==================== design 1
### Met1 routing, design 1

Bar = 20 µm.
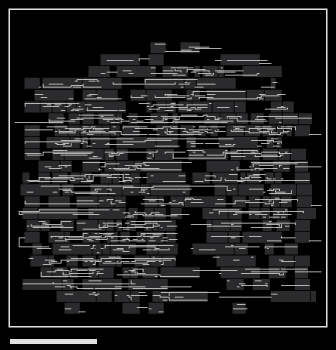
### Metal 2, design 1

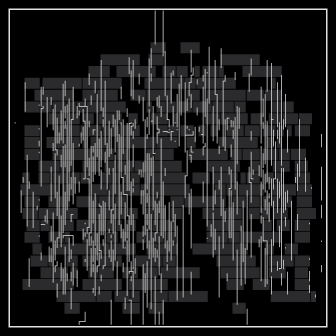
==> config.mk <==
export PLATFORM = sky130hd
export DESIGN_NAME = count_monitor_flat
export DESIGN_NICKNAME = d
export VERILOG_FILES = /design/src/rtl/count_mon_pkg.sv /design/src/rtl/count_monitor_if.sv /design/src/rtl/count_mon_stuck_det.sv /design/src/rtl/count_monitor.sv /design/src/flat_wrapper.sv
export SDC_FILE = /design/constraint.sdc
export NUM_CORES = 1
export LEC_CHECK = 0
export CAP_MARGIN = 20
export CORE_MARGIN = 2
export CORE_UTILIZATION = 40
export DETAILED_ROUTE_END_ITERATION = 12
export PLACE_DENSITY = 0.77
export SYNTH_ARGS = -nofsm -noshare
export SYNTH_HDL_FRONTEND = slang
export SYNTH_HIERARCHICAL = 1
export SYNTH_SLANG_ARGS = --single-unit
export TNS_END_PERCENT = 20
==> constraint.sdc <==
create_clock -name clk -period 2.09 [get_ports clk]
set_input_delay 0.5225 -clock clk [delete_from_list [all_inputs] [get_ports clk]]
set_output_delay 0.5225 -clock clk [all_outputs]
set_load 0.02 [all_outputs]
==> src/rtl/count_mon_pkg.sv <==
`default_nettype none
// ============================================================================
// Module   : count_mon_pkg
// Purpose  : Shared types and default parameter values for the count_monitor
//            block (free-running counter bus checker).
// Contents : count_mon_state_e - tracking FSM state encoding
//            C_DEF_*           - default parameter values
// Revision : 1.0 - initial release
// ============================================================================
package count_mon_pkg;

  typedef enum logic [1:0] {
    ACQ0   = 2'd0,  // no base sample yet
    ACQ    = 2'd1,  // counting consecutive increments toward lock
    LOCKED = 2'd2   // sequence established, every sample must be +1
  } count_mon_state_e;

  localparam int C_DEF_WIDTH       = 8;
  localparam int C_DEF_LOCK_LEN    = 4;
  localparam int C_DEF_STUCK_LIMIT = 16;
  localparam int C_DEF_ERR_W       = 16;

endpackage
`default_nettype wire

==> src/rtl/count_monitor_if.sv <==
`default_nettype none
// ============================================================================
// Module   : count_monitor_if
// Purpose  : Bundles the monitored count bus, its qualifiers and the
//            checker status outputs.
// Modports : master - drives count/sample_en/clr_err, observes status
//            slave  - the checker: consumes count/sample_en/clr_err,
//                     drives locked/mismatch/stuck/err_cnt/last_count
// Revision : 1.0 - initial release
// ============================================================================
interface count_monitor_if #(
  parameter int WIDTH = 8,
  parameter int ERR_W = 16
);
  logic [WIDTH-1:0] count;
  logic             sample_en;
  logic             clr_err;
  logic             locked;
  logic             mismatch;
  logic             stuck;
  logic [ERR_W-1:0] err_cnt;
  logic [WIDTH-1:0] last_count;

  modport master (
    output count, sample_en, clr_err,
    input  locked, mismatch, stuck, err_cnt, last_count
  );

  modport slave (
    input  count, sample_en, clr_err,
    output locked, mismatch, stuck, err_cnt, last_count
  );
endinterface
`default_nettype wire

==> src/rtl/count_mon_stuck_det.sv <==
`default_nettype none
// ============================================================================
// Module   : count_mon_stuck_det
// Purpose  : Run-length detector for a frozen bus. Counts identical
//            consecutive samples (saturating at STUCK_LIMIT) and raises a
//            sticky stuck flag when the run reaches STUCK_LIMIT.
// Ports    : clk, rstn (async active-low)
//            sample_en - a sample is taken this cycle
//            same      - current sample equals the previous sample
//            clr       - synchronous clear of the sticky flag
//            stuck     - registered sticky frozen-bus flag
// Revision : 1.0 - initial release
// ============================================================================
module count_mon_stuck_det #(
  parameter int STUCK_LIMIT = 16
) (
  input  wire logic clk,
  input  wire logic rstn,
  input  wire logic sample_en,
  input  wire logic same,
  input  wire logic clr,
  output logic      stuck
);

  localparam int C_RUN_W = $clog2(STUCK_LIMIT + 1);
  localparam logic [C_RUN_W-1:0] C_LIMIT = C_RUN_W'(STUCK_LIMIT);

  logic [C_RUN_W-1:0] run_q, run_d;
  logic               stuck_q, stuck_d;

  always_comb begin
    run_d   = run_q;
    stuck_d = clr ? 1'b0 : stuck_q;
    if (sample_en) begin
      // A differing sample starts a new run of length one.
      if (!same)                run_d = C_RUN_W'(1);
      else if (run_q != C_LIMIT) run_d = run_q + C_RUN_W'(1);
      if (run_d == C_LIMIT) stuck_d = 1'b1;
    end
  end

  always_ff @(posedge clk or negedge rstn) begin
    if (!rstn) begin
      run_q   <= '0;
      stuck_q <= 1'b0;
    end else begin
      run_q   <= run_d;
      stuck_q <= stuck_d;
    end
  end

  assign stuck = stuck_q;

endmodule
`default_nettype wire

==> src/rtl/count_monitor.sv <==
`default_nettype none
// ============================================================================
// Module   : count_monitor
// Purpose  : Receive-side checker for a free-running counter bus. Locks onto
//            a +1 (mod 2^WIDTH) sequence, flags every break once locked,
//            keeps a saturating error tally and (optionally) detects a
//            frozen bus.
// Ports    : clk  - single clock, posedge
//            rstn - asynchronous active-low reset
//            bus  - count_monitor_if.slave (count, sample_en, clr_err in;
//                   locked, mismatch, stuck, err_cnt, last_count out)
// Config   : COUNT_MON_STUCK_DET_EN - when defined, builds the frozen-bus
//            detector; otherwise stuck is tied to 0.
// Revision : 1.0 - initial release
// ============================================================================
module count_monitor
  import count_mon_pkg::*;
#(
  parameter int WIDTH       = C_DEF_WIDTH,
  parameter int LOCK_LEN    = C_DEF_LOCK_LEN,
  parameter int STUCK_LIMIT = C_DEF_STUCK_LIMIT,
  parameter int ERR_W       = C_DEF_ERR_W
) (
  input  wire logic      clk,
  input  wire logic      rstn,
  count_monitor_if.slave bus
);

  if (LOCK_LEN < 1 || STUCK_LIMIT < 2) begin : g_param_check
    $error("count_monitor: LOCK_LEN must be >= 1 and STUCK_LIMIT >= 2");
  end

  localparam int C_RUN_W = $clog2(LOCK_LEN + 1);
  localparam logic [C_RUN_W-1:0] C_LAST_RUN = C_RUN_W'(LOCK_LEN - 1);

  count_mon_state_e   state_q, state_d;
  logic [WIDTH-1:0]   last_count_q, last_count_d;
  logic [C_RUN_W-1:0] run_q, run_d;
  logic               locked_q, locked_d;
  logic               mismatch_q, mismatch_d;
  logic [ERR_W-1:0]   err_cnt_q, err_cnt_d;

  logic               w_inc_ok;
  logic               w_lock_evt;
  logic               w_break_evt;
  logic [ERR_W-1:0]   w_err_base;
  logic               w_stuck;

  // Modular +1 compare: WIDTH-bit sum makes 2^WIDTH-1 -> 0 a valid step.
  assign w_inc_ok    = (bus.count == last_count_q + WIDTH'(1));
  assign w_lock_evt  = bus.sample_en && (state_q == ACQ) && w_inc_ok &&
                       (run_q == C_LAST_RUN);
  assign w_break_evt = bus.sample_en && (state_q == LOCKED) && !w_inc_ok;

  // State register
  always_ff @(posedge clk or negedge rstn) begin
    if (!rstn) begin
      state_q      <= ACQ0;
      last_count_q <= '0;
      run_q        <= '0;
      locked_q     <= 1'b0;
      mismatch_q   <= 1'b0;
      err_cnt_q    <= '0;
    end else begin
      state_q      <= state_d;
      last_count_q <= last_count_d;
      run_q        <= run_d;
      locked_q     <= locked_d;
      mismatch_q   <= mismatch_d;
      err_cnt_q    <= err_cnt_d;
    end
  end

  // Next-state logic; every sample becomes the new reference value.
  always_comb begin
    state_d      = state_q;
    run_d        = run_q;
    last_count_d = last_count_q;
    if (bus.sample_en) begin
      last_count_d = bus.count;
      case (state_q)
        ACQ0: begin
          run_d   = '0;
          state_d = ACQ;
        end
        ACQ: begin
          if (w_inc_ok) begin
            run_d = run_q + C_RUN_W'(1);
            if (run_q == C_LAST_RUN) state_d = LOCKED;
          end else begin
            run_d = '0;
          end
        end
        LOCKED: begin
          if (!w_inc_ok) begin
            run_d   = '0;
            state_d = ACQ;
          end
        end
        default: state_d = ACQ0;
      endcase
    end
  end

  // Registered-output logic. A clear is applied before a same-cycle error
  // is counted, so clear+mismatch leaves the tally at one.
  always_comb begin
    locked_d   = locked_q;
    mismatch_d = w_break_evt;
    if (w_lock_evt)  locked_d = 1'b1;
    if (w_break_evt) locked_d = 1'b0;

    w_err_base = bus.clr_err ? '0 : err_cnt_q;
    err_cnt_d  = w_err_base;
    if (w_break_evt && (w_err_base != {ERR_W{1'b1}}))
      err_cnt_d = w_err_base + ERR_W'(1);
  end

`ifdef COUNT_MON_STUCK_DET_EN
  logic w_same;
  assign w_same = (bus.count == last_count_q);

  count_mon_stuck_det #(
    .STUCK_LIMIT (STUCK_LIMIT)
  ) u_stuck_det (
    .clk       (clk),
    .rstn      (rstn),
    .sample_en (bus.sample_en),
    .same      (w_same),
    .clr       (bus.clr_err),
    .stuck     (w_stuck)
  );
`else
  assign w_stuck = 1'b0;
`endif

  assign bus.locked     = locked_q;
  assign bus.mismatch   = mismatch_q;
  assign bus.stuck      = w_stuck;
  assign bus.err_cnt    = err_cnt_q;
  assign bus.last_count = last_count_q;

endmodule
`default_nettype wire

==> src/flat_wrapper.sv <==
// flat-port wrapper written by rule: the top's interface ports become plain ports
module count_monitor_flat import count_mon_pkg::*;
#(
  parameter int WIDTH       = C_DEF_WIDTH,
  parameter int LOCK_LEN    = C_DEF_LOCK_LEN,
  parameter int STUCK_LIMIT = C_DEF_STUCK_LIMIT,
  parameter int ERR_W       = C_DEF_ERR_W
)
  (clk, rstn, bus_count, bus_sample_en, bus_clr_err, bus_locked, bus_mismatch, bus_stuck, bus_err_cnt, bus_last_count);
  count_monitor_if #(.WIDTH(WIDTH), .ERR_W(ERR_W)) bus_i ();
  input  wire logic clk;
  input  wire logic rstn;
  input wire logic [$bits(bus_i.count)-1:0] bus_count;
  input wire logic [$bits(bus_i.sample_en)-1:0] bus_sample_en;
  input wire logic [$bits(bus_i.clr_err)-1:0] bus_clr_err;
  output wire logic [$bits(bus_i.locked)-1:0] bus_locked;
  output wire logic [$bits(bus_i.mismatch)-1:0] bus_mismatch;
  output wire logic [$bits(bus_i.stuck)-1:0] bus_stuck;
  output wire logic [$bits(bus_i.err_cnt)-1:0] bus_err_cnt;
  output wire logic [$bits(bus_i.last_count)-1:0] bus_last_count;
  assign bus_i.count = bus_count;
  assign bus_i.sample_en = bus_sample_en;
  assign bus_i.clr_err = bus_clr_err;
  assign bus_locked = bus_i.locked;
  assign bus_mismatch = bus_i.mismatch;
  assign bus_stuck = bus_i.stuck;
  assign bus_err_cnt = bus_i.err_cnt;
  assign bus_last_count = bus_i.last_count;
  count_monitor #(.WIDTH(WIDTH), .LOCK_LEN(LOCK_LEN), .STUCK_LIMIT(STUCK_LIMIT), .ERR_W(ERR_W)) u_core (.clk(clk), .rstn(rstn), .bus(bus_i));
endmodule
==> results.json <==
{
  "fp_nets": 201,
  "synth_cells": 185,
  "cts_root_buffer": "clkbuf_8",
  "warnings": 29,
  "finalSetupViolCount": 8,
  "nMultiInputCombCells": 141,
  "routabilityCongestion": 0.813,
  "critPathCapture": "u_core/bus.err_cnt[1]$_DFF_PN0_",
  "chipArea_um2": 5270,
  "hold_slack_ns": 0.491,
  "yosysChipArea_um2": 1880,
  "cp_max_fo": 5,
  "power_frac_seq": 0.439,
  "clock_sinks": 31,
  "numCtsBuffers": 5,
  "flop-count": 31,
  "grt_max_degree": 32,
  "final_area_um2": 2800,
  "sh_comb_area": 0.437,
  "p_int_mw": 1.07,
  "cts_tree": "done",
  "cp_slowest_cell": "dfrtp_2",
  "powerDensity_nw_per_um2": 518,
  "fin_ws_ns": -0.0724,
  "crit_type": "reg -> reg",
  "slew_violations": 0,
  "die-height_um": 72.6,
  "grt_util_all_layers": 0.196,
  "violations": "setup timing",
  "regArea_um2": 778,
  "status": "complete, but fails checks",
  "pwr-share-comb": 0.202,
  "rsz0062_at_grt": "true",
  "r2r_slack_ns": -0.07,
  "dr.pass1.iters": 4,
  "top_area_frac": 0.412,
  "min_from": "u_core/run_q[2]$_DFFE_PN0P_",
  "post_cts_buffers": 5,
  "clock_area_frac": 0.0357,
  "n_all_inverters": 5,
  "min_path_cells": 1,
  "cp_top_family": "simple AND/OR/NAND/NOR gates",
  "ir_worst_vdd_uv": 295,
  "p_switching_mw": 0.386,
  "top_area_cell": "dfrtp_1",
  "hold_violations": 0,
  "yosys_warnings": 6,
  "critPathLaunchType": "flop"
}
Notes on 'Met1 routing' of design 1 above:
- longest straight run: 24.4 µm
- nets with wire on the layer: 235
total wire length: 4930 µm
Vias: 1721

Notes on 'Metal 2' of design 1 above:
- nets with wire on the layer: 244
- longest straight run: 29.2 µm
- wire length on this layer: 2400 µm
- share of all routed wire: 49%
- main direction: vertical
met2 Use GR: 0.312

[cells by family (layout without fill, tap and decap cells)]
kind of cell	Yosys count	in the layout	share of synthesized area
xor gates and xnor gates	15	15	0.0698
other	1	1	0.00199
and+or+nand+nor	77	79	0.259
muxes	12	12	0.0711
AOI/OAI and AO/OA	30	30	0.112
buffers and inverters	15	83	0.0478
DFF	31	31	0.412
adders and majority gates	4	4	0.0266
[routing by layer]
layer / track usage / up-vias / share of wire
li1: - / 816 / -
met1: 0.260 / 833 / 0.43
met2: 0.312 / 61 / 0.49
met3: 0.0359 / 11 / 0.064
met4: 0.0844 / 0 / 0.022
met5: 0 / - / 0

==================== design 2
**config.mk**
```make
export PLATFORM = sky130hd
export DESIGN_NAME = operand_fetch
export DESIGN_NICKNAME = d
export VERILOG_FILES = /design/src/rtl/riscv_pkg.sv /design/src/rtl/operand_bypass.sv /design/src/rtl/operand_fetch.sv
export SDC_FILE = /design/constraint.sdc
export NUM_CORES = 1
export LEC_CHECK = 0
export ABC_AREA = 1
export CAP_MARGIN = 20
export CORE_MARGIN = 2
export CORE_UTILIZATION = 39
export DETAILED_ROUTE_END_ITERATION = 6
export HOLD_SLACK_MARGIN = 0.05
export PLACE_DENSITY_LB_ADDON = 0.12
export RECOVER_POWER = 100
export SYNTH_ARGS = -nofsm -noshare
export SYNTH_HDL_FRONTEND = slang
export SYNTH_HIERARCHICAL = 1
export SYNTH_SLANG_ARGS = --single-unit
```
**constraint.sdc**
```tcl
create_clock -name clk -period 1.92 [get_ports clk]
set_input_delay 0.384 -clock clk [delete_from_list [all_inputs] [get_ports clk]]
set_output_delay 0.384 -clock clk [all_outputs]
set_load 0.1 [all_outputs]
```
**src/rtl/riscv_pkg.sv**
```systemverilog
// Shared RV32 register-file geometry and instruction field positions.
package riscv_pkg;

  localparam int REGISTER_COUNT       = 32;
  localparam int REGISTER_INDEX_WIDTH = $clog2(REGISTER_COUNT);
  localparam logic [REGISTER_INDEX_WIDTH-1:0] X0 = '0;

  localparam int RS1_LSB = 15;
  localparam int RS2_LSB = 20;
  localparam int RD_LSB  = 7;

endpackage

```
**src/rtl/operand_bypass.sv**
```systemverilog
// Single-operand source select: x0 forced to zero, else writeback snoop, else regfile.
module operand_bypass
  import riscv_pkg::*;
#(
  parameter int XLEN = 32
) (
  input  logic [REGISTER_INDEX_WIDTH-1:0] i_idx,
  input  logic [XLEN-1:0]                 i_rf_data,
  input  logic                            i_wb_wen,
  input  logic [REGISTER_INDEX_WIDTH-1:0] i_wb_addr,
  input  logic [XLEN-1:0]                 i_wb_wdata,
  output logic [XLEN-1:0]                 o_operand
);

  logic w_hit;

  // The regfile has no write-through, so a same-cycle write must be forwarded here.
  assign w_hit     = i_wb_wen && (i_wb_addr == i_idx);
  assign o_operand = (i_idx == X0) ? '0 :
                     w_hit         ? i_wb_wdata : i_rf_data;

endmodule

```
**src/rtl/operand_fetch.sv**
```systemverilog
// Operand fetch stage: regfile read with writeback bypass into a single-entry
// skid-free pipeline register whose held operands track later writebacks.
module operand_fetch
  import riscv_pkg::*;
#(
  parameter int XLEN = 32
) (
  input  logic                            clk,
  input  logic                            n_rst,
  input  logic                            in_valid,
  output logic                            in_ready,
  input  logic [31:0]                     in_instr,
  input  logic [XLEN-1:0]                 in_pc,
  output logic [REGISTER_INDEX_WIDTH-1:0] rs1_addr,
  output logic [REGISTER_INDEX_WIDTH-1:0] rs2_addr,
  input  logic [XLEN-1:0]                 rs1_data,
  input  logic [XLEN-1:0]                 rs2_data,
  input  logic                            wb_wen,
  input  logic [REGISTER_INDEX_WIDTH-1:0] wb_addr,
  input  logic [XLEN-1:0]                 wb_wdata,
  input  logic                            flush,
  output logic                            out_valid,
  input  logic                            out_ready,
  output logic [XLEN-1:0]                 out_pc,
  output logic [31:0]                     out_instr,
  output logic [REGISTER_INDEX_WIDTH-1:0] out_rd,
  output logic [XLEN-1:0]                 out_rs1_val,
  output logic [XLEN-1:0]                 out_rs2_val
);

  logic                            r_valid;
  logic [XLEN-1:0]                 r_pc;
  logic [31:0]                     r_instr;
  logic [XLEN-1:0]                 r_rs1_val;
  logic [XLEN-1:0]                 r_rs2_val;

  logic [XLEN-1:0]                 w_rs1_op;
  logic [XLEN-1:0]                 w_rs2_op;
  logic [REGISTER_INDEX_WIDTH-1:0] w_held_rs1;
  logic [REGISTER_INDEX_WIDTH-1:0] w_held_rs2;
  logic                            w_accept;
  logic                            w_held_upd1;
  logic                            w_held_upd2;

  assign rs1_addr = in_instr[RS1_LSB +: REGISTER_INDEX_WIDTH];
  assign rs2_addr = in_instr[RS2_LSB +: REGISTER_INDEX_WIDTH];

  operand_bypass #(.XLEN(XLEN)) u_bypass_rs1 (
    .i_idx      (rs1_addr),
    .i_rf_data  (rs1_data),
    .i_wb_wen   (wb_wen),
    .i_wb_addr  (wb_addr),
    .i_wb_wdata (wb_wdata),
    .o_operand  (w_rs1_op)
  );

  operand_bypass #(.XLEN(XLEN)) u_bypass_rs2 (
    .i_idx      (rs2_addr),
    .i_rf_data  (rs2_data),
    .i_wb_wen   (wb_wen),
    .i_wb_addr  (wb_addr),
    .i_wb_wdata (wb_wdata),
    .o_operand  (w_rs2_op)
  );

  assign in_ready = !r_valid || out_ready;
  assign w_accept = in_valid && in_ready && !flush;

  // Held operands are refreshed by writes to their source index so they never go stale.
  assign w_held_rs1  = r_instr[RS1_LSB +: REGISTER_INDEX_WIDTH];
  assign w_held_rs2  = r_instr[RS2_LSB +: REGISTER_INDEX_WIDTH];
  assign w_held_upd1 = wb_wen && (wb_addr != X0) && (wb_addr == w_held_rs1);
  assign w_held_upd2 = wb_wen && (wb_addr != X0) && (wb_addr == w_held_rs2);

  always_ff @(posedge clk or negedge n_rst) begin
    if (!n_rst) begin
      r_valid   <= 1'b0;
      r_pc      <= '0;
      r_instr   <= '0;
      r_rs1_val <= '0;
      r_rs2_val <= '0;
    end else if (flush) begin
      r_valid <= 1'b0;
    end else if (w_accept) begin
      r_valid   <= 1'b1;
      r_pc      <= in_pc;
      r_instr   <= in_instr;
      r_rs1_val <= w_rs1_op;
      r_rs2_val <= w_rs2_op;
    end else if (r_valid && out_ready) begin
      r_valid <= 1'b0;
    end else if (r_valid) begin
      if (w_held_upd1) r_rs1_val <= wb_wdata;
      if (w_held_upd2) r_rs2_val <= wb_wdata;
    end
  end

  assign out_valid   = r_valid;
  assign out_pc      = r_pc;
  assign out_instr   = r_instr;
  assign out_rd      = r_instr[RD_LSB +: REGISTER_INDEX_WIDTH];
  assign out_rs1_val = r_rs1_val;
  assign out_rs2_val = r_rs2_val;

endmodule

```
### Met1 routing, design 2

Bar = 50 µm.
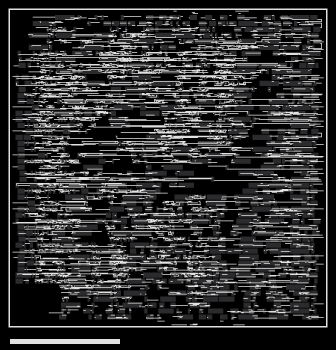
- longest straight run: 43.2 µm
- share of all routed wire: 41%
total wire length: 24400 µm
met1 usage: 0.286
Vias: 7680

==> results.json <==
{
  "status": "finished clean",
  "tapCellCount": 265,
  "hold_slack_ns": 0.368,
  "most_common_cell": "nand2_1",
  "crit_type": "reg -> out",
  "diodes": 1,
  "clock_sinks": 129,
  "fin_crit_sh": 0.956,
  "synth-seq-cells": 129,
  "rsz0062_at_grt": "true",
  "p_seq_mw": 3.48,
  "route.met3.wl_um": 1970,
  "pwr-share-clk": 0.250,
  "grt_util_all_layers": 0.236,
  "endpoint_kind": "output port",
  "fin_total_pwr_mw": 12.7,
  "critPathCapture": "in_ready",
  "nNetsFinal": 1535,
  "worstPathRequired_ns": 1.54,
  "grt_pass1_vias": 7187,
  "yosys.area_share.aoi": 0.00346,
  "skew_ns": 0.0106,
  "grt_max_degree": 42,
  "m1WireLength_um": 9890,
  "postSynthSeqShare": 0.425,
  "grt_most_used_layer": "met2",
  "p_leak_nw": 6.31,
  "r2r_end": "out_pc[2]$_DFFE_PN0P_",
  "cp_top_family": "flip-flops",
  "regArea_um2": 3240,
  "die-height_um": 143,
  "cts_tree": "done",
  "fillers": 1873,
  "fmax_mhz": 545,
  "final_area_um2": 11300,
  "rr_worst_depth": 6,
  "slew_headroom": 0.285,
  "slew_violations": 0,
  "flop-count": 129,
  "min_to": "out_instr[19]$_DFFE_PN0P_",
  "nonClkBufAreaFrac": 0.289,
  "yosys.area_share.simple": 0.364,
  "ys.flop_type": "dfrtp_1",
  "cp_common_cell": "buf_12",
  "n_all_buffers": 376
}
### Metal 2, design 2

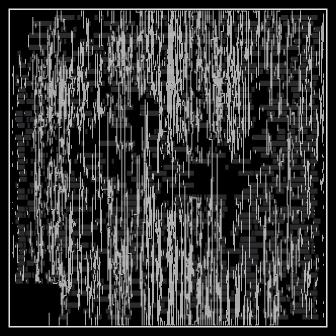
- longest straight run: 84.3 µm
- wire length on this layer: 12200 µm

## cell families after synthesis
| logic type | count (synthesis) |
|---|---|
| AND/OR/NAND/NOR | 678 |
| buffers and inverters | 166 |
| AND-OR/OR-AND | 3 |
| flip-flops | 129 |
| multiplexers | 62 |
| XOR/XNOR | 8 |
## flip-flops by register name, summed over array words and instances (netlist names)
name	count
out_instr	32
out_pc	32
out_rs1_val	32
out_rs2_val	32
out_valid	1

==================== design 3
--- config.mk ---
export PLATFORM = sky130hd
export DESIGN_NAME = mem_stage
export DESIGN_NICKNAME = d
export VERILOG_FILES = /design/src/rtl/mem_pkg.sv /design/src/rtl/mem_align.sv /design/src/rtl/mem_stage.sv
export SDC_FILE = /design/constraint.sdc
export NUM_CORES = 1
export LEC_CHECK = 0
export ABC_AREA = 1
export CAP_MARGIN = 25
export CORE_MARGIN = 2
export CORE_UTILIZATION = 38
export DETAILED_ROUTE_END_ITERATION = 10
export DONT_BUFFER_PORTS = 1
export SETUP_SLACK_MARGIN = 0.2
export SYNTH_ARGS = -nofsm -noshare
export SYNTH_HDL_FRONTEND = slang
export SYNTH_SLANG_ARGS = --single-unit
--- constraint.sdc ---
create_clock -name CLK -period 1.3 [get_ports CLK]
set_input_delay 0.26 -clock CLK [delete_from_list [all_inputs] [get_ports CLK]]
set_output_delay 0.26 -clock CLK [all_outputs]
set_load 0.05 [all_outputs]
--- src/rtl/mem_pkg.sv ---
// Shared definitions for the memory stage: load/store op codes, FSM states,
// byte-enable patterns and op-code decode helpers.
package mem_pkg;

   localparam logic [5:0] OP_LB  = 6'h20;
   localparam logic [5:0] OP_LH  = 6'h21;
   localparam logic [5:0] OP_LW  = 6'h23;
   localparam logic [5:0] OP_LBU = 6'h24;
   localparam logic [5:0] OP_LHU = 6'h25;
   localparam logic [5:0] OP_SB  = 6'h28;
   localparam logic [5:0] OP_SH  = 6'h29;
   localparam logic [5:0] OP_SW  = 6'h2B;

   typedef enum logic [1:0] {
      IDLE = 2'd0,
      WAIT = 2'd1,
      DONE = 2'd2
   } state_t;

   typedef enum logic [1:0] {
      SZ_BYTE = 2'd0,
      SZ_HALF = 2'd1,
      SZ_WORD = 2'd2
   } sz_t;

   // Big-endian lanes: bit 3 covers data bits 31:24 (offset 0).
   localparam logic [3:0] BE_BYTE0 = 4'b1000;
   localparam logic [3:0] BE_HI    = 4'b1100;
   localparam logic [3:0] BE_LO    = 4'b0011;
   localparam logic [3:0] BE_WORD  = 4'b1111;

   // Unknown codes fall through to a word access.
   function automatic sz_t op_size(input logic [5:0] op);
      case (op)
         OP_LB, OP_LBU, OP_SB: return SZ_BYTE;
         OP_LH, OP_LHU, OP_SH: return SZ_HALF;
         default:              return SZ_WORD;
      endcase
   endfunction

   function automatic logic op_signed(input logic [5:0] op);
      return (op == OP_LB) || (op == OP_LH);
   endfunction

endpackage

--- src/rtl/mem_align.sv ---
// Combinational lane logic: store steering, byte enables, misalign detect
// for the presented request, and select/extend for the returning load word.
module mem_align
   import mem_pkg::*;
#(
   parameter int DATA_W = 32
) (
   input  logic [5:0]        req_op,
   input  logic [1:0]        req_off,
   input  logic [DATA_W-1:0] req_sdata,
   output logic              req_misalign,
   output logic [3:0]        req_be,
   output logic [DATA_W-1:0] req_wdata,
   input  logic [5:0]        ld_op,
   input  logic [1:0]        ld_off,
   input  logic [DATA_W-1:0] ld_rdata,
   output logic [DATA_W-1:0] ld_data
);

   logic [7:0]  ld_byte;
   logic [15:0] ld_half;

   always_comb begin
      req_be       = BE_WORD;
      req_wdata    = req_sdata;
      req_misalign = 1'b0;
      case (op_size(req_op))
         SZ_BYTE: begin
            req_be    = BE_BYTE0 >> req_off;
            req_wdata = {4{req_sdata[7:0]}};
         end
         SZ_HALF: begin
            req_be       = req_off[1] ? BE_LO : BE_HI;
            req_wdata    = {2{req_sdata[15:0]}};
            req_misalign = req_off[0];
         end
         default: req_misalign = |req_off;
      endcase
   end

   always_comb begin
      case (ld_off)
         2'd0:    ld_byte = ld_rdata[31:24];
         2'd1:    ld_byte = ld_rdata[23:16];
         2'd2:    ld_byte = ld_rdata[15:8];
         default: ld_byte = ld_rdata[7:0];
      endcase
      ld_half = ld_off[1] ? ld_rdata[15:0] : ld_rdata[31:16];
      case (op_size(ld_op))
         SZ_BYTE: ld_data = op_signed(ld_op) ? {{24{ld_byte[7]}}, ld_byte}
                                             : {24'd0, ld_byte};
         SZ_HALF: ld_data = op_signed(ld_op) ? {{16{ld_half[15]}}, ld_half}
                                             : {16'd0, ld_half};
         default: ld_data = ld_rdata;
      endcase
   end

endmodule

--- src/rtl/mem_stage.sv ---
// Memory pipeline stage: issues data-cache loads/stores over req/ready,
// stalls upstream while an access is outstanding, registers the WB result.
module mem_stage
   import mem_pkg::*;
#(
   parameter int ADDR_W = 32,
   parameter int DATA_W = 32
) (
   input  logic              CLK,
   input  logic              RESET,
   input  logic [31:0]       Instr1_IN,
   input  logic [31:0]       Instr1_PC_IN,
   input  logic [DATA_W-1:0] ALU_result1_IN,
   input  logic [4:0]        WriteRegister1_IN,
   input  logic [DATA_W-1:0] MemWriteData1_IN,
   input  logic              RegWrite1_IN,
   input  logic [5:0]        ALU_Control1_IN,
   input  logic              MemRead1_IN,
   input  logic              MemWrite1_IN,
   output logic              dc_req,
   output logic              dc_we,
   output logic [ADDR_W-1:0] dc_addr,
   output logic [3:0]        dc_be,
   output logic [DATA_W-1:0] dc_wdata,
   input  logic              dc_ready,
   input  logic [DATA_W-1:0] dc_rdata,
   output logic [31:0]       Instr1_OUT,
   output logic [31:0]       Instr1_PC_OUT,
   output logic [DATA_W-1:0] WriteData1_OUT,
   output logic [4:0]        WriteRegister1_OUT,
   output logic              RegWrite1_OUT,
   output logic              AddrErr1_OUT,
   output logic [4:0]        BypassReg1_MEMEXE,
   output logic [DATA_W-1:0] BypassData1_MEMEXE,
   output logic              BypassValid1_MEMEXE,
   output logic              stall_OUT
);

   state_t            state_q, state_d;
   logic              mem_op, misalign_c, addr_err_c;
   logic              stall_c, load_out, latch_req, latch_rd;
   logic              out_rw_c, out_err_c;
   logic [DATA_W-1:0] out_wdata_c;
   logic [3:0]        be_c;
   logic [DATA_W-1:0] wdata_c, ld_ext_c;

   logic [ADDR_W-1:0] addr_p1;
   logic [3:0]        be_p1;
   logic [DATA_W-1:0] wdata_p1;
   logic              we_p1;
   logic [5:0]        op_p1;
   logic [1:0]        off_p1;
   logic [DATA_W-1:0] ld_data_p2;

   mem_align #(.DATA_W(DATA_W)) u_align (
      .req_op       (ALU_Control1_IN),
      .req_off      (ALU_result1_IN[1:0]),
      .req_sdata    (MemWriteData1_IN),
      .req_misalign (misalign_c),
      .req_be       (be_c),
      .req_wdata    (wdata_c),
      .ld_op        (op_p1),
      .ld_off       (off_p1),
      .ld_rdata     (dc_rdata),
      .ld_data      (ld_ext_c)
   );

   assign mem_op     = MemRead1_IN | MemWrite1_IN;
   assign addr_err_c = mem_op & misalign_c;

   always_ff @(posedge CLK or negedge RESET) begin
      if (!RESET) state_q <= IDLE;
      else        state_q <= state_d;
   end

   always_comb begin
      state_d     = state_q;
      stall_c     = 1'b0;
      dc_req      = 1'b0;
      load_out    = 1'b0;
      latch_req   = 1'b0;
      latch_rd    = 1'b0;
      out_wdata_c = ALU_result1_IN;
      out_rw_c    = RegWrite1_IN;
      out_err_c   = 1'b0;
      case (state_q)
         IDLE: begin
            if (mem_op && !misalign_c) begin
               stall_c   = 1'b1;
               latch_req = 1'b1;
               state_d   = WAIT;
            end else begin
               load_out  = 1'b1;
               out_err_c = addr_err_c;
               if (addr_err_c) out_rw_c = 1'b0;
            end
         end
         WAIT: begin
            dc_req  = 1'b1;
            stall_c = 1'b1;
            if (dc_ready) begin
               latch_rd = 1'b1;
               state_d  = DONE;
            end
         end
         DONE: begin
            // Upstream was frozen, so the inputs still carry this access.
            load_out    = 1'b1;
            out_wdata_c = ld_data_p2;
            out_rw_c    = RegWrite1_IN & ~we_p1;
            state_d     = IDLE;
         end
         default: state_d = IDLE;
      endcase
   end

   // A pipeline held in reset must not be frozen by a presented memory op.
   assign stall_OUT = stall_c & RESET;

   // ---- request latch (IDLE -> WAIT) ----
   always_ff @(posedge CLK or negedge RESET) begin
      if (!RESET) begin
         addr_p1  <= '0;
         be_p1    <= '0;
         wdata_p1 <= '0;
         we_p1    <= 1'b0;
         op_p1    <= '0;
         off_p1   <= '0;
      end else if (latch_req) begin
         addr_p1  <= {ALU_result1_IN[ADDR_W-1:2], 2'b00};
         be_p1    <= be_c;
         wdata_p1 <= wdata_c;
         we_p1    <= MemWrite1_IN;
         op_p1    <= ALU_Control1_IN;
         off_p1   <= ALU_result1_IN[1:0];
      end
   end

   // ---- load data capture (WAIT -> DONE) ----
   always_ff @(posedge CLK or negedge RESET) begin
      if (!RESET)        ld_data_p2 <= '0;
      else if (latch_rd) ld_data_p2 <= we_p1 ? '0 : ld_ext_c;
   end

   // ---- writeback output register ----
   always_ff @(posedge CLK or negedge RESET) begin
      if (!RESET) begin
         Instr1_OUT         <= '0;
         Instr1_PC_OUT      <= '0;
         WriteData1_OUT     <= '0;
         WriteRegister1_OUT <= '0;
         RegWrite1_OUT      <= 1'b0;
         AddrErr1_OUT       <= 1'b0;
      end else begin
         AddrErr1_OUT <= out_err_c;
         if (load_out) begin
            Instr1_OUT         <= Instr1_IN;
            Instr1_PC_OUT      <= Instr1_PC_IN;
            WriteData1_OUT     <= out_wdata_c;
            WriteRegister1_OUT <= WriteRegister1_IN;
            RegWrite1_OUT      <= out_rw_c;
         end
      end
   end

   assign dc_we    = we_p1;
   assign dc_addr  = addr_p1;
   assign dc_be    = be_p1;
   assign dc_wdata = wdata_p1;

   assign BypassReg1_MEMEXE   = WriteRegister1_OUT;
   assign BypassData1_MEMEXE  = WriteData1_OUT;
   assign BypassValid1_MEMEXE = RegWrite1_OUT && (WriteRegister1_OUT != 5'd0);

endmodule

### Met1 routing, design 3

Bar = 50 µm.
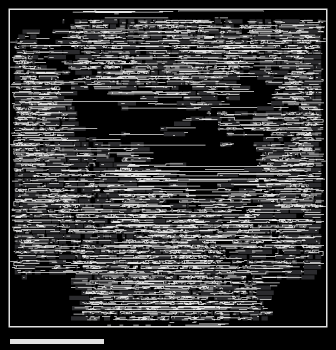
- nets with wire on the layer: 1598
- wire length on this layer: 16600 µm
- longest straight run: 78.2 µm
met1 usage: 0.316
Vias: 10800

==> results.json <==
{
  "drc_errors": 0,
  "layout-drive-gt1-share": 0.511,
  "finalCoreUtilization": 0.689,
  "flop-count": 212,
  "fin_ws_ns": -0.559,
  "hp-class": "in -> async",
  "drv_cap": 0,
  "crit_type": "reg -> out",
  "violations": "hold timing, setup timing",
  "rows": 59,
  "r2r_end": "dc_wdata[16]$_DFFE_PN0P_",
  "drt-initial-drc-count": 929,
  "dominant-cell-class": "combinational gates",
  "use_met2": 0.467,
  "hpwl_um": 21400,
  "grt_util_all_layers": 0.269,
  "synth_cells": 1316,
  "ioPinCount": 389,
  "yosysChipArea_um2": 10200,
  "ctsHoldBuffers": 154,
  "r2r-start": "state_q[1]$_DFFE_PN0P_",
  "postRouteAntennaNets": 0,
  "crit_start": "BypassReg1_MEMEXE[1]$_DFFE_PN0P_",
  "status": "complete, but fails checks",
  "dpl-instance-area_um2": 11300,
  "ir_worst_vdd_uv": 1140,
  "layout.cells.non_filler": 1954,
  "ys_sh_adder": 0,
  "powerDensity_nw_per_um2": 2060,
  "xor_area_frac": 0,
  "place_ws_ns": -0.165,
  "period_needed_ns": 1.86,
  "avgSynthCellArea_um2": 7.75,
  "core_area_um2": 26200,
  "numCtsBuffers": 25,
  "critPathCapture": "BypassValid1_MEMEXE",
  "synth.top_cells.by_count": "nand2_1, dfrtp_1, nand3_1",
  "cp_max_fo": 2,
  "cts_max_level": 1,
  "yosysCellCount": 1316,
  "tapCellCount": 335,
  "post_cts_buffers": 44,
  "fp_util": 0.389,
  "edf_count": 0,
  "hold_slack_ns": -0.568,
  "finalSetupViolCount": 364,
  "hold_violations": 212
}
==> flip-flops by register name, indices dropped and copies added (netlist names), 2 cells and up <==
name	count
BypassData1_MEMEXE	32
Instr1_OUT	32
Instr1_PC_OUT	32
dc_wdata	32
ld_data_p2	32
dc_addr	30
op_p1	6
BypassReg1_MEMEXE	5
dc_be	4
off_p1	2
state_q	2
==> power breakdown <==
part | internal, mW | leakage (nW) | switching, mW
registers | 8.92 | 2.43 | 6.58
clock network | 5.09 | 0.449 | 2.93
logic | 6.01 | 5.67 | 7.62

==================== design 4
### Met1 routing, design 4

Bar = 20 µm.
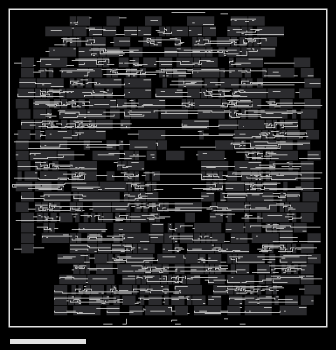
### Metal 2, design 4

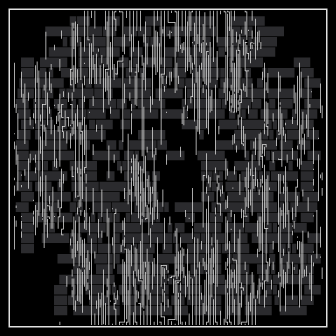
### M3 wires, design 4

Bar = 20 µm.
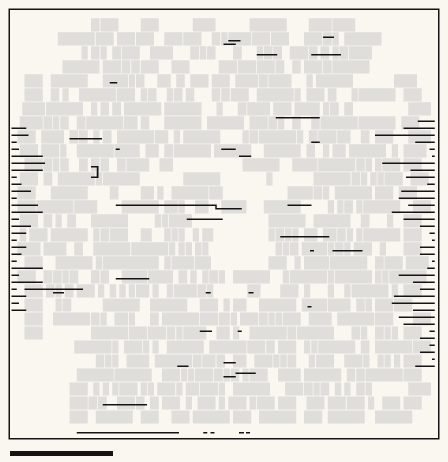
### config.mk
export PLATFORM = sky130hd
export DESIGN_NAME = wb_initiator_flat
export DESIGN_NICKNAME = d
export VERILOG_FILES = /design/src/rtl/vanilla_pkg.sv /design/src/rtl/wb_initiator_if.sv /design/src/rtl/wb_initiator.sv /design/src/flat_wrapper.sv
export SDC_FILE = /design/constraint.sdc
export NUM_CORES = 1
export LEC_CHECK = 0
export ABC_AREA = 1
export CORE_UTILIZATION = 42
export DETAILED_ROUTE_END_ITERATION = 12
export MAX_ROUTING_LAYER = met4
export PLACE_DENSITY = 0.86
export SLEW_MARGIN = 10
export SYNTH_ARGS = -nofsm -noshare
export SYNTH_HDL_FRONTEND = slang
export SYNTH_SLANG_ARGS = --single-unit
export TNS_END_PERCENT = 5
### constraint.sdc
create_clock -name CLK_I -period 1.9 [get_ports CLK_I]
set_input_delay 0.38 -clock CLK_I [delete_from_list [all_inputs] [get_ports CLK_I]]
set_output_delay 0.38 -clock CLK_I [all_outputs]
set_load 0.05 [all_outputs]
### src/rtl/vanilla_pkg.sv
// -----------------------------------------------------------------------------
// vanilla_pkg
//   Shared types and default widths for the WISHBONE initiator and the MMIO
//   device slots it talks to.
//   - WB_ADDR_W / WB_DATA_W / WB_TIMEOUT_CYC : default parameter values
//   - wb_init_state_t : initiator FSM states
//   - wb_cmd_t        : one host command (address, write data, direction)
// -----------------------------------------------------------------------------
package vanilla_pkg;

  localparam int WB_ADDR_W      = 5;
  localparam int WB_DATA_W      = 32;
  localparam int WB_TIMEOUT_CYC = 255;

  typedef enum logic [1:0] {
    IDLE,
    STROBE,
    WAIT,
    RESP
  } wb_init_state_t;

  typedef struct packed {
    logic [WB_ADDR_W-1:0] addr;
    logic [WB_DATA_W-1:0] wdata;
    logic                 we;
  } wb_cmd_t;

endpackage

### src/rtl/wb_initiator_if.sv
// -----------------------------------------------------------------------------
// wb_initiator_if
//   Bundles the three interfaces of the WISHBONE initiator:
//   - command stream  : cmd_valid/cmd_ready, cmd_addr, cmd_wdata, cmd_we
//   - response stream : rsp_valid/rsp_ready, rsp_rdata, rsp_err
//   - WISHBONE bus    : ADR_O, DAT_O, DAT_I, CYC_O, STB_O, WE_O, ACK_I
//   modport master : the initiator's view
//   modport slave  : the environment's view (requester + bus slave)
// -----------------------------------------------------------------------------
interface wb_initiator_if
  import vanilla_pkg::*;
#(
  parameter int ADDR_W = WB_ADDR_W,
  parameter int DATA_W = WB_DATA_W
);

  // command stream
  logic              cmd_valid;
  logic              cmd_ready;
  logic [ADDR_W-1:0] cmd_addr;
  logic [DATA_W-1:0] cmd_wdata;
  logic              cmd_we;

  // response stream
  logic              rsp_valid;
  logic              rsp_ready;
  logic [DATA_W-1:0] rsp_rdata;
  logic              rsp_err;

  // WISHBONE
  logic [ADDR_W-1:0] ADR_O;
  logic [DATA_W-1:0] DAT_O;
  logic [DATA_W-1:0] DAT_I;
  logic              CYC_O;
  logic              STB_O;
  logic              WE_O;
  logic              ACK_I;

  modport master (
    input  cmd_valid, cmd_addr, cmd_wdata, cmd_we,
    output cmd_ready,
    output rsp_valid, rsp_rdata, rsp_err,
    input  rsp_ready,
    output ADR_O, DAT_O, CYC_O, STB_O, WE_O,
    input  DAT_I, ACK_I
  );

  modport slave (
    output cmd_valid, cmd_addr, cmd_wdata, cmd_we,
    input  cmd_ready,
    input  rsp_valid, rsp_rdata, rsp_err,
    output rsp_ready,
    input  ADR_O, DAT_O, CYC_O, STB_O, WE_O,
    output DAT_I, ACK_I
  );

endinterface

### src/rtl/wb_initiator.sv
// -----------------------------------------------------------------------------
// wb_initiator
//   Single-outstanding WISHBONE initiator. Each accepted command becomes one
//   classic bus cycle (one-cycle STB_O, CYC_O held until ACK_I); the result is
//   returned on a valid/ready response stream. One command in flight at most.
//
// Ports
//   CLK_I : clock, all logic on the rising edge
//   RST_I : synchronous, active-high reset
//   bus   : wb_initiator_if.master (command, response and WISHBONE signals)
//
// Parameters
//   ADDR_W, DATA_W : address / data widths (must match the interface instance)
//   TIMEOUT_CYC    : bus-cycle abort limit, only used with WB_TIMEOUT_EN
//
// Configuration
//   WB_TIMEOUT_EN : when defined, a bus cycle without ACK_I for TIMEOUT_CYC
//                   cycles is aborted and answered with rsp_err=1. When not
//                   defined the initiator waits for ACK_I forever and rsp_err
//                   is constant 0.
// -----------------------------------------------------------------------------
module wb_initiator
  import vanilla_pkg::*;
#(
  parameter int ADDR_W      = WB_ADDR_W,
  parameter int DATA_W      = WB_DATA_W,
  parameter int TIMEOUT_CYC = WB_TIMEOUT_CYC
) (
  input  logic           CLK_I,
  input  logic           RST_I,
  wb_initiator_if.master bus
);

  wb_init_state_t state_q, state_d;

  logic [ADDR_W-1:0] adr_q;
  logic [DATA_W-1:0] dat_q;
  logic [DATA_W-1:0] rdata_q;
  logic [DATA_W-1:0] rdata_d;
  logic              cyc_q;
  logic              stb_q;
  logic              we_q;
  logic              rsp_valid_q;

  logic in_bus;    // STROBE or WAIT: a bus cycle is open
  logic cmd_take;  // command handshake this cycle
  logic ack_take;  // slave acknowledge accepted this cycle
  logic tmo_hit;   // abort this cycle (never when ACK_I is present)

  assign in_bus   = (state_q == STROBE) || (state_q == WAIT);
  assign cmd_take = (state_q == IDLE) && bus.cmd_valid;
  assign ack_take = in_bus && bus.ACK_I;
  // Writes return zero; WE_O is still the value of the cycle being acked.
  assign rdata_d  = we_q ? '0 : bus.DAT_I;

  // ---------------------------------------------------------------------------
  // Optional bus-cycle timeout
  // ---------------------------------------------------------------------------
`ifdef WB_TIMEOUT_EN
  localparam int CNT_W = $clog2(TIMEOUT_CYC + 1);

  logic [CNT_W-1:0] tmo_cnt_q;
  logic             rsp_err_q;

  // Counter holds the number of ACK-less cycles already spent; the cycle in
  // which it would reach TIMEOUT_CYC is the expiry cycle. ACK_I there wins.
  assign tmo_hit = in_bus && !bus.ACK_I &&
                   (tmo_cnt_q == CNT_W'(TIMEOUT_CYC - 1));

  always_ff @(posedge CLK_I) begin
    if (RST_I) begin
      tmo_cnt_q <= '0;
    end else if (cmd_take) begin
      tmo_cnt_q <= '0;
    end else if (in_bus && !bus.ACK_I) begin
      tmo_cnt_q <= tmo_cnt_q + 1'b1;
    end
  end

  always_ff @(posedge CLK_I) begin
    if (RST_I) begin
      rsp_err_q <= 1'b0;
    end else if (ack_take) begin
      rsp_err_q <= 1'b0;
    end else if (tmo_hit) begin
      rsp_err_q <= 1'b1;
    end
  end

  assign bus.rsp_err = rsp_err_q;
`else
  assign tmo_hit     = 1'b0;
  assign bus.rsp_err = 1'b0;

  // Keeps the parameter referenced when the timeout is compiled out.
  logic [31:0] unused_timeout_cyc;
  assign unused_timeout_cyc = 32'(TIMEOUT_CYC);
`endif

  // ---------------------------------------------------------------------------
  // FSM: state register
  // ---------------------------------------------------------------------------
  // NOTE: reset is sampled on the clock edge, so it sits inside the clocked
  // branch and is not in the sensitivity list.
  always_ff @(posedge CLK_I) begin
    if (RST_I) begin
      state_q <= IDLE;
    end else begin
      state_q <= state_d;
    end
  end

  // ---------------------------------------------------------------------------
  // FSM: next state
  // ---------------------------------------------------------------------------
  // NOTE: state_d gets its default before the case so every path assigns it
  // and no latch is inferred.
  always_comb begin
    state_d = state_q;
    case (state_q)
      IDLE:   if (bus.cmd_valid) state_d = STROBE;
      STROBE,
      WAIT:   if (bus.ACK_I || tmo_hit) state_d = RESP;
              else                      state_d = WAIT;
      RESP:   if (bus.rsp_ready) state_d = IDLE;
      default: state_d = IDLE;
    endcase
  end

  // ---------------------------------------------------------------------------
  // Registered bus and response outputs
  // ---------------------------------------------------------------------------
  // NOTE: non-blocking assignments so every register here sees the pre-edge
  // values of the others (e.g. rdata_d uses the old we_q).
  always_ff @(posedge CLK_I) begin
    if (RST_I) begin
      adr_q       <= '0;
      dat_q       <= '0;
      we_q        <= 1'b0;
      cyc_q       <= 1'b0;
      stb_q       <= 1'b0;
      rdata_q     <= '0;
      rsp_valid_q <= 1'b0;
    end else begin
      if (cmd_take) begin
        adr_q <= bus.cmd_addr;
        dat_q <= bus.cmd_wdata;
        we_q  <= bus.cmd_we;
        cyc_q <= 1'b1;
        stb_q <= 1'b1;
      end

      // One strobe per transfer: slaves with side effects must see it once.
      if (state_q == STROBE) begin
        stb_q <= 1'b0;
      end

      if (ack_take) begin
        cyc_q       <= 1'b0;
        we_q        <= 1'b0;
        rdata_q     <= rdata_d;
        rsp_valid_q <= 1'b1;
      end else if (tmo_hit) begin
        cyc_q       <= 1'b0;
        rdata_q     <= '0;
        rsp_valid_q <= 1'b1;
      end

      if ((state_q == RESP) && bus.rsp_ready) begin
        rsp_valid_q <= 1'b0;
      end
    end
  end

  assign bus.cmd_ready = (state_q == IDLE);
  assign bus.rsp_valid = rsp_valid_q;
  assign bus.rsp_rdata = rdata_q;
  assign bus.ADR_O     = adr_q;
  assign bus.DAT_O     = dat_q;
  assign bus.WE_O      = we_q;
  assign bus.CYC_O     = cyc_q;
  assign bus.STB_O     = stb_q;

endmodule
### src/flat_wrapper.sv
// flat-port wrapper written by rule: the top's interface ports become plain ports
module wb_initiator_flat import vanilla_pkg::*;
#(
  parameter int ADDR_W      = WB_ADDR_W,
  parameter int DATA_W      = WB_DATA_W,
  parameter int TIMEOUT_CYC = WB_TIMEOUT_CYC
)
  (CLK_I, RST_I, bus_cmd_valid, bus_cmd_addr, bus_cmd_wdata, bus_cmd_we, bus_cmd_ready, bus_rsp_valid, bus_rsp_rdata, bus_rsp_err, bus_rsp_ready, bus_ADR_O, bus_DAT_O, bus_CYC_O, bus_STB_O, bus_WE_O, bus_DAT_I, bus_ACK_I);
  wb_initiator_if #(.ADDR_W(ADDR_W), .DATA_W(DATA_W)) bus_i ();
  input  logic CLK_I;
  input  logic RST_I;
  input wire logic [$bits(bus_i.cmd_valid)-1:0] bus_cmd_valid;
  input wire logic [$bits(bus_i.cmd_addr)-1:0] bus_cmd_addr;
  input wire logic [$bits(bus_i.cmd_wdata)-1:0] bus_cmd_wdata;
  input wire logic [$bits(bus_i.cmd_we)-1:0] bus_cmd_we;
  output wire logic [$bits(bus_i.cmd_ready)-1:0] bus_cmd_ready;
  output wire logic [$bits(bus_i.rsp_valid)-1:0] bus_rsp_valid;
  output wire logic [$bits(bus_i.rsp_rdata)-1:0] bus_rsp_rdata;
  output wire logic [$bits(bus_i.rsp_err)-1:0] bus_rsp_err;
  input wire logic [$bits(bus_i.rsp_ready)-1:0] bus_rsp_ready;
  output wire logic [$bits(bus_i.ADR_O)-1:0] bus_ADR_O;
  output wire logic [$bits(bus_i.DAT_O)-1:0] bus_DAT_O;
  output wire logic [$bits(bus_i.CYC_O)-1:0] bus_CYC_O;
  output wire logic [$bits(bus_i.STB_O)-1:0] bus_STB_O;
  output wire logic [$bits(bus_i.WE_O)-1:0] bus_WE_O;
  input wire logic [$bits(bus_i.DAT_I)-1:0] bus_DAT_I;
  input wire logic [$bits(bus_i.ACK_I)-1:0] bus_ACK_I;
  assign bus_i.cmd_valid = bus_cmd_valid;
  assign bus_i.cmd_addr = bus_cmd_addr;
  assign bus_i.cmd_wdata = bus_cmd_wdata;
  assign bus_i.cmd_we = bus_cmd_we;
  assign bus_cmd_ready = bus_i.cmd_ready;
  assign bus_rsp_valid = bus_i.rsp_valid;
  assign bus_rsp_rdata = bus_i.rsp_rdata;
  assign bus_rsp_err = bus_i.rsp_err;
  assign bus_i.rsp_ready = bus_rsp_ready;
  assign bus_ADR_O = bus_i.ADR_O;
  assign bus_DAT_O = bus_i.DAT_O;
  assign bus_CYC_O = bus_i.CYC_O;
  assign bus_STB_O = bus_i.STB_O;
  assign bus_WE_O = bus_i.WE_O;
  assign bus_i.DAT_I = bus_DAT_I;
  assign bus_i.ACK_I = bus_ACK_I;
  wb_initiator #(.ADDR_W(ADDR_W), .DATA_W(DATA_W), .TIMEOUT_CYC(TIMEOUT_CYC)) u_core (.CLK_I(CLK_I), .RST_I(RST_I), .bus(bus_i));
endmodule
==> results.json <==
{
  "yosys.area_share.simple": 0.290,
  "post_cts_buffers": 0,
  "grt_first_pass_wirelength_um": 12700,
  "die-height_um": 83.1,
  "async_flop_share": 0,
  "path_clk_slew_ns": 0.08,
  "status": "finished clean",
  "p_switching_mw": 3.21,
  "crit_start": "u_core.bus.DAT_O[13]$_SDFFE_PP0P_",
  "yosys_warnings": 0,
  "grt-ovfl-total": 0,
  "cts_buffer_depth": 2,
  "r2r-start": "u_core.state_q[0]$_SDFFE_PP0P_",
  "drc_errors": 0,
  "critPathCapture": "bus_DAT_O[13]",
  "postSynthSeqShare": 0.543,
  "die_w_um": 83.1,
  "yosysChipArea_um2": 2770,
  "slew_headroom": 0.640,
  "crit_type": "reg -> out",
  "cpPeakStageDelay_ns": 0.81,
  "cts_tree": "done",
  "use_met3": 0.0388,
  "mostFrequentLayoutCell": "clkdlybuf4s50_1",
  "fin_crit_sh": 0.983,
  "nonClkBufAreaFrac": 0.364,
  "cp_data_arrival_time_ns": 1.49,
  "grt_max_degree": 37,
  "ioPinCount": 150,
  "power_frac_seq": 0.317,
  "slew_violations": 0,
  "pwr-share-comb": 0.512,
  "nClkBuffers": 13,
  "dp_cells": 556,
  "p_int_mw": 3.86,
  "hold_violations": 0,
  "warnings": 28,
  "edf_count": 0,
  "worst_slew_pin_slew_ns": 0.539,
  "place_ws_ns": 0.172,
  "final_area_um2": 4520,
  "synth_cells": 344,
  "endpoint_kind": "output port",
  "dominant-cell-class": "buffers",
  "cp_max_fo": 2,
  "finalSetupViolCount": 0,
  "pwr-share-clk": 0.171,
  "layout.cells.non_filler": 571,
  "skew_ns": 0.00875,
  "avgSynthCellArea_um2": 8.04,
  "ys_sh_mux": 0,
  "n_all_inverters": 8
}
Notes on 'Met1 routing' of design 4 above:
- longest straight run: 34.5 µm
- nets with wire on the layer: 502
Vias: 2864
met1 usage: 0.270

Notes on 'Metal 2' of design 4 above:
- share of all routed wire: 52%
- nets with wire on the layer: 481
- longest straight run: 38.1 µm
- wire length on this layer: 4090 µm

Notes on 'M3 wires' of design 4 above:
- share of all routed wire: 4.7%
- longest straight run: 19.5 µm
- main direction: horizontal
- wire length on this layer: 370 µm
- nets with wire on the layer: 85

[power groups by stage]
stage	registers, mW	clock network (mW)	logic (mW)
after global placement	2.25	0	3.57
after floorplan	3.71	0	0.989
after CTS	2.24	1.22	3.65
final	2.24	1.21	3.62
after global routing	2.30	1.30	3.81
after detailed placement	2.27	0	3.64
[through the flow]
stage	util	power [mW]
after floorplan	-	4.70
after detailed placement	0.672	5.91
after CTS	0.702	7.11
after global routing	0.713	7.41
after global placement	0.672	5.82
final	0.713	7.06
[repair_timing]
item / CTS / global route
setup endpoints to repair: 1 / 27
resized: 1 / 27
pin swaps: 0 / 0

==================== design 5
### Met1 routing, design 5

Bar = 50 µm.
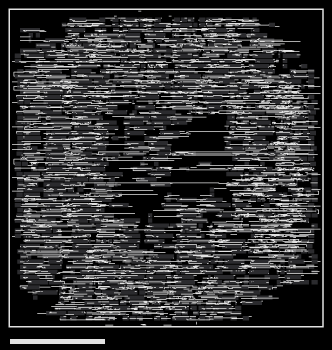
### Metal 2, design 5

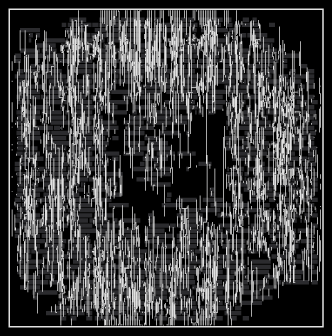
<file path="src/rtl/prefetch_pkg.sv">
// Shared widths, IDs and types for the prefetch issue arbiter.
// Imported by the interface, the FIFO-side top and the testbench.
package prefetch_pkg;

    localparam int ADDR_BITS         = 64;
    localparam int ID_BITS           = 4;
    localparam logic [ID_BITS-1:0] PF_ID = 4'hF;
    localparam int LOG_OUTSTAND_REQS = 6;

    typedef enum logic {
        S_EMPTY = 1'b0,
        S_HOLD  = 1'b1
    } ar_state_e;

    typedef struct packed {
        logic [ADDR_BITS-1:0] addr;
        logic [ID_BITS-1:0]   id;
        logic                 is_prefetch;
    } ar_req_t;

endpackage

</file>
<file path="src/rtl/prefetch_issue_arbiter_if.sv">
// Bundle of demand, prefetch, AR and retire signals around the arbiter.
// master = environment side, slave = arbiter side.
interface prefetch_issue_arbiter_if #(
    parameter int PF_QUEUE_DEPTH = 4
);
    import prefetch_pkg::*;

    localparam int QCNT_BITS = $clog2(PF_QUEUE_DEPTH) + 1;

    logic                         en;
    logic                         demandValid;
    logic [ADDR_BITS-1:0]         demandAddr;
    logic [ID_BITS-1:0]           demandId;
    logic                         demandReady;
    logic                         pfValid;
    logic [ADDR_BITS-1:0]         pfAddr;
    logic                         pfReady;
    logic                         flush;
    logic [LOG_OUTSTAND_REQS-1:0] outstandingReqLimit;
    logic                         arValid;
    logic [ADDR_BITS-1:0]         arAddr;
    logic [ID_BITS-1:0]           arId;
    logic                         arIsPrefetch;
    logic                         arReady;
    logic                         rDoneValid;
    logic                         rDoneIsPrefetch;
    logic [LOG_OUTSTAND_REQS-1:0] outstandingReqCnt;
    logic [QCNT_BITS-1:0]         pfQueueCnt;

    modport master (
        output en, demandValid, demandAddr, demandId, pfValid, pfAddr, flush,
               outstandingReqLimit, arReady, rDoneValid, rDoneIsPrefetch,
        input  demandReady, pfReady, arValid, arAddr, arId, arIsPrefetch,
               outstandingReqCnt, pfQueueCnt
    );

    modport slave (
        input  en, demandValid, demandAddr, demandId, pfValid, pfAddr, flush,
               outstandingReqLimit, arReady, rDoneValid, rDoneIsPrefetch,
        output demandReady, pfReady, arValid, arAddr, arId, arIsPrefetch,
               outstandingReqCnt, pfQueueCnt
    );

endinterface

</file>
<file path="src/rtl/pf_addr_fifo.sv">
// Small synchronous FIFO for prefetch addresses with flush and occupancy count.
// Push is ignored when full, pop when empty; flush beats both.
module pf_addr_fifo #(
    parameter int DEPTH = 4,
    parameter int WIDTH = 64
) (
    input  logic                     clk,
    input  logic                     reset,
    input  logic                     push,
    input  logic                     pop,
    input  logic                     flush,
    input  logic [WIDTH-1:0]         wdata,
    output logic [WIDTH-1:0]         rdata,
    output logic                     full,
    output logic                     empty,
    output logic [$clog2(DEPTH):0]   count
);

    localparam int PTR_BITS = $clog2(DEPTH);
    localparam logic [PTR_BITS-1:0] PTR_ONE  = 1;
    localparam logic [PTR_BITS:0]   CNT_ONE  = 1;
    localparam logic [PTR_BITS:0]   FULL_CNT = DEPTH[PTR_BITS:0];

    logic [WIDTH-1:0]    mem [DEPTH];
    logic [PTR_BITS-1:0] wr_ptr;
    logic [PTR_BITS-1:0] rd_ptr;
    logic                do_push;
    logic                do_pop;

    assign full    = (count == FULL_CNT);
    assign empty   = (count == '0);
    assign do_push = push && !full && !flush;
    assign do_pop  = pop && !empty && !flush;
    assign rdata   = mem[rd_ptr];

    // NOTE: clocked state uses non-blocking (<=) so every register samples pre-edge values.
    always_ff @(posedge clk or posedge reset) begin
        if (reset) begin
            wr_ptr <= '0;
            rd_ptr <= '0;
            count  <= '0;
        end else if (flush) begin
            wr_ptr <= '0;
            rd_ptr <= '0;
            count  <= '0;
        end else begin
            if (do_push) wr_ptr <= wr_ptr + PTR_ONE;
            if (do_pop)  rd_ptr <= rd_ptr + PTR_ONE;
            case ({do_push, do_pop})
                2'b10:   count <= count + CNT_ONE;
                2'b01:   count <= count - CNT_ONE;
                default: count <= count;
            endcase
        end
    end

    // NOTE: storage is not reset; pointers and count alone define which entries are valid.
    always_ff @(posedge clk) begin
        if (do_push) mem[wr_ptr] <= wdata;
    end

endmodule

</file>
<file path="src/rtl/prefetch_issue_arbiter.sv">
// Arbitrates one AR channel between demand reads and queued prefetches, with
// in-flight throttling, a starvation guard and outstanding-prefetch accounting.
module prefetch_issue_arbiter
    import prefetch_pkg::*;
#(
    parameter int PF_QUEUE_DEPTH = 4,
    parameter int STARVE_LIMIT   = 8
) (
    input  logic                      clk,
    input  logic                      reset,
    prefetch_issue_arbiter_if.slave   bus
);

    localparam int STARVE_BITS = $clog2(STARVE_LIMIT + 1);
    localparam logic [STARVE_BITS-1:0]       STARVE_MAX = STARVE_LIMIT[STARVE_BITS-1:0];
    localparam logic [STARVE_BITS-1:0]       STARVE_ONE = 1;
    localparam logic [LOG_OUTSTAND_REQS-1:0] CNT_ONE    = 1;

    ar_state_e                    state_q, state_d;
    ar_req_t                      ar_q, ar_d;
    logic [STARVE_BITS-1:0]       starve_q;
    logic [LOG_OUTSTAND_REQS-1:0] out_cnt_q;

    logic                         fifo_full, fifo_empty;
    logic [ADDR_BITS-1:0]         fifo_rdata;
    logic [$clog2(PF_QUEUE_DEPTH):0] fifo_count;

    logic                         ar_hs, slot_free, held_pf, pf_eligible, starve_hit;
    logic                         grant_pf, grant_dem, issue_pf, retire_pf;
    logic [LOG_OUTSTAND_REQS:0]   inflight;

    pf_addr_fifo #(
        .DEPTH (PF_QUEUE_DEPTH),
        .WIDTH (ADDR_BITS)
    ) u_fifo (
        .clk   (clk),
        .reset (reset),
        .push  (bus.pfValid && !fifo_full),
        .pop   (grant_pf),
        .flush (bus.flush),
        .wdata (bus.pfAddr),
        .rdata (fifo_rdata),
        .full  (fifo_full),
        .empty (fifo_empty),
        .count (fifo_count)
    );

    assign ar_hs      = (state_q == S_HOLD) && bus.arReady;
    assign slot_free  = (state_q == S_EMPTY) || bus.arReady;
    assign held_pf    = (state_q == S_HOLD) && ar_q.is_prefetch;
    // A prefetch sitting on AR counts against the limit before its handshake.
    assign inflight   = {1'b0, out_cnt_q} + {{LOG_OUTSTAND_REQS{1'b0}}, held_pf};
    assign pf_eligible = !fifo_empty && (inflight < {1'b0, bus.outstandingReqLimit});
    assign starve_hit = (starve_q == STARVE_MAX);
    assign issue_pf   = ar_hs && ar_q.is_prefetch;
    assign retire_pf  = bus.rDoneValid && bus.rDoneIsPrefetch;

    // NOTE: every always_comb output gets a default first so no path can infer a latch.
    always_comb begin
        state_d   = state_q;
        ar_d      = ar_q;
        grant_pf  = 1'b0;
        grant_dem = 1'b0;
        if (bus.en && slot_free) begin
            if (pf_eligible && (starve_hit || !bus.demandValid)) grant_pf  = 1'b1;
            else if (bus.demandValid)                            grant_dem = 1'b1;
        end
        if (grant_pf) begin
            ar_d    = '{addr: fifo_rdata, id: PF_ID, is_prefetch: 1'b1};
            state_d = S_HOLD;
        end else if (grant_dem) begin
            ar_d    = '{addr: bus.demandAddr, id: bus.demandId, is_prefetch: 1'b0};
            state_d = S_HOLD;
        end else if (ar_hs) begin
            state_d = S_EMPTY;
        end
    end

    always_ff @(posedge clk or posedge reset) begin
        if (reset) begin
            state_q <= S_EMPTY;
            ar_q    <= '0;
        end else begin
            state_q <= state_d;
            ar_q    <= ar_d;
        end
    end

    always_ff @(posedge clk or posedge reset) begin
        if (reset) begin
            starve_q <= '0;
        end else if (bus.flush || fifo_empty || grant_pf) begin
            starve_q <= '0;
        end else if (grant_dem && pf_eligible && !starve_hit) begin
            starve_q <= starve_q + STARVE_ONE;
        end
    end

    always_ff @(posedge clk or posedge reset) begin
        if (reset) begin
            out_cnt_q <= '0;
        end else if (issue_pf && !retire_pf) begin
            out_cnt_q <= out_cnt_q + CNT_ONE;
        end else if (retire_pf && !issue_pf && out_cnt_q != '0) begin
            out_cnt_q <= out_cnt_q - CNT_ONE;
        end
    end

    underflow_chk: assert property (@(posedge clk) disable iff (reset)
        !(retire_pf && !issue_pf && out_cnt_q == '0))
        else $warning("prefetch retire with zero outstanding count");

    assign bus.demandReady       = grant_dem;
    assign bus.pfReady           = !fifo_full;
    assign bus.pfQueueCnt        = fifo_count;
    assign bus.arValid           = (state_q == S_HOLD);
    assign bus.arAddr            = ar_q.addr;
    assign bus.arId              = ar_q.id;
    assign bus.arIsPrefetch      = ar_q.is_prefetch;
    assign bus.outstandingReqCnt = out_cnt_q;

endmodule

</file>
<file path="src/flat_wrapper.sv">
// flat-port wrapper written by rule: the top's interface ports become plain ports
module prefetch_issue_arbiter_flat import prefetch_pkg::*;
#(
    parameter int PF_QUEUE_DEPTH = 4,
    parameter int STARVE_LIMIT   = 8
)
  (clk, reset, bus_en, bus_demandValid, bus_demandAddr, bus_demandId, bus_pfValid, bus_pfAddr, bus_flush, bus_outstandingReqLimit, bus_arReady, bus_rDoneValid, bus_rDoneIsPrefetch, bus_demandReady, bus_pfReady, bus_arValid, bus_arAddr, bus_arId, bus_arIsPrefetch, bus_outstandingReqCnt, bus_pfQueueCnt);
  prefetch_issue_arbiter_if #(.PF_QUEUE_DEPTH(PF_QUEUE_DEPTH)) bus_i ();
  input  logic clk;
  input  logic reset;
  input wire logic [$bits(bus_i.en)-1:0] bus_en;
  input wire logic [$bits(bus_i.demandValid)-1:0] bus_demandValid;
  input wire logic [$bits(bus_i.demandAddr)-1:0] bus_demandAddr;
  input wire logic [$bits(bus_i.demandId)-1:0] bus_demandId;
  input wire logic [$bits(bus_i.pfValid)-1:0] bus_pfValid;
  input wire logic [$bits(bus_i.pfAddr)-1:0] bus_pfAddr;
  input wire logic [$bits(bus_i.flush)-1:0] bus_flush;
  input wire logic [$bits(bus_i.outstandingReqLimit)-1:0] bus_outstandingReqLimit;
  input wire logic [$bits(bus_i.arReady)-1:0] bus_arReady;
  input wire logic [$bits(bus_i.rDoneValid)-1:0] bus_rDoneValid;
  input wire logic [$bits(bus_i.rDoneIsPrefetch)-1:0] bus_rDoneIsPrefetch;
  output wire logic [$bits(bus_i.demandReady)-1:0] bus_demandReady;
  output wire logic [$bits(bus_i.pfReady)-1:0] bus_pfReady;
  output wire logic [$bits(bus_i.arValid)-1:0] bus_arValid;
  output wire logic [$bits(bus_i.arAddr)-1:0] bus_arAddr;
  output wire logic [$bits(bus_i.arId)-1:0] bus_arId;
  output wire logic [$bits(bus_i.arIsPrefetch)-1:0] bus_arIsPrefetch;
  output wire logic [$bits(bus_i.outstandingReqCnt)-1:0] bus_outstandingReqCnt;
  output wire logic [$bits(bus_i.pfQueueCnt)-1:0] bus_pfQueueCnt;
  assign bus_i.en = bus_en;
  assign bus_i.demandValid = bus_demandValid;
  assign bus_i.demandAddr = bus_demandAddr;
  assign bus_i.demandId = bus_demandId;
  assign bus_i.pfValid = bus_pfValid;
  assign bus_i.pfAddr = bus_pfAddr;
  assign bus_i.flush = bus_flush;
  assign bus_i.outstandingReqLimit = bus_outstandingReqLimit;
  assign bus_i.arReady = bus_arReady;
  assign bus_i.rDoneValid = bus_rDoneValid;
  assign bus_i.rDoneIsPrefetch = bus_rDoneIsPrefetch;
  assign bus_demandReady = bus_i.demandReady;
  assign bus_pfReady = bus_i.pfReady;
  assign bus_arValid = bus_i.arValid;
  assign bus_arAddr = bus_i.arAddr;
  assign bus_arId = bus_i.arId;
  assign bus_arIsPrefetch = bus_i.arIsPrefetch;
  assign bus_outstandingReqCnt = bus_i.outstandingReqCnt;
  assign bus_pfQueueCnt = bus_i.pfQueueCnt;
  prefetch_issue_arbiter #(.PF_QUEUE_DEPTH(PF_QUEUE_DEPTH), .STARVE_LIMIT(STARVE_LIMIT)) u_core (.clk(clk), .reset(reset), .bus(bus_i));
endmodule
</file>
<file path="config.mk">
export PLATFORM = sky130hd
export DESIGN_NAME = prefetch_issue_arbiter_flat
export DESIGN_NICKNAME = d
export VERILOG_FILES = /design/src/rtl/prefetch_pkg.sv /design/src/rtl/prefetch_issue_arbiter_if.sv /design/src/rtl/pf_addr_fifo.sv /design/src/rtl/prefetch_issue_arbiter.sv /design/src/flat_wrapper.sv
export SDC_FILE = /design/constraint.sdc
export NUM_CORES = 1
export LEC_CHECK = 0
export CAP_MARGIN = 40
export CORE_AREA = 2 2 163 165
export CTS_BUF_LIST = sky130_fd_sc_hd__clkbuf_4
export DETAILED_ROUTE_END_ITERATION = 8
export DIE_AREA = 0 0 165 167
export HOLD_SLACK_MARGIN = 0.05
export PLACE_DENSITY = 0.85
export SYNTH_ARGS = -nofsm -noshare
export SYNTH_HDL_FRONTEND = slang
export SYNTH_HIERARCHICAL = 1
export SYNTH_SLANG_ARGS = --single-unit
</file>
<file path="constraint.sdc">
create_clock -name clk -period 5.2 [get_ports clk]
set_input_delay 1.04 -clock clk [delete_from_list [all_inputs] [get_ports clk]]
set_output_delay 1.04 -clock clk [all_outputs]
set_load 0.05 [all_outputs]
</file>
==> results.json <==
{
  "status": "finished clean",
  "crit_type": "reg -> out",
  "top_area_cell": "edfxtp_1",
  "ir_worst_vdd_uv": 423,
  "cts_buffer_depth": 3,
  "m1WireLength_um": 12600,
  "power_frac_seq": 0.431,
  "sh_comb_area": 0.214,
  "tapCellCount": 335,
  "worst-path-stages": 11,
  "fp_nets": 996,
  "xor_area_frac": 0.00878,
  "p_int_mw": 5.37,
  "path_clk_slew_ns": 0.06,
  "die_w_um": 165,
  "hpwl_um": 20100,
  "cts_root_buffer": "clkbuf_4",
  "ioPinCount": 228,
  "via_per_inst": 5.86,
  "flop-count": 343,
  "cts_max_level": 3,
  "fin_total_pwr_mw": 8.09,
  "dpl-instance-area_um2": 16600,
  "routabilityCongestion": 0.771,
  "cp_data_arrival_time_ns": 3.26,
  "cts_tree": "done",
  "yosysChipArea_um2": 14000,
  "grt_first_pass_wirelength_um": 51500,
  "postRouteAntennaNets": 0,
  "numCtsBuffers": 86,
  "die-height_um": 167,
  "critPathCapture": "bus_demandReady",
  "hold_violations": 0,
  "grt-ovfl-total": 0,
  "period_needed_ns": 4.30,
  "ctsHoldBuffers": 0,
  "cp_max_fo": 4,
  "n_all_buffers": 243,
  "synth.top_cells.by_count": "edfxtp_1, dfrtp_1, nor2_1",
  "n_all_inverters": 15,
  "synth-seq-cells": 343,
  "clock_latency_ns": 0.69,
  "pwr-share-comb": 0.288,
  "synth_cells": 830,
  "seq_share": 0.556,
  "layout.cells.non_filler": 1516,
  "fmax_mhz": 232,
  "yosysUniqueCellTypes": 48,
  "pwr-share-clk": 0.281,
  "ys_sh_mux": 0.107
}
About 'Met1 routing' of design 5:
- main direction: horizontal
- longest straight run: 59.1 µm
- wire length on this layer: 12600 µm
- nets with wire on the layer: 1137
- share of all routed wire: 39%

About 'Metal 2' of design 5:
- share of all routed wire: 50%
- longest straight run: 54.0 µm
- nets with wire on the layer: 1150
- wire length on this layer: 16200 µm
- main direction: vertical
total wire length: 32600 µm
met2 Use GR: 0.397
Vias: 8889

## power groups by stage
stage / clock network, mW / registers (mW) / logic, mW
after CTS: 2.35 / 3.49 / 2.34
after global placement: 0 / 3.52 / 2.28
after global routing: 2.49 / 3.52 / 2.45
final: 2.28 / 3.49 / 2.33
after floorplan: 0 / 4.32 / 0.682
after detailed placement: 0 / 3.54 / 2.34

==================== design 6
## src/rtl/move_anim_sequencer_if.sv

```systemverilog
// Request/display bundle between the game controller (master) and the token animation sequencer (slave).
interface move_anim_sequencer_if;
  logic       pos_valid;
  logic       event_req;
  logic [3:0] p1_target;
  logic [3:0] p2_target;
  logic [3:0] anim_p1_pos;
  logic [3:0] anim_p2_pos;
  logic       moving_player;
  logic       busy;
  logic       turn_done;

  modport master (
    output pos_valid, event_req, p1_target, p2_target,
    input  anim_p1_pos, anim_p2_pos, moving_player, busy, turn_done
  );

  modport slave (
    input  pos_valid, event_req, p1_target, p2_target,
    output anim_p1_pos, anim_p2_pos, moving_player, busy, turn_done
  );
endinterface

```

## src/rtl/move_anim_sequencer.sv

```systemverilog
// Walks both board tokens one square per step toward the committed targets and
// returns a one-cycle turn_done when a move, zero-move acknowledge or event hold ends.
module move_anim_sequencer #(
  parameter int STEP_CYCLES     = 25_000_000,
  parameter int EVT_HOLD_CYCLES = 50_000_000,
  parameter int MAX_POS         = 10
) (
  input logic                  clk,
  input logic                  reset_n,
  move_anim_sequencer_if.slave seq
);

  localparam logic [1:0] S_IDLE     = 2'd0;
  localparam logic [1:0] S_MOVE     = 2'd1;
  localparam logic [1:0] S_EVT_HOLD = 2'd2;
  localparam logic [1:0] S_DONE     = 2'd3;

  localparam int STEP_W = (STEP_CYCLES > 1) ? $clog2(STEP_CYCLES) : 1;
  localparam int HOLD_W = (EVT_HOLD_CYCLES > 1) ? $clog2(EVT_HOLD_CYCLES) : 1;
  localparam logic [STEP_W-1:0] STEP_LAST = STEP_W'(STEP_CYCLES - 1);
  localparam logic [HOLD_W-1:0] HOLD_LAST = HOLD_W'(EVT_HOLD_CYCLES - 1);
  localparam logic [3:0]        MAX_P     = 4'(MAX_POS);

  logic [1:0]        state_q, state_d;
  logic [3:0]        p1_pos_q, p1_pos_d;
  logic [3:0]        p2_pos_q, p2_pos_d;
  logic              mp_q, mp_d;
  logic [STEP_W-1:0] step_cnt_q, step_cnt_d;
  logic [HOLD_W-1:0] hold_cnt_q, hold_cnt_d;
  logic              pv_pend_q, pv_pend_d;
  logic              ev_pend_q, ev_pend_d;
  logic              pv_prev_q, ev_prev_q;

  logic [3:0] eff1, eff2;
  logic [3:0] p1_step, p2_step;
  logic       mis1, mis2;
  logic       pv_rise, ev_rise;

  assign eff1 = (seq.p1_target > MAX_P) ? MAX_P : seq.p1_target;
  assign eff2 = (seq.p2_target > MAX_P) ? MAX_P : seq.p2_target;
  assign mis1 = (eff1 != p1_pos_q);
  assign mis2 = (eff2 != p2_pos_q);

  // Only used while the token mismatches, so the decrement never wraps below 0.
  assign p1_step = (p1_pos_q < eff1) ? p1_pos_q + 4'd1 : p1_pos_q - 4'd1;
  assign p2_step = (p2_pos_q < eff2) ? p2_pos_q + 4'd1 : p2_pos_q - 4'd1;

  assign pv_rise = seq.pos_valid & ~pv_prev_q;
  assign ev_rise = seq.event_req & ~ev_prev_q;

  always_comb begin
    state_d    = state_q;
    p1_pos_d   = p1_pos_q;
    p2_pos_d   = p2_pos_q;
    mp_d       = mp_q;
    step_cnt_d = step_cnt_q;
    hold_cnt_d = hold_cnt_q;
    pv_pend_d  = pv_pend_q | pv_rise;
    ev_pend_d  = ev_pend_q | ev_rise;

    case (state_q)
      S_IDLE: begin
        if (mis1 || mis2) begin
          state_d    = S_MOVE;
          mp_d       = ~mis1;
          step_cnt_d = '0;
        end else if (pv_pend_q) begin
          state_d = S_DONE;
        end else if (ev_pend_q) begin
          state_d    = S_EVT_HOLD;
          hold_cnt_d = '0;
        end
      end

      S_MOVE: begin
        if (!mis1 && !mis2) begin
          state_d = S_DONE;
        end else if (mp_q && mis1) begin
          // A retarget of player 1 during player 2's walk hands the step back to player 1.
          mp_d       = 1'b0;
          step_cnt_d = '0;
        end else if (!mp_q && !mis1) begin
          mp_d       = 1'b1;
          step_cnt_d = '0;
        end else if (step_cnt_q == STEP_LAST) begin
          step_cnt_d = '0;
          if (!mp_q) begin
            p1_pos_d = p1_step;
            // Hand over on the landing step itself so player 2 starts without a dead cycle.
            if ((p1_step == eff1) && mis2) begin
              mp_d = 1'b1;
            end
          end else begin
            p2_pos_d = p2_step;
          end
        end else begin
          step_cnt_d = step_cnt_q + 1'b1;
        end
      end

      S_EVT_HOLD: begin
        if (mis1 || mis2) begin
          state_d    = S_MOVE;
          mp_d       = ~mis1;
          step_cnt_d = '0;
        end else if (hold_cnt_q == HOLD_LAST) begin
          state_d = S_DONE;
        end else begin
          hold_cnt_d = hold_cnt_q + 1'b1;
        end
      end

      S_DONE: begin
        // One pulse acknowledges every request pending so far, including edges seen this cycle.
        pv_pend_d = 1'b0;
        ev_pend_d = 1'b0;
        state_d   = S_IDLE;
      end

      default: state_d = S_IDLE;
    endcase
  end

  always_ff @(posedge clk or negedge reset_n) begin
    if (!reset_n) begin
      state_q    <= S_IDLE;
      p1_pos_q   <= '0;
      p2_pos_q   <= '0;
      mp_q       <= 1'b0;
      step_cnt_q <= '0;
      hold_cnt_q <= '0;
      pv_pend_q  <= 1'b0;
      ev_pend_q  <= 1'b0;
      pv_prev_q  <= 1'b0;
      ev_prev_q  <= 1'b0;
    end else begin
      state_q    <= state_d;
      p1_pos_q   <= p1_pos_d;
      p2_pos_q   <= p2_pos_d;
      mp_q       <= mp_d;
      step_cnt_q <= step_cnt_d;
      hold_cnt_q <= hold_cnt_d;
      pv_pend_q  <= pv_pend_d;
      ev_pend_q  <= ev_pend_d;
      pv_prev_q  <= seq.pos_valid;
      ev_prev_q  <= seq.event_req;
    end
  end

  assign seq.anim_p1_pos   = p1_pos_q;
  assign seq.anim_p2_pos   = p2_pos_q;
  assign seq.moving_player = mp_q;
  assign seq.busy          = (state_q != S_IDLE);
  assign seq.turn_done     = (state_q == S_DONE);

endmodule

```

## src/flat_wrapper.sv

```systemverilog
// flat-port wrapper written by rule: the top's interface ports become plain ports
module move_anim_sequencer_flat 
#(
  parameter int STEP_CYCLES     = 25_000_000,
  parameter int EVT_HOLD_CYCLES = 50_000_000,
  parameter int MAX_POS         = 10
)
  (clk, reset_n, seq_pos_valid, seq_event_req, seq_p1_target, seq_p2_target, seq_anim_p1_pos, seq_anim_p2_pos, seq_moving_player, seq_busy, seq_turn_done);
  move_anim_sequencer_if seq_i ();
  input logic clk;
  input logic reset_n;
  input wire logic [$bits(seq_i.pos_valid)-1:0] seq_pos_valid;
  input wire logic [$bits(seq_i.event_req)-1:0] seq_event_req;
  input wire logic [$bits(seq_i.p1_target)-1:0] seq_p1_target;
  input wire logic [$bits(seq_i.p2_target)-1:0] seq_p2_target;
  output wire logic [$bits(seq_i.anim_p1_pos)-1:0] seq_anim_p1_pos;
  output wire logic [$bits(seq_i.anim_p2_pos)-1:0] seq_anim_p2_pos;
  output wire logic [$bits(seq_i.moving_player)-1:0] seq_moving_player;
  output wire logic [$bits(seq_i.busy)-1:0] seq_busy;
  output wire logic [$bits(seq_i.turn_done)-1:0] seq_turn_done;
  assign seq_i.pos_valid = seq_pos_valid;
  assign seq_i.event_req = seq_event_req;
  assign seq_i.p1_target = seq_p1_target;
  assign seq_i.p2_target = seq_p2_target;
  assign seq_anim_p1_pos = seq_i.anim_p1_pos;
  assign seq_anim_p2_pos = seq_i.anim_p2_pos;
  assign seq_moving_player = seq_i.moving_player;
  assign seq_busy = seq_i.busy;
  assign seq_turn_done = seq_i.turn_done;
  move_anim_sequencer #(.STEP_CYCLES(STEP_CYCLES), .EVT_HOLD_CYCLES(EVT_HOLD_CYCLES), .MAX_POS(MAX_POS)) u_core (.clk(clk), .reset_n(reset_n), .seq(seq_i));
endmodule
```

## config.mk

```make
export PLATFORM = sky130hd
export DESIGN_NAME = move_anim_sequencer_flat
export DESIGN_NICKNAME = d
export VERILOG_FILES = /design/src/rtl/move_anim_sequencer_if.sv /design/src/rtl/move_anim_sequencer.sv /design/src/flat_wrapper.sv
export SDC_FILE = /design/constraint.sdc
export NUM_CORES = 1
export LEC_CHECK = 0
export ABC_AREA = 1
export CORE_MARGIN = 2
export CORE_UTILIZATION = 30
export CTS_CLUSTER_DIAMETER = 100
export DETAILED_ROUTE_END_ITERATION = 10
export REMOVE_ABC_BUFFERS = 1
export SYNTH_ARGS = -nofsm -noshare
export SYNTH_HDL_FRONTEND = slang
export SYNTH_SLANG_ARGS = --single-unit
```

## constraint.sdc

```tcl
create_clock -name clk -period 2.83 [get_ports clk]
set_input_delay 0.4245 -clock clk [delete_from_list [all_inputs] [get_ports clk]]
set_output_delay 0.4245 -clock clk [all_outputs]
set_load 0.01 [all_outputs]
```

### Met1 routing, design 6

Bar = 50 µm.
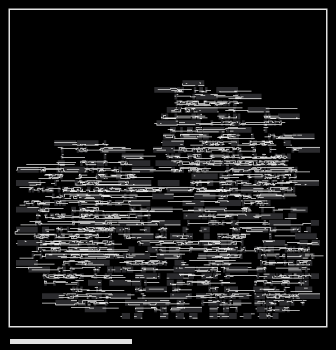
- main direction: horizontal
- share of all routed wire: 49%
- wire length on this layer: 5310 µm
- nets with wire on the layer: 696
- longest straight run: 28.5 µm
total wire length: 10800 µm
met1 usage: 0.188
Vias: 4239

### Metal 2, design 6

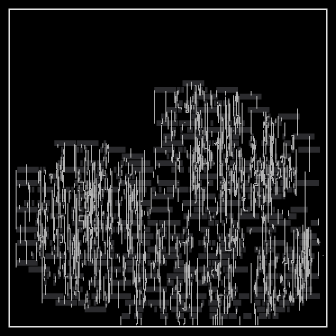
- main direction: vertical
- wire length on this layer: 5070 µm

### M3 wires, design 6

Bar = 50 µm.
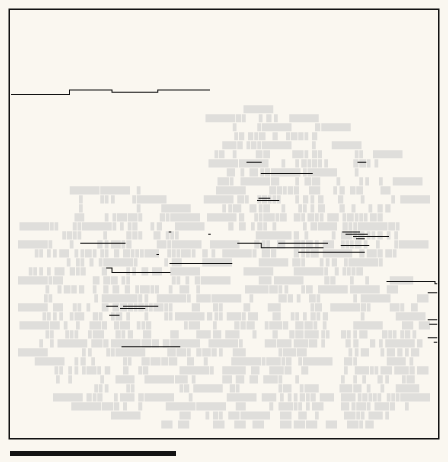
- wire length on this layer: 309 µm
- main direction: horizontal
grt met3 use: 0.0310

==> results.json <==
{
  "status": "finished clean",
  "cts_buffer_depth": 2,
  "ir_worst_vdd_uv": 318,
  "endpoint_kind": "flop",
  "grt_util_all_layers": 0.143,
  "synth_area_um2": 4710,
  "r2r_end": "u_core.seq.moving_player$_DFFE_PN0P_",
  "grt-ovfl-total": 0,
  "drc_errors": 0,
  "post_cts_buffers": 0,
  "fin_total_pwr_mw": 3.51,
  "ys.flop_type": "dfrtp_1",
  "hold_slack_ns": 0.00436,
  "hp-class": "in -> async",
  "largest-register": "u_core.hold_cnt_q",
  "r2r_slack_ns": 0.49,
  "cp_data_arrival_time_ns": 2.92,
  "skew_ns": 0.0110,
  "yosysChipArea_um2": 4710,
  "grt_first_pass_wirelength_um": 19600,
  "route.met3.wl_um": 309,
  "critPathLaunchType": "input pin",
  "layout-drive-gt1-share": 0.152,
  "rows": 45,
  "fillers": 1624,
  "regArea_um2": 1650,
  "top_layer": "met4",
  "portBuffers": 22,
  "tapCellCount": 211,
  "synth-seq-cells": 66,
  "via_per_inst": 4.57,
  "grt_most_used_layer": "met2",
  "sh_comb_area": 0.470,
  "power_frac_seq": 0.307,
  "worstPathRequired_ns": 3.10,
  "rr_worst_depth": 12,
  "n_all_buffers": 58,
  "p_leak_nw": 2.58,
  "fp_util": 0.308,
  "layout_top_cells": "nand2_1, nor2_1, inv_1",
  "path_cells": "clkdlybuf4s50_1 -> inv_2 -> buf_4 -> nand2_1 -> ha_1 -> nand2_1 -> inv_1 -> a21oi_1 -> fa_1 -> o21ai_0 -> nand2_1 -> nor2_1 -> nand3_1 -> nand2_1 -> nand2_1 -> a21oi_1",
  "pwr-share-clk": 0.343,
  "syn_to_final_growth_pct": 22.0,
  "antenna_found_initial": 0,
  "async_flop_share": 1.00,
  "top_area_cell": "dfrtp_1",
  "yosys_warnings": 0,
  "fin_ws_ns": 0.174,
  "diodes": 0,
  "n_all_inverters": 81,
  "grt_max_degree": 52,
  "path_clk_slew_ns": 0.06,
  "critPathCapture": "u_core.seq.moving_player$_DFFE_PN0P_"
}
==> cells by family (layout without fill, tap and decap cells) <==
kind of cell	count (synthesis)	after routing	share of synthesized area
buf+inv	92	155	0.0835
fa+ha+maj	23	23	0.0643
flops	66	66	0.351
xor+xnor	27	27	0.0503
simple gates	387	387	0.381
mux	2	2	0.00452
compound gates	57	57	0.0654
==> per-stage QoR <==
step	instance area, µm²	setup TNS (ns)	cells
2_1_floorplan	4620	0	643
3_3_place_gp	5390	-2.10	911
3_5_place_dp	5390	-2.19	911
4_1_cts	5700	0	927
6_report	5740	0	928
5_1_grt	5740	-0.0192	928

==================== design 7
### Met1 routing, design 7

Bar = 20 µm.
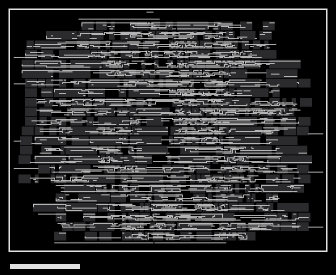
### Metal 2, design 7

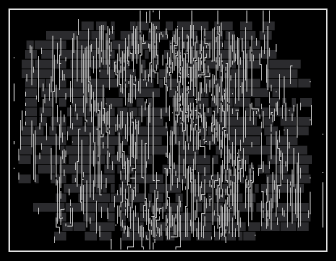
`src/rtl/acc_pkg.sv`:
```
// Shared constants for the ACC actuator arbiter: state codes, command width
// and default tuning values.
package acc_pkg;

    localparam int CMD_W = 8;

    localparam logic [2:0] ST_IDLE     = 3'd0;
    localparam logic [2:0] ST_THROTTLE = 3'd1;
    localparam logic [2:0] ST_COAST    = 3'd2;
    localparam logic [2:0] ST_BRAKE    = 3'd3;
    localparam logic [2:0] ST_FAILSAFE = 3'd4;

    localparam int DEF_SLEW_STEP   = 4;
    localparam int DEF_DEADTIME    = 3;
    localparam int DEF_WDOG_CYCLES = 16;
    localparam int DEF_FS_BRAKE    = 32;

endpackage

```
`src/rtl/acc_slew_limiter.sv`:
```
// Next-value calculator for one actuator command; each direction either
// jumps straight to the target or moves at most STEP per cycle.
module acc_slew_limiter
    import acc_pkg::*;
#(
    parameter int STEP = DEF_SLEW_STEP
) (
    input  logic [CMD_W-1:0] target,
    input  logic [CMD_W-1:0] current,
    input  logic             rise_slewed,
    input  logic             fall_slewed,
    output logic [CMD_W-1:0] cmd_next
);

    localparam logic [CMD_W-1:0] STEP_C = CMD_W'(STEP);

    logic [CMD_W-1:0] diff;

    // Limits are decided on the distance to target, so current+STEP never wraps past 255.
    always_comb begin
        // NOTE: every output of a combinational block gets a default first; otherwise a latch is inferred.
        cmd_next = current;
        diff     = '0;
        if (target > current) begin
            diff     = target - current;
            cmd_next = (rise_slewed && diff > STEP_C) ? current + STEP_C : target;
        end else if (target < current) begin
            diff     = current - target;
            cmd_next = (fall_slewed && diff > STEP_C) ? current - STEP_C : target;
        end
    end

endmodule

```
`src/rtl/acc_actuator_arbiter.sv`:
```
// Throttle/brake arbiter: mutual exclusion with dead-time, comfort slew
// limiting and a request watchdog that forces a failsafe brake.
module acc_actuator_arbiter
    import acc_pkg::*;
#(
    parameter int SLEW_STEP   = DEF_SLEW_STEP,
    parameter int DEADTIME    = DEF_DEADTIME,
    parameter int WDOG_CYCLES = DEF_WDOG_CYCLES,
    parameter int FS_BRAKE    = DEF_FS_BRAKE
) (
    input  logic       clk,
    input  logic       reset,
    input  logic       enable,
    input  logic       req_valid,
    input  logic [7:0] throttle_req,
    input  logic [7:0] brake_req,
    output logic [7:0] throttle_cmd,
    output logic [7:0] brake_cmd,
    output logic [2:0] state,
    output logic       fault
);

    localparam int WD_W = $clog2(WDOG_CYCLES + 1);
    localparam int DT_W = $clog2(DEADTIME + 1);

    logic [CMD_W-1:0] thr_tgt, brk_tgt, brk_goal;
    logic [CMD_W-1:0] thr_slew, brk_slew, thr_nx, brk_nx;
    logic [WD_W-1:0]  wdog;
    logic [DT_W-1:0]  dt_cnt, dt_nx;
    logic [2:0]       state_nx;
    logic             wdog_trip;

    // Trips on the edge where the idle count would reach WDOG_CYCLES.
    assign wdog_trip = enable && !req_valid && (wdog >= WD_W'(WDOG_CYCLES - 1))
                       && (state != ST_IDLE) && (state != ST_FAILSAFE);

    assign brk_goal = (state == ST_FAILSAFE || wdog_trip) ? CMD_W'(FS_BRAKE) : brk_tgt;

    acc_slew_limiter #(.STEP(SLEW_STEP)) u_thr_slew (
        .target      (thr_tgt),
        .current     (throttle_cmd),
        .rise_slewed (1'b1),
        .fall_slewed (1'b0),
        .cmd_next    (thr_slew)
    );

    acc_slew_limiter #(.STEP(SLEW_STEP)) u_brk_slew (
        .target      (brk_goal),
        .current     (brake_cmd),
        .rise_slewed (1'b0),
        .fall_slewed (1'b1),
        .cmd_next    (brk_slew)
    );

    always_comb begin
        state_nx = state;
        thr_nx   = throttle_cmd;
        brk_nx   = brake_cmd;
        dt_nx    = dt_cnt;
        if (!enable) begin
            state_nx = ST_IDLE;
            thr_nx   = '0;
            brk_nx   = '0;
            dt_nx    = '0;
        end else if (wdog_trip) begin
            state_nx = ST_FAILSAFE;
            thr_nx   = '0;
            brk_nx   = brk_slew;
            dt_nx    = '0;
        end else begin
            case (state)
                ST_IDLE: begin
                    thr_nx = '0;
                    brk_nx = '0;
                    if (brk_tgt != '0) begin
                        state_nx = ST_BRAKE;
                        brk_nx   = brk_slew;
                    end else if (thr_tgt != '0) begin
                        state_nx = ST_THROTTLE;
                        thr_nx   = thr_slew;
                    end
                end
                ST_THROTTLE: begin
                    brk_nx = '0;
                    if (brk_tgt != '0) begin
                        state_nx = ST_COAST;
                        thr_nx   = '0;
                        dt_nx    = DT_W'(DEADTIME - 1);
                    end else if (thr_tgt == '0 && throttle_cmd == '0) begin
                        state_nx = ST_IDLE;
                    end else begin
                        thr_nx = thr_slew;
                    end
                end
                ST_COAST: begin
                    // Dead-time always runs to completion; targets only matter at expiry.
                    thr_nx = '0;
                    brk_nx = '0;
                    if (dt_cnt != '0) begin
                        dt_nx = dt_cnt - 1'b1;
                    end else if (brk_tgt != '0) begin
                        state_nx = ST_BRAKE;
                        brk_nx   = brk_slew;
                    end else if (thr_tgt != '0) begin
                        state_nx = ST_THROTTLE;
                        thr_nx   = thr_slew;
                    end else begin
                        state_nx = ST_IDLE;
                    end
                end
                ST_BRAKE: begin
                    thr_nx = '0;
                    if (brk_tgt == '0 && brake_cmd == '0) begin
                        if (thr_tgt != '0) begin
                            state_nx = ST_COAST;
                            dt_nx    = DT_W'(DEADTIME - 1);
                        end else begin
                            state_nx = ST_IDLE;
                        end
                    end else begin
                        brk_nx = brk_slew;
                    end
                end
                ST_FAILSAFE: begin
                    thr_nx = '0;
                    brk_nx = brk_slew;
                end
                default: begin
                    state_nx = ST_IDLE;
                    thr_nx   = '0;
                    brk_nx   = '0;
                    dt_nx    = '0;
                end
            endcase
        end
    end

    always_ff @(posedge clk or posedge reset) begin
        if (reset) begin
            state        <= ST_IDLE;
            throttle_cmd <= '0;
            brake_cmd    <= '0;
            fault        <= 1'b0;
            thr_tgt      <= '0;
            brk_tgt      <= '0;
            wdog         <= '0;
            dt_cnt       <= '0;
        end else begin
            // NOTE: sequential state uses non-blocking assignments so every register samples pre-edge values.
            state        <= state_nx;
            throttle_cmd <= thr_nx;
            brake_cmd    <= brk_nx;
            fault        <= (state_nx == ST_FAILSAFE);
            dt_cnt       <= dt_nx;
            if (!enable) begin
                thr_tgt <= '0;
                brk_tgt <= '0;
                wdog    <= '0;
            end else if (req_valid) begin
                thr_tgt <= (brake_req != '0) ? '0 : throttle_req;
                brk_tgt <= brake_req;
                wdog    <= '0;
            end else if (wdog != WD_W'(WDOG_CYCLES)) begin
                wdog <= wdog + 1'b1;
            end
        end
    end

endmodule

```
`config.mk`:
```
export PLATFORM = sky130hd
export DESIGN_NAME = acc_actuator_arbiter
export DESIGN_NICKNAME = d
export VERILOG_FILES = /design/src/rtl/acc_pkg.sv /design/src/rtl/acc_slew_limiter.sv /design/src/rtl/acc_actuator_arbiter.sv
export SDC_FILE = /design/constraint.sdc
export NUM_CORES = 1
export LEC_CHECK = 0
export CORE_ASPECT_RATIO = 0.75
export CORE_MARGIN = 2
export CORE_UTILIZATION = 60
export DETAILED_ROUTE_END_ITERATION = 8
export PLACE_DENSITY = 0.85
export REMOVE_ABC_BUFFERS = 1
export SLEW_MARGIN = 20
export SYNTH_ARGS = -nofsm -noshare
export SYNTH_HDL_FRONTEND = slang
export SYNTH_SLANG_ARGS = --single-unit
```
`constraint.sdc`:
```
create_clock -name clk -period 10.2 [get_ports clk]
set_input_delay 1.02 -clock clk [delete_from_list [all_inputs] [get_ports clk]]
set_output_delay 1.02 -clock clk [all_outputs]
set_load 0.02 [all_outputs]
```
==> results.json <==
{
  "met2WireLength_um": 3530,
  "r2r-start": "wdog[1]$_DFFE_PP0P_",
  "yosys.area_share.simple": 0.194,
  "fin_ws_ns": 4.86,
  "xor_area_frac": 0.0396,
  "edf_count": 0,
  "regArea_um2": 1080,
  "min_from": "dt_cnt[0]$_DFFE_PP0P_",
  "clock_sinks": 43,
  "antenna_found_initial": 0,
  "power_frac_seq": 0.300,
  "ctsResizeCount": 0,
  "period_needed_ns": 5.34,
  "place_ws_ns": 4.26,
  "critPathLaunchType": "input pin",
  "diodes": 0,
  "drc_errors": 0,
  "dpl-instance-area_um2": 3760,
  "sh_comb_area": 0.534,
  "ys.flop_type": "dfrtp_1",
  "status": "finished clean",
  "nMultiInputCombCells": 284,
  "chipArea_um2": 6150,
  "yosysCellCount": 369
}
Notes on 'Met1 routing' of design 7 above:
- longest straight run: 28.1 µm
- main direction: horizontal
total wire length: 8390 µm
met1 usage: 0.433
Vias: 3031

Notes on 'Metal 2' of design 7 above:
- share of all routed wire: 42%
- nets with wire on the layer: 391
- wire length on this layer: 3530 µm
met2 Use GR: 0.428

## worst min path at each step
stage | to
after detailed placement | dt_cnt[0]$_DFFE_PP0P_
after global placement | dt_cnt[0]$_DFFE_PP0P_
after global routing | dt_cnt[0]$_DFFE_PP0P_
final | dt_cnt[0]$_DFFE_PP0P_
after floorplan | dt_cnt[0]$_DFFE_PP0P_
after CTS | dt_cnt[0]$_DFFE_PP0P_

==================== design 8
$ cat src/rtl/super_execute.sv
// Integer execute stage feeding the EX/MEM pipeline register.
// Single-cycle ALU ops plus an iterative shift-add multiplier that stalls decode.
module super_execute #(
  parameter int REGI_BITS = 4,
  parameter int REGI_SIZE = 16,
  parameter int OP_BITS   = 4
) (
  input  logic                 clk_i,
  input  logic                 rst_i,
  input  logic                 valid_i,
  input  logic [OP_BITS-1:0]   alu_op_i,
  input  logic [REGI_SIZE-1:0] opa_i,
  input  logic [REGI_SIZE-1:0] opb_i,
  input  logic [REGI_SIZE-1:0] std_i,
  input  logic [REGI_BITS-1:0] rd_i,
  input  logic                 enableReg_i,
  input  logic                 enableJump_i,
  input  logic                 flagMemRead_i,
  input  logic                 flagMemWrite_i,
  input  logic                 flush_i,
  output logic                 stall_o,
  output logic [REGI_SIZE-1:0] int_a_o,
  output logic [REGI_SIZE-1:0] int_wd_o,
  output logic [REGI_BITS-1:0] rd_o,
  output logic                 enableReg_o,
  output logic                 enableJump_o,
  output logic                 flagMemRead_o,
  output logic                 flagMemWrite_o
);

  localparam int CNT_W = $clog2(REGI_SIZE);
  localparam logic [CNT_W-1:0] CNT_LAST = CNT_W'(REGI_SIZE - 1);

  localparam logic [OP_BITS-1:0] OP_ADD = OP_BITS'(0);
  localparam logic [OP_BITS-1:0] OP_SUB = OP_BITS'(1);
  localparam logic [OP_BITS-1:0] OP_AND = OP_BITS'(2);
  localparam logic [OP_BITS-1:0] OP_OR  = OP_BITS'(3);
  localparam logic [OP_BITS-1:0] OP_XOR = OP_BITS'(4);
  localparam logic [OP_BITS-1:0] OP_SLL = OP_BITS'(5);
  localparam logic [OP_BITS-1:0] OP_SRL = OP_BITS'(6);
  localparam logic [OP_BITS-1:0] OP_MUL = OP_BITS'(8);

  typedef enum logic {S_IDLE = 1'b0, S_MUL = 1'b1} state_t;

  function automatic logic [REGI_SIZE-1:0] alu_f(
    input logic [OP_BITS-1:0]   op,
    input logic [REGI_SIZE-1:0] a,
    input logic [REGI_SIZE-1:0] b
  );
    logic [CNT_W-1:0] sh;
    sh = b[CNT_W-1:0];
    case (op)
      OP_ADD:  alu_f = a + b;
      OP_SUB:  alu_f = a - b;
      OP_AND:  alu_f = a & b;
      OP_OR:   alu_f = a | b;
      OP_XOR:  alu_f = a ^ b;
      OP_SLL:  alu_f = a << sh;
      OP_SRL:  alu_f = a >> sh;
      default: alu_f = b;
    endcase
  endfunction

  state_t               state_q, state_d;
  logic [CNT_W-1:0]     cnt_q, cnt_d;
  logic [REGI_SIZE-1:0] mcand_q, mcand_d, mplier_q, mplier_d, acc_q, acc_d;
  logic [REGI_SIZE-1:0] l_std_q, l_std_d;
  logic [REGI_BITS-1:0] l_rd_q, l_rd_d;
  logic                 l_en_reg_q, l_en_reg_d, l_jump_q, l_jump_d;
  logic                 l_mrd_q, l_mrd_d, l_mwr_q, l_mwr_d;
  logic [REGI_SIZE-1:0] int_a_q, int_a_d, int_wd_q, int_wd_d;
  logic [REGI_BITS-1:0] rd_q, rd_d;
  logic                 en_reg_q, en_reg_d, jump_q, jump_d, mrd_q, mrd_d, mwr_q, mwr_d;
  logic [REGI_SIZE-1:0] partial_s, acc_sum_s;

  // Shift-add step: partial product for the current multiplier bit.
  always_comb begin
    if (mplier_q[cnt_q]) begin
      partial_s = mcand_q << cnt_q;
    end else begin
      partial_s = {REGI_SIZE{1'b0}};
    end
    acc_sum_s = acc_q + partial_s;
  end

  // Next-state logic; enables and flags default to a bubble, data outputs hold.
  always_comb begin
    state_d    = state_q;
    cnt_d      = cnt_q;
    mcand_d    = mcand_q;
    mplier_d   = mplier_q;
    acc_d      = acc_q;
    l_std_d    = l_std_q;
    l_rd_d     = l_rd_q;
    l_en_reg_d = l_en_reg_q;
    l_jump_d   = l_jump_q;
    l_mrd_d    = l_mrd_q;
    l_mwr_d    = l_mwr_q;
    int_a_d    = int_a_q;
    int_wd_d   = int_wd_q;
    rd_d       = rd_q;
    en_reg_d   = 1'b0;
    jump_d     = 1'b0;
    mrd_d      = 1'b0;
    mwr_d      = 1'b0;
    if (flush_i) begin
      state_d = S_IDLE;
      cnt_d   = {CNT_W{1'b0}};
    end else if (state_q == S_MUL) begin
      acc_d = acc_sum_s;
      if (cnt_q == CNT_LAST) begin
        state_d  = S_IDLE;
        cnt_d    = {CNT_W{1'b0}};
        int_a_d  = acc_sum_s;
        int_wd_d = l_std_q;
        rd_d     = l_rd_q;
        en_reg_d = l_en_reg_q;
        jump_d   = l_jump_q;
        mrd_d    = l_mrd_q;
        mwr_d    = l_mwr_q;
      end else begin
        cnt_d = cnt_q + CNT_W'(1);
      end
    end else if (valid_i) begin
      if (alu_op_i == OP_MUL) begin
        state_d    = S_MUL;
        cnt_d      = {CNT_W{1'b0}};
        acc_d      = {REGI_SIZE{1'b0}};
        mcand_d    = opa_i;
        mplier_d   = opb_i;
        l_std_d    = std_i;
        l_rd_d     = rd_i;
        l_en_reg_d = enableReg_i;
        l_jump_d   = enableJump_i & (opa_i == opb_i);
        l_mrd_d    = flagMemRead_i;
        l_mwr_d    = flagMemWrite_i;
      end else begin
        int_a_d  = alu_f(alu_op_i, opa_i, opb_i);
        int_wd_d = std_i;
        rd_d     = rd_i;
        en_reg_d = enableReg_i;
        jump_d   = enableJump_i & (opa_i == opb_i);
        mrd_d    = flagMemRead_i;
        mwr_d    = flagMemWrite_i;
      end
    end else begin
      state_d = S_IDLE;
    end
  end

  // Pipeline, FSM and multiplier registers.
  always_ff @(posedge clk_i or negedge rst_i) begin
    if (!rst_i) begin
      state_q    <= S_IDLE;
      cnt_q      <= {CNT_W{1'b0}};
      mcand_q    <= {REGI_SIZE{1'b0}};
      mplier_q   <= {REGI_SIZE{1'b0}};
      acc_q      <= {REGI_SIZE{1'b0}};
      l_std_q    <= {REGI_SIZE{1'b0}};
      l_rd_q     <= {REGI_BITS{1'b0}};
      l_en_reg_q <= 1'b0;
      l_jump_q   <= 1'b0;
      l_mrd_q    <= 1'b0;
      l_mwr_q    <= 1'b0;
      int_a_q    <= {REGI_SIZE{1'b0}};
      int_wd_q   <= {REGI_SIZE{1'b0}};
      rd_q       <= {REGI_BITS{1'b0}};
      en_reg_q   <= 1'b0;
      jump_q     <= 1'b0;
      mrd_q      <= 1'b0;
      mwr_q      <= 1'b0;
    end else begin
      state_q    <= state_d;
      cnt_q      <= cnt_d;
      mcand_q    <= mcand_d;
      mplier_q   <= mplier_d;
      acc_q      <= acc_d;
      l_std_q    <= l_std_d;
      l_rd_q     <= l_rd_d;
      l_en_reg_q <= l_en_reg_d;
      l_jump_q   <= l_jump_d;
      l_mrd_q    <= l_mrd_d;
      l_mwr_q    <= l_mwr_d;
      int_a_q    <= int_a_d;
      int_wd_q   <= int_wd_d;
      rd_q       <= rd_d;
      en_reg_q   <= en_reg_d;
      jump_q     <= jump_d;
      mrd_q      <= mrd_d;
      mwr_q      <= mwr_d;
    end
  end

  assign stall_o        = (state_q == S_MUL);
  assign int_a_o        = int_a_q;
  assign int_wd_o       = int_wd_q;
  assign rd_o           = rd_q;
  assign enableReg_o    = en_reg_q;
  assign enableJump_o   = jump_q;
  assign flagMemRead_o  = mrd_q;
  assign flagMemWrite_o = mwr_q;

endmodule

$ cat config.mk
export PLATFORM = sky130hd
export DESIGN_NAME = super_execute
export DESIGN_NICKNAME = d
export VERILOG_FILES = /design/src/rtl/super_execute.sv
export SDC_FILE = /design/constraint.sdc
export NUM_CORES = 1
export LEC_CHECK = 0
export ABC_AREA = 1
export CORE_MARGIN = 5
export CORE_UTILIZATION = 30
export DETAILED_ROUTE_END_ITERATION = 10
export PLACE_DENSITY = 0.57
export SLEW_MARGIN = 20
export SYNTH_ARGS = -nofsm -noshare
export SYNTH_HDL_FRONTEND = slang
export SYNTH_SLANG_ARGS = --single-unit
$ cat constraint.sdc
create_clock -name clk_i -period 3.15 [get_ports clk_i]
set_clock_uncertainty 0.2 [all_clocks]
set_input_delay 0.4725 -clock clk_i [delete_from_list [all_inputs] [get_ports clk_i]]
set_output_delay 0.4725 -clock clk_i [all_outputs]
set_load 0.02 [all_outputs]
### Met1 routing, design 8

Bar = 50 µm.
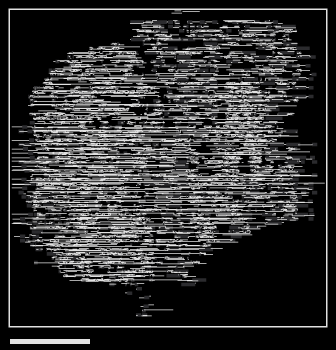
- main direction: horizontal
- longest straight run: 62.1 µm
total wire length: 41000 µm
met1 usage: 0.285
Vias: 11800

==> results.json <==
{
  "cp_slowest_cell": "dfrtp_2",
  "place_ws_ns": -0.103,
  "drt-initial-drc-count": 1028,
  "p_int_mw": 3.92,
  "cp_max_fo": 14,
  "yosys.area_share.aoi": 0.177,
  "period_needed_ns": 3.03,
  "cts_root_buffer": "clkbuf_16",
  "synth_area_um2": 10400,
  "most_common_cell": "nand2_1",
  "status": "finished clean",
  "yosysCellCount": 1663,
  "p_seq_mw": 1.88,
  "die_w_um": 197,
  "r2r_slack_ns": 0.12,
  "syn_to_final_growth_pct": 32.7,
  "seq_share": 0.211,
  "cts_buffer_depth": 2,
  "synth.top_cells.by_count": "nand2_1, o21ai_0, inv_1",
  "powerDensity_nw_per_um2": 427,
  "ys_sh_adder": 0.0860,
  "finalSetupViolCount": 0,
  "nMultiInputCombCells": 1273,
  "fin_crit_sh": 0.962,
  "path_cells": "inv_4 -> buf_4 -> nand2_1 -> nand3_1 -> nand3_1 -> nand3_1 -> nand2_4 -> o311ai_1 -> inv_1 -> ha_1 -> nand2_1 -> nand2_1 -> o21bai_2 -> inv_1 -> nand2_1 -> a21oi_1 -> o21ai_1 -> buf_4 -> o21ai_0",
  "flop-count": 117,
  "cpPeakStageDelay_ns": 0.43,
  "tapCellCount": 455,
  "final_area_um2": 13900,
  "chipArea_um2": 38600,
  "sh_comb_area": 0.471,
  "nNetsFinal": 2016,
  "ctsHoldBuffers": 1,
  "hpwl_um": 32900,
  "fin_total_pwr_mw": 5.92,
  "endpoint_kind": "flop",
  "top_area_frac": 0.280,
  "logic_family": "simple AND/OR/NAND/NOR gates",
  "postRouteAntennaNets": 0,
  "fillers": 3688,
  "dr.pass1.iters": 6,
  "clock_latency_ns": 0.42,
  "met2WireLength_um": 18800,
  "fin_ws_ns": 0.119,
  "fp_nets": 1797,
  "path_buffers": 5,
  "warnings": 62,
  "grt_most_used_layer": "met2",
  "n_all_inverters": 199,
  "power.group.top": "clock",
  "top_area_cell": "dfrtp_1",
  "pwr-share-comb": 0.319,
  "worst_slew_pin_slew_ns": 0.765,
  "fp_util": 0.303,
  "clock_area_frac": 0.0468,
  "rsz0062_at_grt": "true",
  "slew_headroom": 0.490,
  "cp_top_family": "AND-OR/OR-AND gates"
}
worst paths after layout:
kind | endpoint | depth (start not counted)
worst min-delay path | l_std_q[10]$_DFFE_PN0P_ | 2
min in group asynchronous | mplier_q[2]$_DFFE_PN0P_ | 2
max in group asynchronous | int_a_o[12]$_DFFE_PN0P_ | 3
worst max register to register | acc_q[10]$_DFFE_PN0P_ | 19
worst max-delay path | acc_q[10]$_DFFE_PN0P_ | 19
worst min register to register | l_std_q[10]$_DFFE_PN0P_ | 2

==================== design 9
### Met1 routing, design 9

Bar = 20 µm.
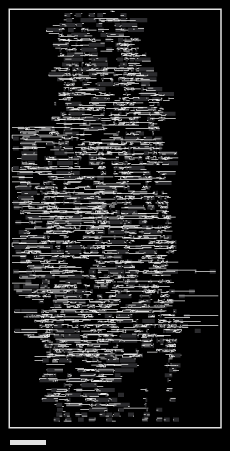
### Metal 2, design 9

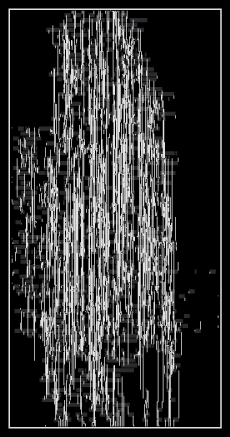
### M3 wires, design 9

Bar = 20 µm.
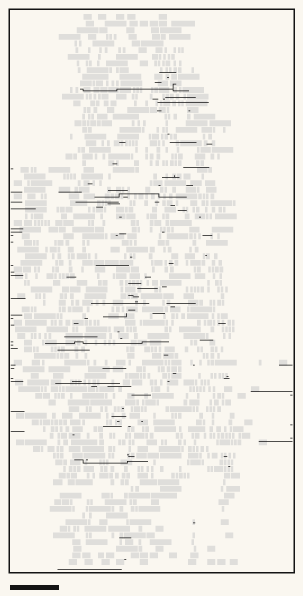
File: src/rtl/vrf_bram_addr_gen_multilane_if.sv
// VRF BRAM address generator bus: decode-side request
// fields in, BRAM-side addresses, enables and lane masks out.
interface vrf_bram_addr_gen_multilane_if #(
  parameter int NUM_VREGS       = 32,
  parameter int ELEMS_PER_REG   = 32,
  parameter int LANES           = 1,
  parameter int MAX_EXE_LATENCY = 7
);
  localparam int RPR   = ELEMS_PER_REG / LANES;
  localparam int DEPTH = NUM_VREGS * RPR;
  localparam int AW    = $clog2(DEPTH);
  localparam int VLMAX = ELEMS_PER_REG * 8;
  localparam int VLW   = $clog2(VLMAX) + 1;
  localparam int MAW   = $clog2(VLMAX / LANES);
  localparam int LW    = $clog2(MAX_EXE_LATENCY + 1);
  localparam int RW    = $clog2(NUM_VREGS);

  logic             start_i;
  logic [1:0]       vrf_type_of_access_i;
  logic [RW-1:0]    vs1_address_i;
  logic [RW-1:0]    vs2_address_i;
  logic [RW-1:0]    vd_address_i;
  logic [1:0]       vmul_i;
  logic [VLW-1:0]   vector_length_i;
  logic [LW-1:0]    alu_exe_time_i;
  logic             stall_i;
  logic [AW-1:0]    BRAM1_r_address_o;
  logic             BRAM1_re_o;
  logic [AW-1:0]    BRAM2_r_address_o;
  logic             BRAM2_re_o;
  logic [AW-1:0]    BRAM_w_address_o;
  logic             BRAM_we_o;
  logic [MAW-1:0]   mask_BRAM_r_address_o;
  logic             mask_BRAM_re_o;
  logic [LANES-1:0] rd_lane_valid_o;
  logic [LANES-1:0] wr_lane_valid_o;
  logic             ready_o;

  modport master (
    output start_i, vrf_type_of_access_i,
    output vs1_address_i, vs2_address_i, vd_address_i,
    output vmul_i, vector_length_i, alu_exe_time_i,
    output stall_i,
    input  BRAM1_r_address_o, BRAM1_re_o,
    input  BRAM2_r_address_o, BRAM2_re_o,
    input  BRAM_w_address_o, BRAM_we_o,
    input  mask_BRAM_r_address_o, mask_BRAM_re_o,
    input  rd_lane_valid_o, wr_lane_valid_o, ready_o
  );

  modport slave (
    input  start_i, vrf_type_of_access_i,
    input  vs1_address_i, vs2_address_i, vd_address_i,
    input  vmul_i, vector_length_i, alu_exe_time_i,
    input  stall_i,
    output BRAM1_r_address_o, BRAM1_re_o,
    output BRAM2_r_address_o, BRAM2_re_o,
    output BRAM_w_address_o, BRAM_we_o,
    output mask_BRAM_r_address_o, mask_BRAM_re_o,
    output rd_lane_valid_o, wr_lane_valid_o, ready_o
  );
endinterface

File: src/rtl/vrf_bram_addr_gen_multilane.sv
// VRF BRAM address sequencer: one tick counter drives read
// beat k at tick k and write beat k at tick k+L.
module vrf_bram_addr_gen_multilane #(
  parameter int NUM_VREGS       = 32,
  parameter int ELEMS_PER_REG   = 32,
  parameter int LANES           = 1,
  parameter int MAX_EXE_LATENCY = 7
) (
  input logic clk,
  input logic reset,
  vrf_bram_addr_gen_multilane_if.slave bus
);
  localparam int RPR   = ELEMS_PER_REG / LANES;
  localparam int DEPTH = NUM_VREGS * RPR;
  localparam int AW    = $clog2(DEPTH);
  localparam int VLMAX = ELEMS_PER_REG * 8;
  localparam int VLW   = $clog2(VLMAX) + 1;
  localparam int MAW   = $clog2(VLMAX / LANES);
  localparam int LW    = $clog2(MAX_EXE_LATENCY + 1);
  localparam int TW    = VLW + LW + 1;
  localparam int BW    = MAW + 1;

  localparam logic [1:0] IDLE  = 2'b00;
  localparam logic [1:0] RUN   = 2'b01;
  localparam logic [1:0] DRAIN = 2'b10;

  localparam logic [1:0] T_VV = 2'b00;
  localparam logic [1:0] T_VX = 2'b01;
  localparam logic [1:0] T_WR = 2'b10;
  localparam logic [1:0] T_ST = 2'b11;

  logic [1:0]       state_q, state_d;
  logic             ready_q, ready_d;
  logic [1:0]       typ_q, typ_d;
  logic [AW-1:0]    b1_q, b1_d, b2_q, b2_d, bw_q, bw_d;
  logic [VLW-1:0]   vl_q, vl_d;
  logic [BW-1:0]    beats_q, beats_d;
  logic [LW-1:0]    lat_q, lat_d;
  logic [TW-1:0]    last_q, last_d;
  logic [TW-1:0]    t_q, t_d;
  logic [AW-1:0]    r1a_q, r1a_d, r2a_q, r2a_d, wa_q, wa_d;
  logic             r1e_q, r1e_d, r2e_q, r2e_d, we_q, we_d;
  logic [MAW-1:0]   ma_q, ma_d;
  logic             me_q, me_d;
  logic [LANES-1:0] rlv_q, rlv_d, wlv_q, wlv_d;

  logic [VLW-1:0]   cap, vl_in;
  logic [BW-1:0]    beats_in;
  logic [LW-1:0]    lat_in;
  logic             accept, go, rd_on, wr_on;
  logic [TW-1:0]    tk, wk;

  function automatic logic [AW-1:0] row(
    input logic [AW-1:0] base,
    input logic [TW-1:0] k
  );
    logic [AW:0] s;
    s = {1'b0, base} + (AW+1)'(k);
    if (s >= (AW+1)'(DEPTH))
      s = s - (AW+1)'(DEPTH);
    return s[AW-1:0];
  endfunction

  // Partial mask on the final beat when vl is not lane-aligned.
  function automatic logic [LANES-1:0] lmask(
    input logic [TW-1:0]  k,
    input logic [BW-1:0]  beats,
    input logic [VLW-1:0] vl
  );
    int rem;
    rem = int'(vl) % LANES;
    lmask = '1;
    if (k == TW'(beats) - TW'(1) && rem != 0)
      lmask = LANES'((1 << rem) - 1);
  endfunction

  // Request decode, op latch, beat emission and FSM next state.
  always_comb begin
    cap = VLW'(ELEMS_PER_REG) << bus.vmul_i;
    vl_in = (bus.vector_length_i < cap) ?
            bus.vector_length_i : cap;
    beats_in = BW'((int'(vl_in) + LANES - 1) / LANES);
    lat_in = (bus.alu_exe_time_i > LW'(MAX_EXE_LATENCY)) ?
             LW'(MAX_EXE_LATENCY) : bus.alu_exe_time_i;
    if (bus.vrf_type_of_access_i[1])
      lat_in = '0;
    accept = bus.start_i & ready_q;

    typ_d   = typ_q;
    b1_d    = b1_q;
    b2_d    = b2_q;
    bw_d    = bw_q;
    vl_d    = vl_q;
    beats_d = beats_q;
    lat_d   = lat_q;
    last_d  = last_q;
    if (accept) begin
      typ_d   = bus.vrf_type_of_access_i;
      b1_d    = AW'(int'(bus.vs1_address_i) * RPR);
      b2_d    = AW'(int'(bus.vs2_address_i) * RPR);
      bw_d    = AW'(int'(bus.vd_address_i) * RPR);
      vl_d    = vl_in;
      beats_d = beats_in;
      lat_d   = lat_in;
      last_d  = TW'(beats_in) + TW'(lat_in) - TW'(1);
    end

    tk = accept ? '0 : t_q;
    go = accept ? (beats_in != '0) :
         (state_q != IDLE && !bus.stall_i && t_q <= last_q);
    wk = tk - TW'(lat_d);
    rd_on = go && tk < TW'(beats_d);
    wr_on = go && tk >= TW'(lat_d) && wk < TW'(beats_d);

    r1e_d = rd_on && (typ_d == T_VV || typ_d == T_ST);
    r2e_d = rd_on && (typ_d == T_VV || typ_d == T_VX);
    we_d  = wr_on && typ_d != T_ST;
    me_d  = (typ_d == T_WR) ? we_d : rd_on;
    rlv_d = (r1e_d | r2e_d) ? lmask(tk, beats_d, vl_d) : '0;
    wlv_d = we_d ? lmask(wk, beats_d, vl_d) : '0;
    r1a_d = r1e_d ?
            row((typ_d == T_ST) ? bw_d : b1_d, tk) : r1a_q;
    r2a_d = r2e_d ? row(b2_d, tk) : r2a_q;
    wa_d  = we_d ? row(bw_d, wk) : wa_q;
    ma_d  = me_d ?
            MAW'((typ_d == T_WR) ? wk : tk) : ma_q;

    state_d = state_q;
    ready_d = ready_q;
    t_d     = t_q;
    if (accept) begin
      if (beats_in != '0) begin
        state_d = RUN;
        ready_d = 1'b0;
        t_d     = TW'(1);
      end
    end else if (state_q != IDLE) begin
      if (t_q > last_q) begin
        state_d = IDLE;
        ready_d = 1'b1;
        t_d     = '0;
      end else if (!bus.stall_i) begin
        t_d     = t_q + TW'(1);
        state_d = (t_d < TW'(beats_q)) ? RUN : DRAIN;
      end
    end
  end

  // State, latched op and registered outputs.
  always_ff @(posedge clk or posedge reset) begin
    if (reset) begin
      state_q <= IDLE;
      ready_q <= 1'b1;
      typ_q   <= '0;
      b1_q    <= '0;
      b2_q    <= '0;
      bw_q    <= '0;
      vl_q    <= '0;
      beats_q <= '0;
      lat_q   <= '0;
      last_q  <= '0;
      t_q     <= '0;
      r1a_q   <= '0;
      r2a_q   <= '0;
      wa_q    <= '0;
      r1e_q   <= 1'b0;
      r2e_q   <= 1'b0;
      we_q    <= 1'b0;
      ma_q    <= '0;
      me_q    <= 1'b0;
      rlv_q   <= '0;
      wlv_q   <= '0;
    end else begin
      state_q <= state_d;
      ready_q <= ready_d;
      typ_q   <= typ_d;
      b1_q    <= b1_d;
      b2_q    <= b2_d;
      bw_q    <= bw_d;
      vl_q    <= vl_d;
      beats_q <= beats_d;
      lat_q   <= lat_d;
      last_q  <= last_d;
      t_q     <= t_d;
      r1a_q   <= r1a_d;
      r2a_q   <= r2a_d;
      wa_q    <= wa_d;
      r1e_q   <= r1e_d;
      r2e_q   <= r2e_d;
      we_q    <= we_d;
      ma_q    <= ma_d;
      me_q    <= me_d;
      rlv_q   <= rlv_d;
      wlv_q   <= wlv_d;
    end
  end

  assign bus.BRAM1_r_address_o     = r1a_q;
  assign bus.BRAM1_re_o            = r1e_q;
  assign bus.BRAM2_r_address_o     = r2a_q;
  assign bus.BRAM2_re_o            = r2e_q;
  assign bus.BRAM_w_address_o      = wa_q;
  assign bus.BRAM_we_o             = we_q;
  assign bus.mask_BRAM_r_address_o = ma_q;
  assign bus.mask_BRAM_re_o        = me_q;
  assign bus.rd_lane_valid_o       = rlv_q;
  assign bus.wr_lane_valid_o       = wlv_q;
  assign bus.ready_o               = ready_q;
endmodule

File: src/flat_wrapper.sv
// flat-port wrapper written by rule: the top's interface ports become plain ports
module vrf_bram_addr_gen_multilane_flat 
#(
  parameter int NUM_VREGS       = 32,
  parameter int ELEMS_PER_REG   = 32,
  parameter int LANES           = 1,
  parameter int MAX_EXE_LATENCY = 7
)
  (clk, reset, bus_start_i, bus_vrf_type_of_access_i, bus_vs1_address_i, bus_vs2_address_i, bus_vd_address_i, bus_vmul_i, bus_vector_length_i, bus_alu_exe_time_i, bus_stall_i, bus_BRAM1_r_address_o, bus_BRAM1_re_o, bus_BRAM2_r_address_o, bus_BRAM2_re_o, bus_BRAM_w_address_o, bus_BRAM_we_o, bus_mask_BRAM_r_address_o, bus_mask_BRAM_re_o, bus_rd_lane_valid_o, bus_wr_lane_valid_o, bus_ready_o);
  vrf_bram_addr_gen_multilane_if #(.NUM_VREGS(NUM_VREGS), .ELEMS_PER_REG(ELEMS_PER_REG), .LANES(LANES), .MAX_EXE_LATENCY(MAX_EXE_LATENCY)) bus_i ();
  input logic clk;
  input logic reset;
  input wire logic [$bits(bus_i.start_i)-1:0] bus_start_i;
  input wire logic [$bits(bus_i.vrf_type_of_access_i)-1:0] bus_vrf_type_of_access_i;
  input wire logic [$bits(bus_i.vs1_address_i)-1:0] bus_vs1_address_i;
  input wire logic [$bits(bus_i.vs2_address_i)-1:0] bus_vs2_address_i;
  input wire logic [$bits(bus_i.vd_address_i)-1:0] bus_vd_address_i;
  input wire logic [$bits(bus_i.vmul_i)-1:0] bus_vmul_i;
  input wire logic [$bits(bus_i.vector_length_i)-1:0] bus_vector_length_i;
  input wire logic [$bits(bus_i.alu_exe_time_i)-1:0] bus_alu_exe_time_i;
  input wire logic [$bits(bus_i.stall_i)-1:0] bus_stall_i;
  output wire logic [$bits(bus_i.BRAM1_r_address_o)-1:0] bus_BRAM1_r_address_o;
  output wire logic [$bits(bus_i.BRAM1_re_o)-1:0] bus_BRAM1_re_o;
  output wire logic [$bits(bus_i.BRAM2_r_address_o)-1:0] bus_BRAM2_r_address_o;
  output wire logic [$bits(bus_i.BRAM2_re_o)-1:0] bus_BRAM2_re_o;
  output wire logic [$bits(bus_i.BRAM_w_address_o)-1:0] bus_BRAM_w_address_o;
  output wire logic [$bits(bus_i.BRAM_we_o)-1:0] bus_BRAM_we_o;
  output wire logic [$bits(bus_i.mask_BRAM_r_address_o)-1:0] bus_mask_BRAM_r_address_o;
  output wire logic [$bits(bus_i.mask_BRAM_re_o)-1:0] bus_mask_BRAM_re_o;
  output wire logic [$bits(bus_i.rd_lane_valid_o)-1:0] bus_rd_lane_valid_o;
  output wire logic [$bits(bus_i.wr_lane_valid_o)-1:0] bus_wr_lane_valid_o;
  output wire logic [$bits(bus_i.ready_o)-1:0] bus_ready_o;
  assign bus_i.start_i = bus_start_i;
  assign bus_i.vrf_type_of_access_i = bus_vrf_type_of_access_i;
  assign bus_i.vs1_address_i = bus_vs1_address_i;
  assign bus_i.vs2_address_i = bus_vs2_address_i;
  assign bus_i.vd_address_i = bus_vd_address_i;
  assign bus_i.vmul_i = bus_vmul_i;
  assign bus_i.vector_length_i = bus_vector_length_i;
  assign bus_i.alu_exe_time_i = bus_alu_exe_time_i;
  assign bus_i.stall_i = bus_stall_i;
  assign bus_BRAM1_r_address_o = bus_i.BRAM1_r_address_o;
  assign bus_BRAM1_re_o = bus_i.BRAM1_re_o;
  assign bus_BRAM2_r_address_o = bus_i.BRAM2_r_address_o;
  assign bus_BRAM2_re_o = bus_i.BRAM2_re_o;
  assign bus_BRAM_w_address_o = bus_i.BRAM_w_address_o;
  assign bus_BRAM_we_o = bus_i.BRAM_we_o;
  assign bus_mask_BRAM_r_address_o = bus_i.mask_BRAM_r_address_o;
  assign bus_mask_BRAM_re_o = bus_i.mask_BRAM_re_o;
  assign bus_rd_lane_valid_o = bus_i.rd_lane_valid_o;
  assign bus_wr_lane_valid_o = bus_i.wr_lane_valid_o;
  assign bus_ready_o = bus_i.ready_o;
  vrf_bram_addr_gen_multilane #(.NUM_VREGS(NUM_VREGS), .ELEMS_PER_REG(ELEMS_PER_REG), .LANES(LANES), .MAX_EXE_LATENCY(MAX_EXE_LATENCY)) u_core (.clk(clk), .reset(reset), .bus(bus_i));
endmodule
File: config.mk
export PLATFORM = sky130hd
export DESIGN_NAME = vrf_bram_addr_gen_multilane_flat
export DESIGN_NICKNAME = d
export VERILOG_FILES = /design/src/rtl/vrf_bram_addr_gen_multilane_if.sv /design/src/rtl/vrf_bram_addr_gen_multilane.sv /design/src/flat_wrapper.sv
export SDC_FILE = /design/constraint.sdc
export NUM_CORES = 1
export LEC_CHECK = 0
export ABC_AREA = 1
export CORE_ASPECT_RATIO = 2
export CORE_UTILIZATION = 31
export CTS_BUF_LIST = sky130_fd_sc_hd__clkbuf_8
export DETAILED_ROUTE_END_ITERATION = 12
export GPL_TIMING_DRIVEN = 0
export SLEW_MARGIN = 15
export SYNTH_ARGS = -nofsm -noshare
export SYNTH_HDL_FRONTEND = slang
export SYNTH_SLANG_ARGS = --single-unit
File: constraint.sdc
create_clock -name clk -period 5.9 [get_ports clk]
set_input_delay 1.18 -clock clk [delete_from_list [all_inputs] [get_ports clk]]
set_output_delay 1.18 -clock clk [all_outputs]
set_load 0.03 [all_outputs]
==> results.json <==
{
  "status": "finished clean",
  "clock_area_frac": 0.0433,
  "cp_max_fo": 10,
  "tapCellCount": 340,
  "route.met3.wl_um": 675,
  "place_ws_ns": -1.11,
  "chipArea_um2": 26700,
  "crit_type": "in -> reg",
  "yosysUniqueCellTypes": 44,
  "rows": 83,
  "die-height_um": 230,
  "pwr-share-comb": 0.469,
  "syn_to_final_growth_pct": 21.5,
  "fillers": 2737,
  "logic_family": "simple AND/OR/NAND/NOR gates",
  "finalCoreUtilization": 0.383,
  "dp_cells": 1481,
  "postSynthSeqShare": 0.361,
  "power.group.top": "combinational logic",
  "layout.cells.non_filler": 1515,
  "crit_start": "bus_start_i",
  "path_clk_slew_ns": 0.07,
  "edf_count": 0,
  "die_w_um": 116,
  "min_to": "u_core.bus.BRAM2_r_address_o[9]$_DFFE_PP0P_",
  "ioPinCount": 80,
  "met2WireLength_um": 13800,
  "portBuffers": 79,
  "post_cts_buffers": 0,
  "hp-class": "reg -> reg",
  "synth-seq-cells": 116,
  "rsz0062_at_grt": "false",
  "comb-power_mw": 1.57,
  "warnings": 27,
  "use_met3": 0.0295
}
Notes on 'Met1 routing' of design 9 above:
- nets with wire on the layer: 1197
- share of all routed wire: 33%
- longest straight run: 41.4 µm

Notes on 'Metal 2' of design 9 above:
- share of all routed wire: 56%
- main direction: vertical
- longest straight run: 89.4 µm
- nets with wire on the layer: 1043
- wire length on this layer: 13800 µm
total wire length: 24500 µm
Vias: 7161
met2 Use GR: 0.374

Notes on 'M3 wires' of design 9 above:
- nets with wire on the layer: 78
- longest straight run: 26.2 µm
- main direction: horizontal
- share of all routed wire: 2.8%

worst register-to-register path: cells and delay by family, from the launching register on:
family / cells / cell delay, ns
XOR/XNOR: 1 / 0.18
adder cells (fa/ha/maj): 3 / 0.95
buffers and inverters: 5 / 1.09
flip-flops: 1 / 0.55
AND/OR/NAND/NOR: 14 / 1.87
AND-OR/OR-AND: 1 / 0.35
cell usage after synthesis (15+ instances only):
master	count	area [µm²]
a21oi_1	46	230
dfrtp_1	115	2880
ha_1	78	976
inv_1	140	526
nand2_1	297	1110
nand3_1	69	345
nand4_1	15	93.8
nor2_1	84	315
o21ai_0	58	290
xor2_1	35	307


==> layout pictures side by side <==
Placed standard cells.
panel A
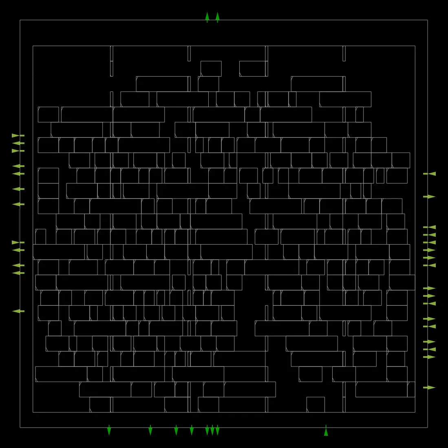
panel B
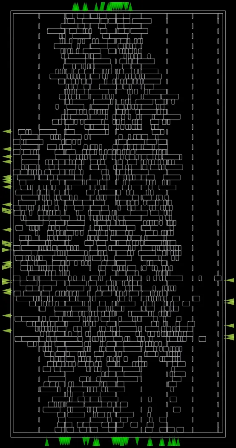
panel C
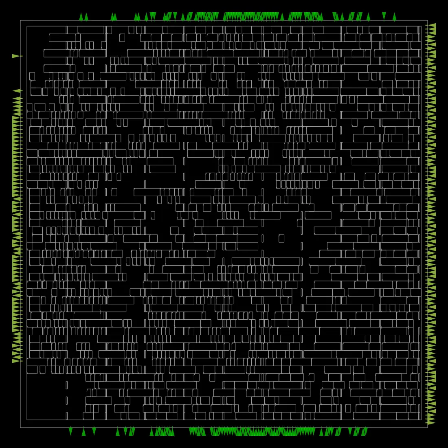
panel D
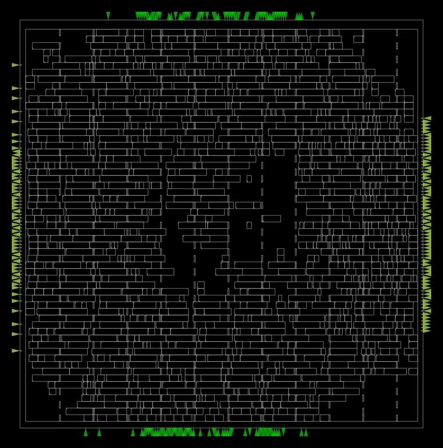
panel E
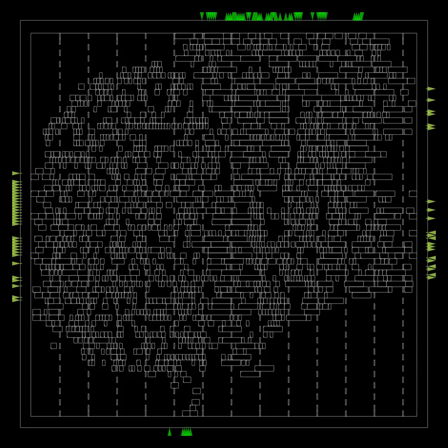
panel F
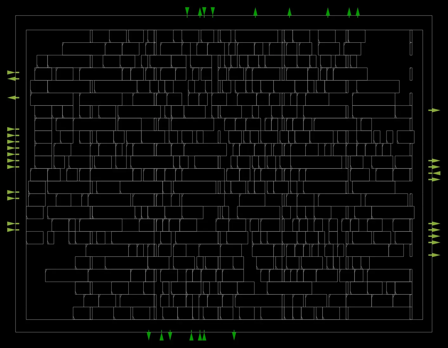
Of these, most sequential cells: panel D
Of these, fewest cells: panel A
For design 7, see panel F.
For design 8, see panel E.
For design 5, see panel D.
For design 9, see panel B.
For design 1, see panel A.
For design 2, see panel C.


==> notes/layouts.md <==
Pictures saved along the way, in no particular order.

Sequential cells grouped by signal name.
Plate I
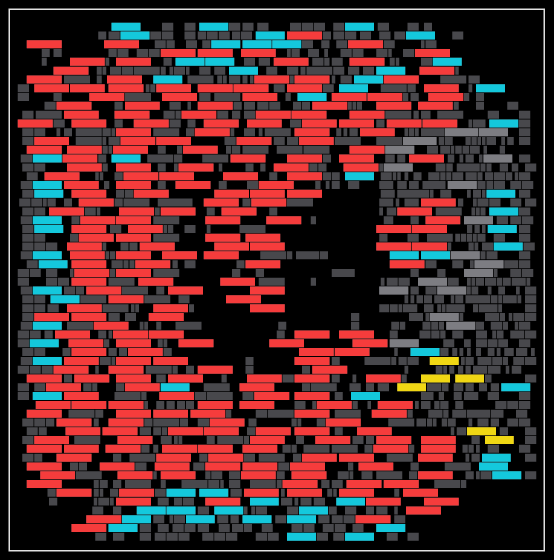
Plate II
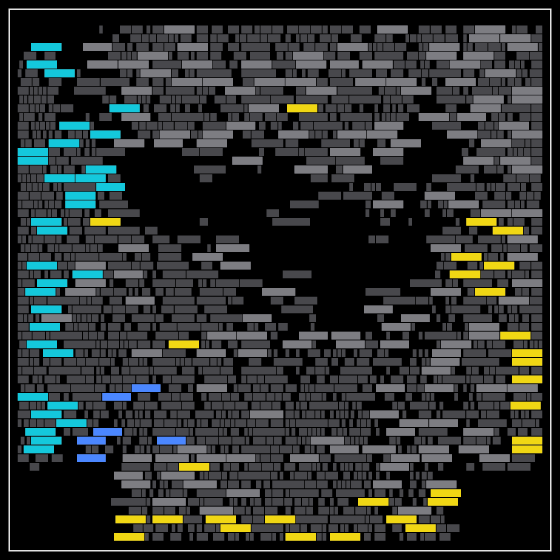
Plate III
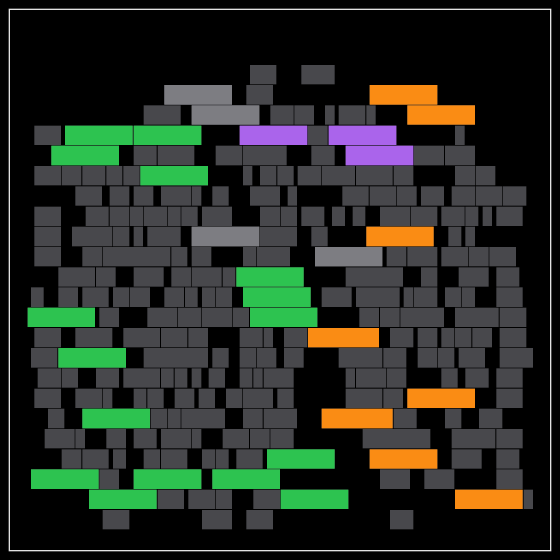
Plate IV
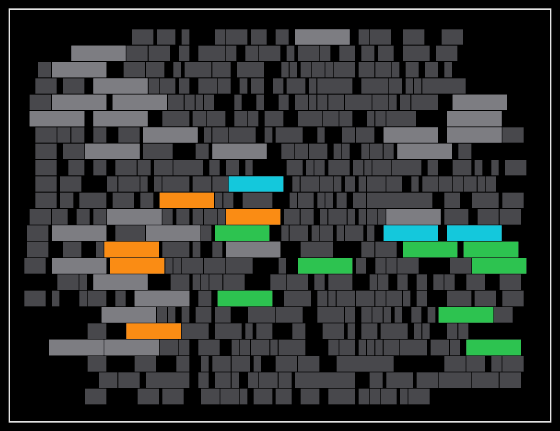
Plate V
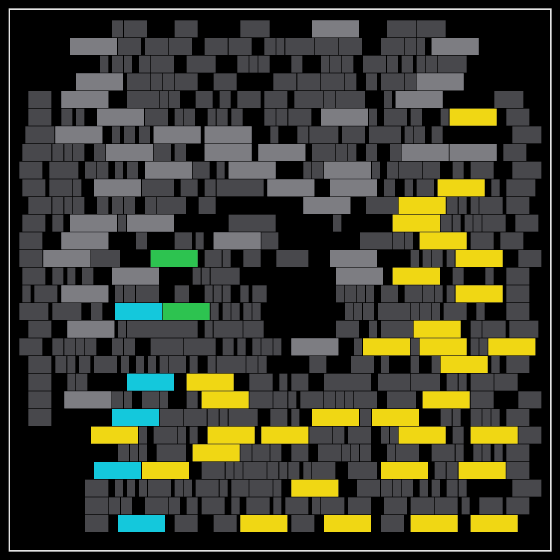
Plate VI
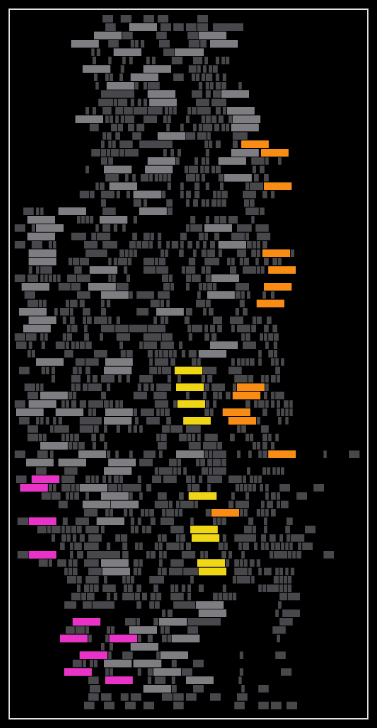
Plate II comes from design 3.
Plate III comes from design 1.
Plate VI comes from design 9.
Plate I comes from design 5.
Plate V comes from design 4.
Plate IV comes from design 7.
Of these, fewest sequential cells: Plate III
Of these, most sequential cells: Plate I

Key to Plate VI:
- yellow: u_core.beats_q (flops 9)
- orange: u_core.last_q (flops 13)
- magenta: u_core.bus.BRAM_w_address_o (flops 10; where south-west)

Power and IR drop assume default switching activity.
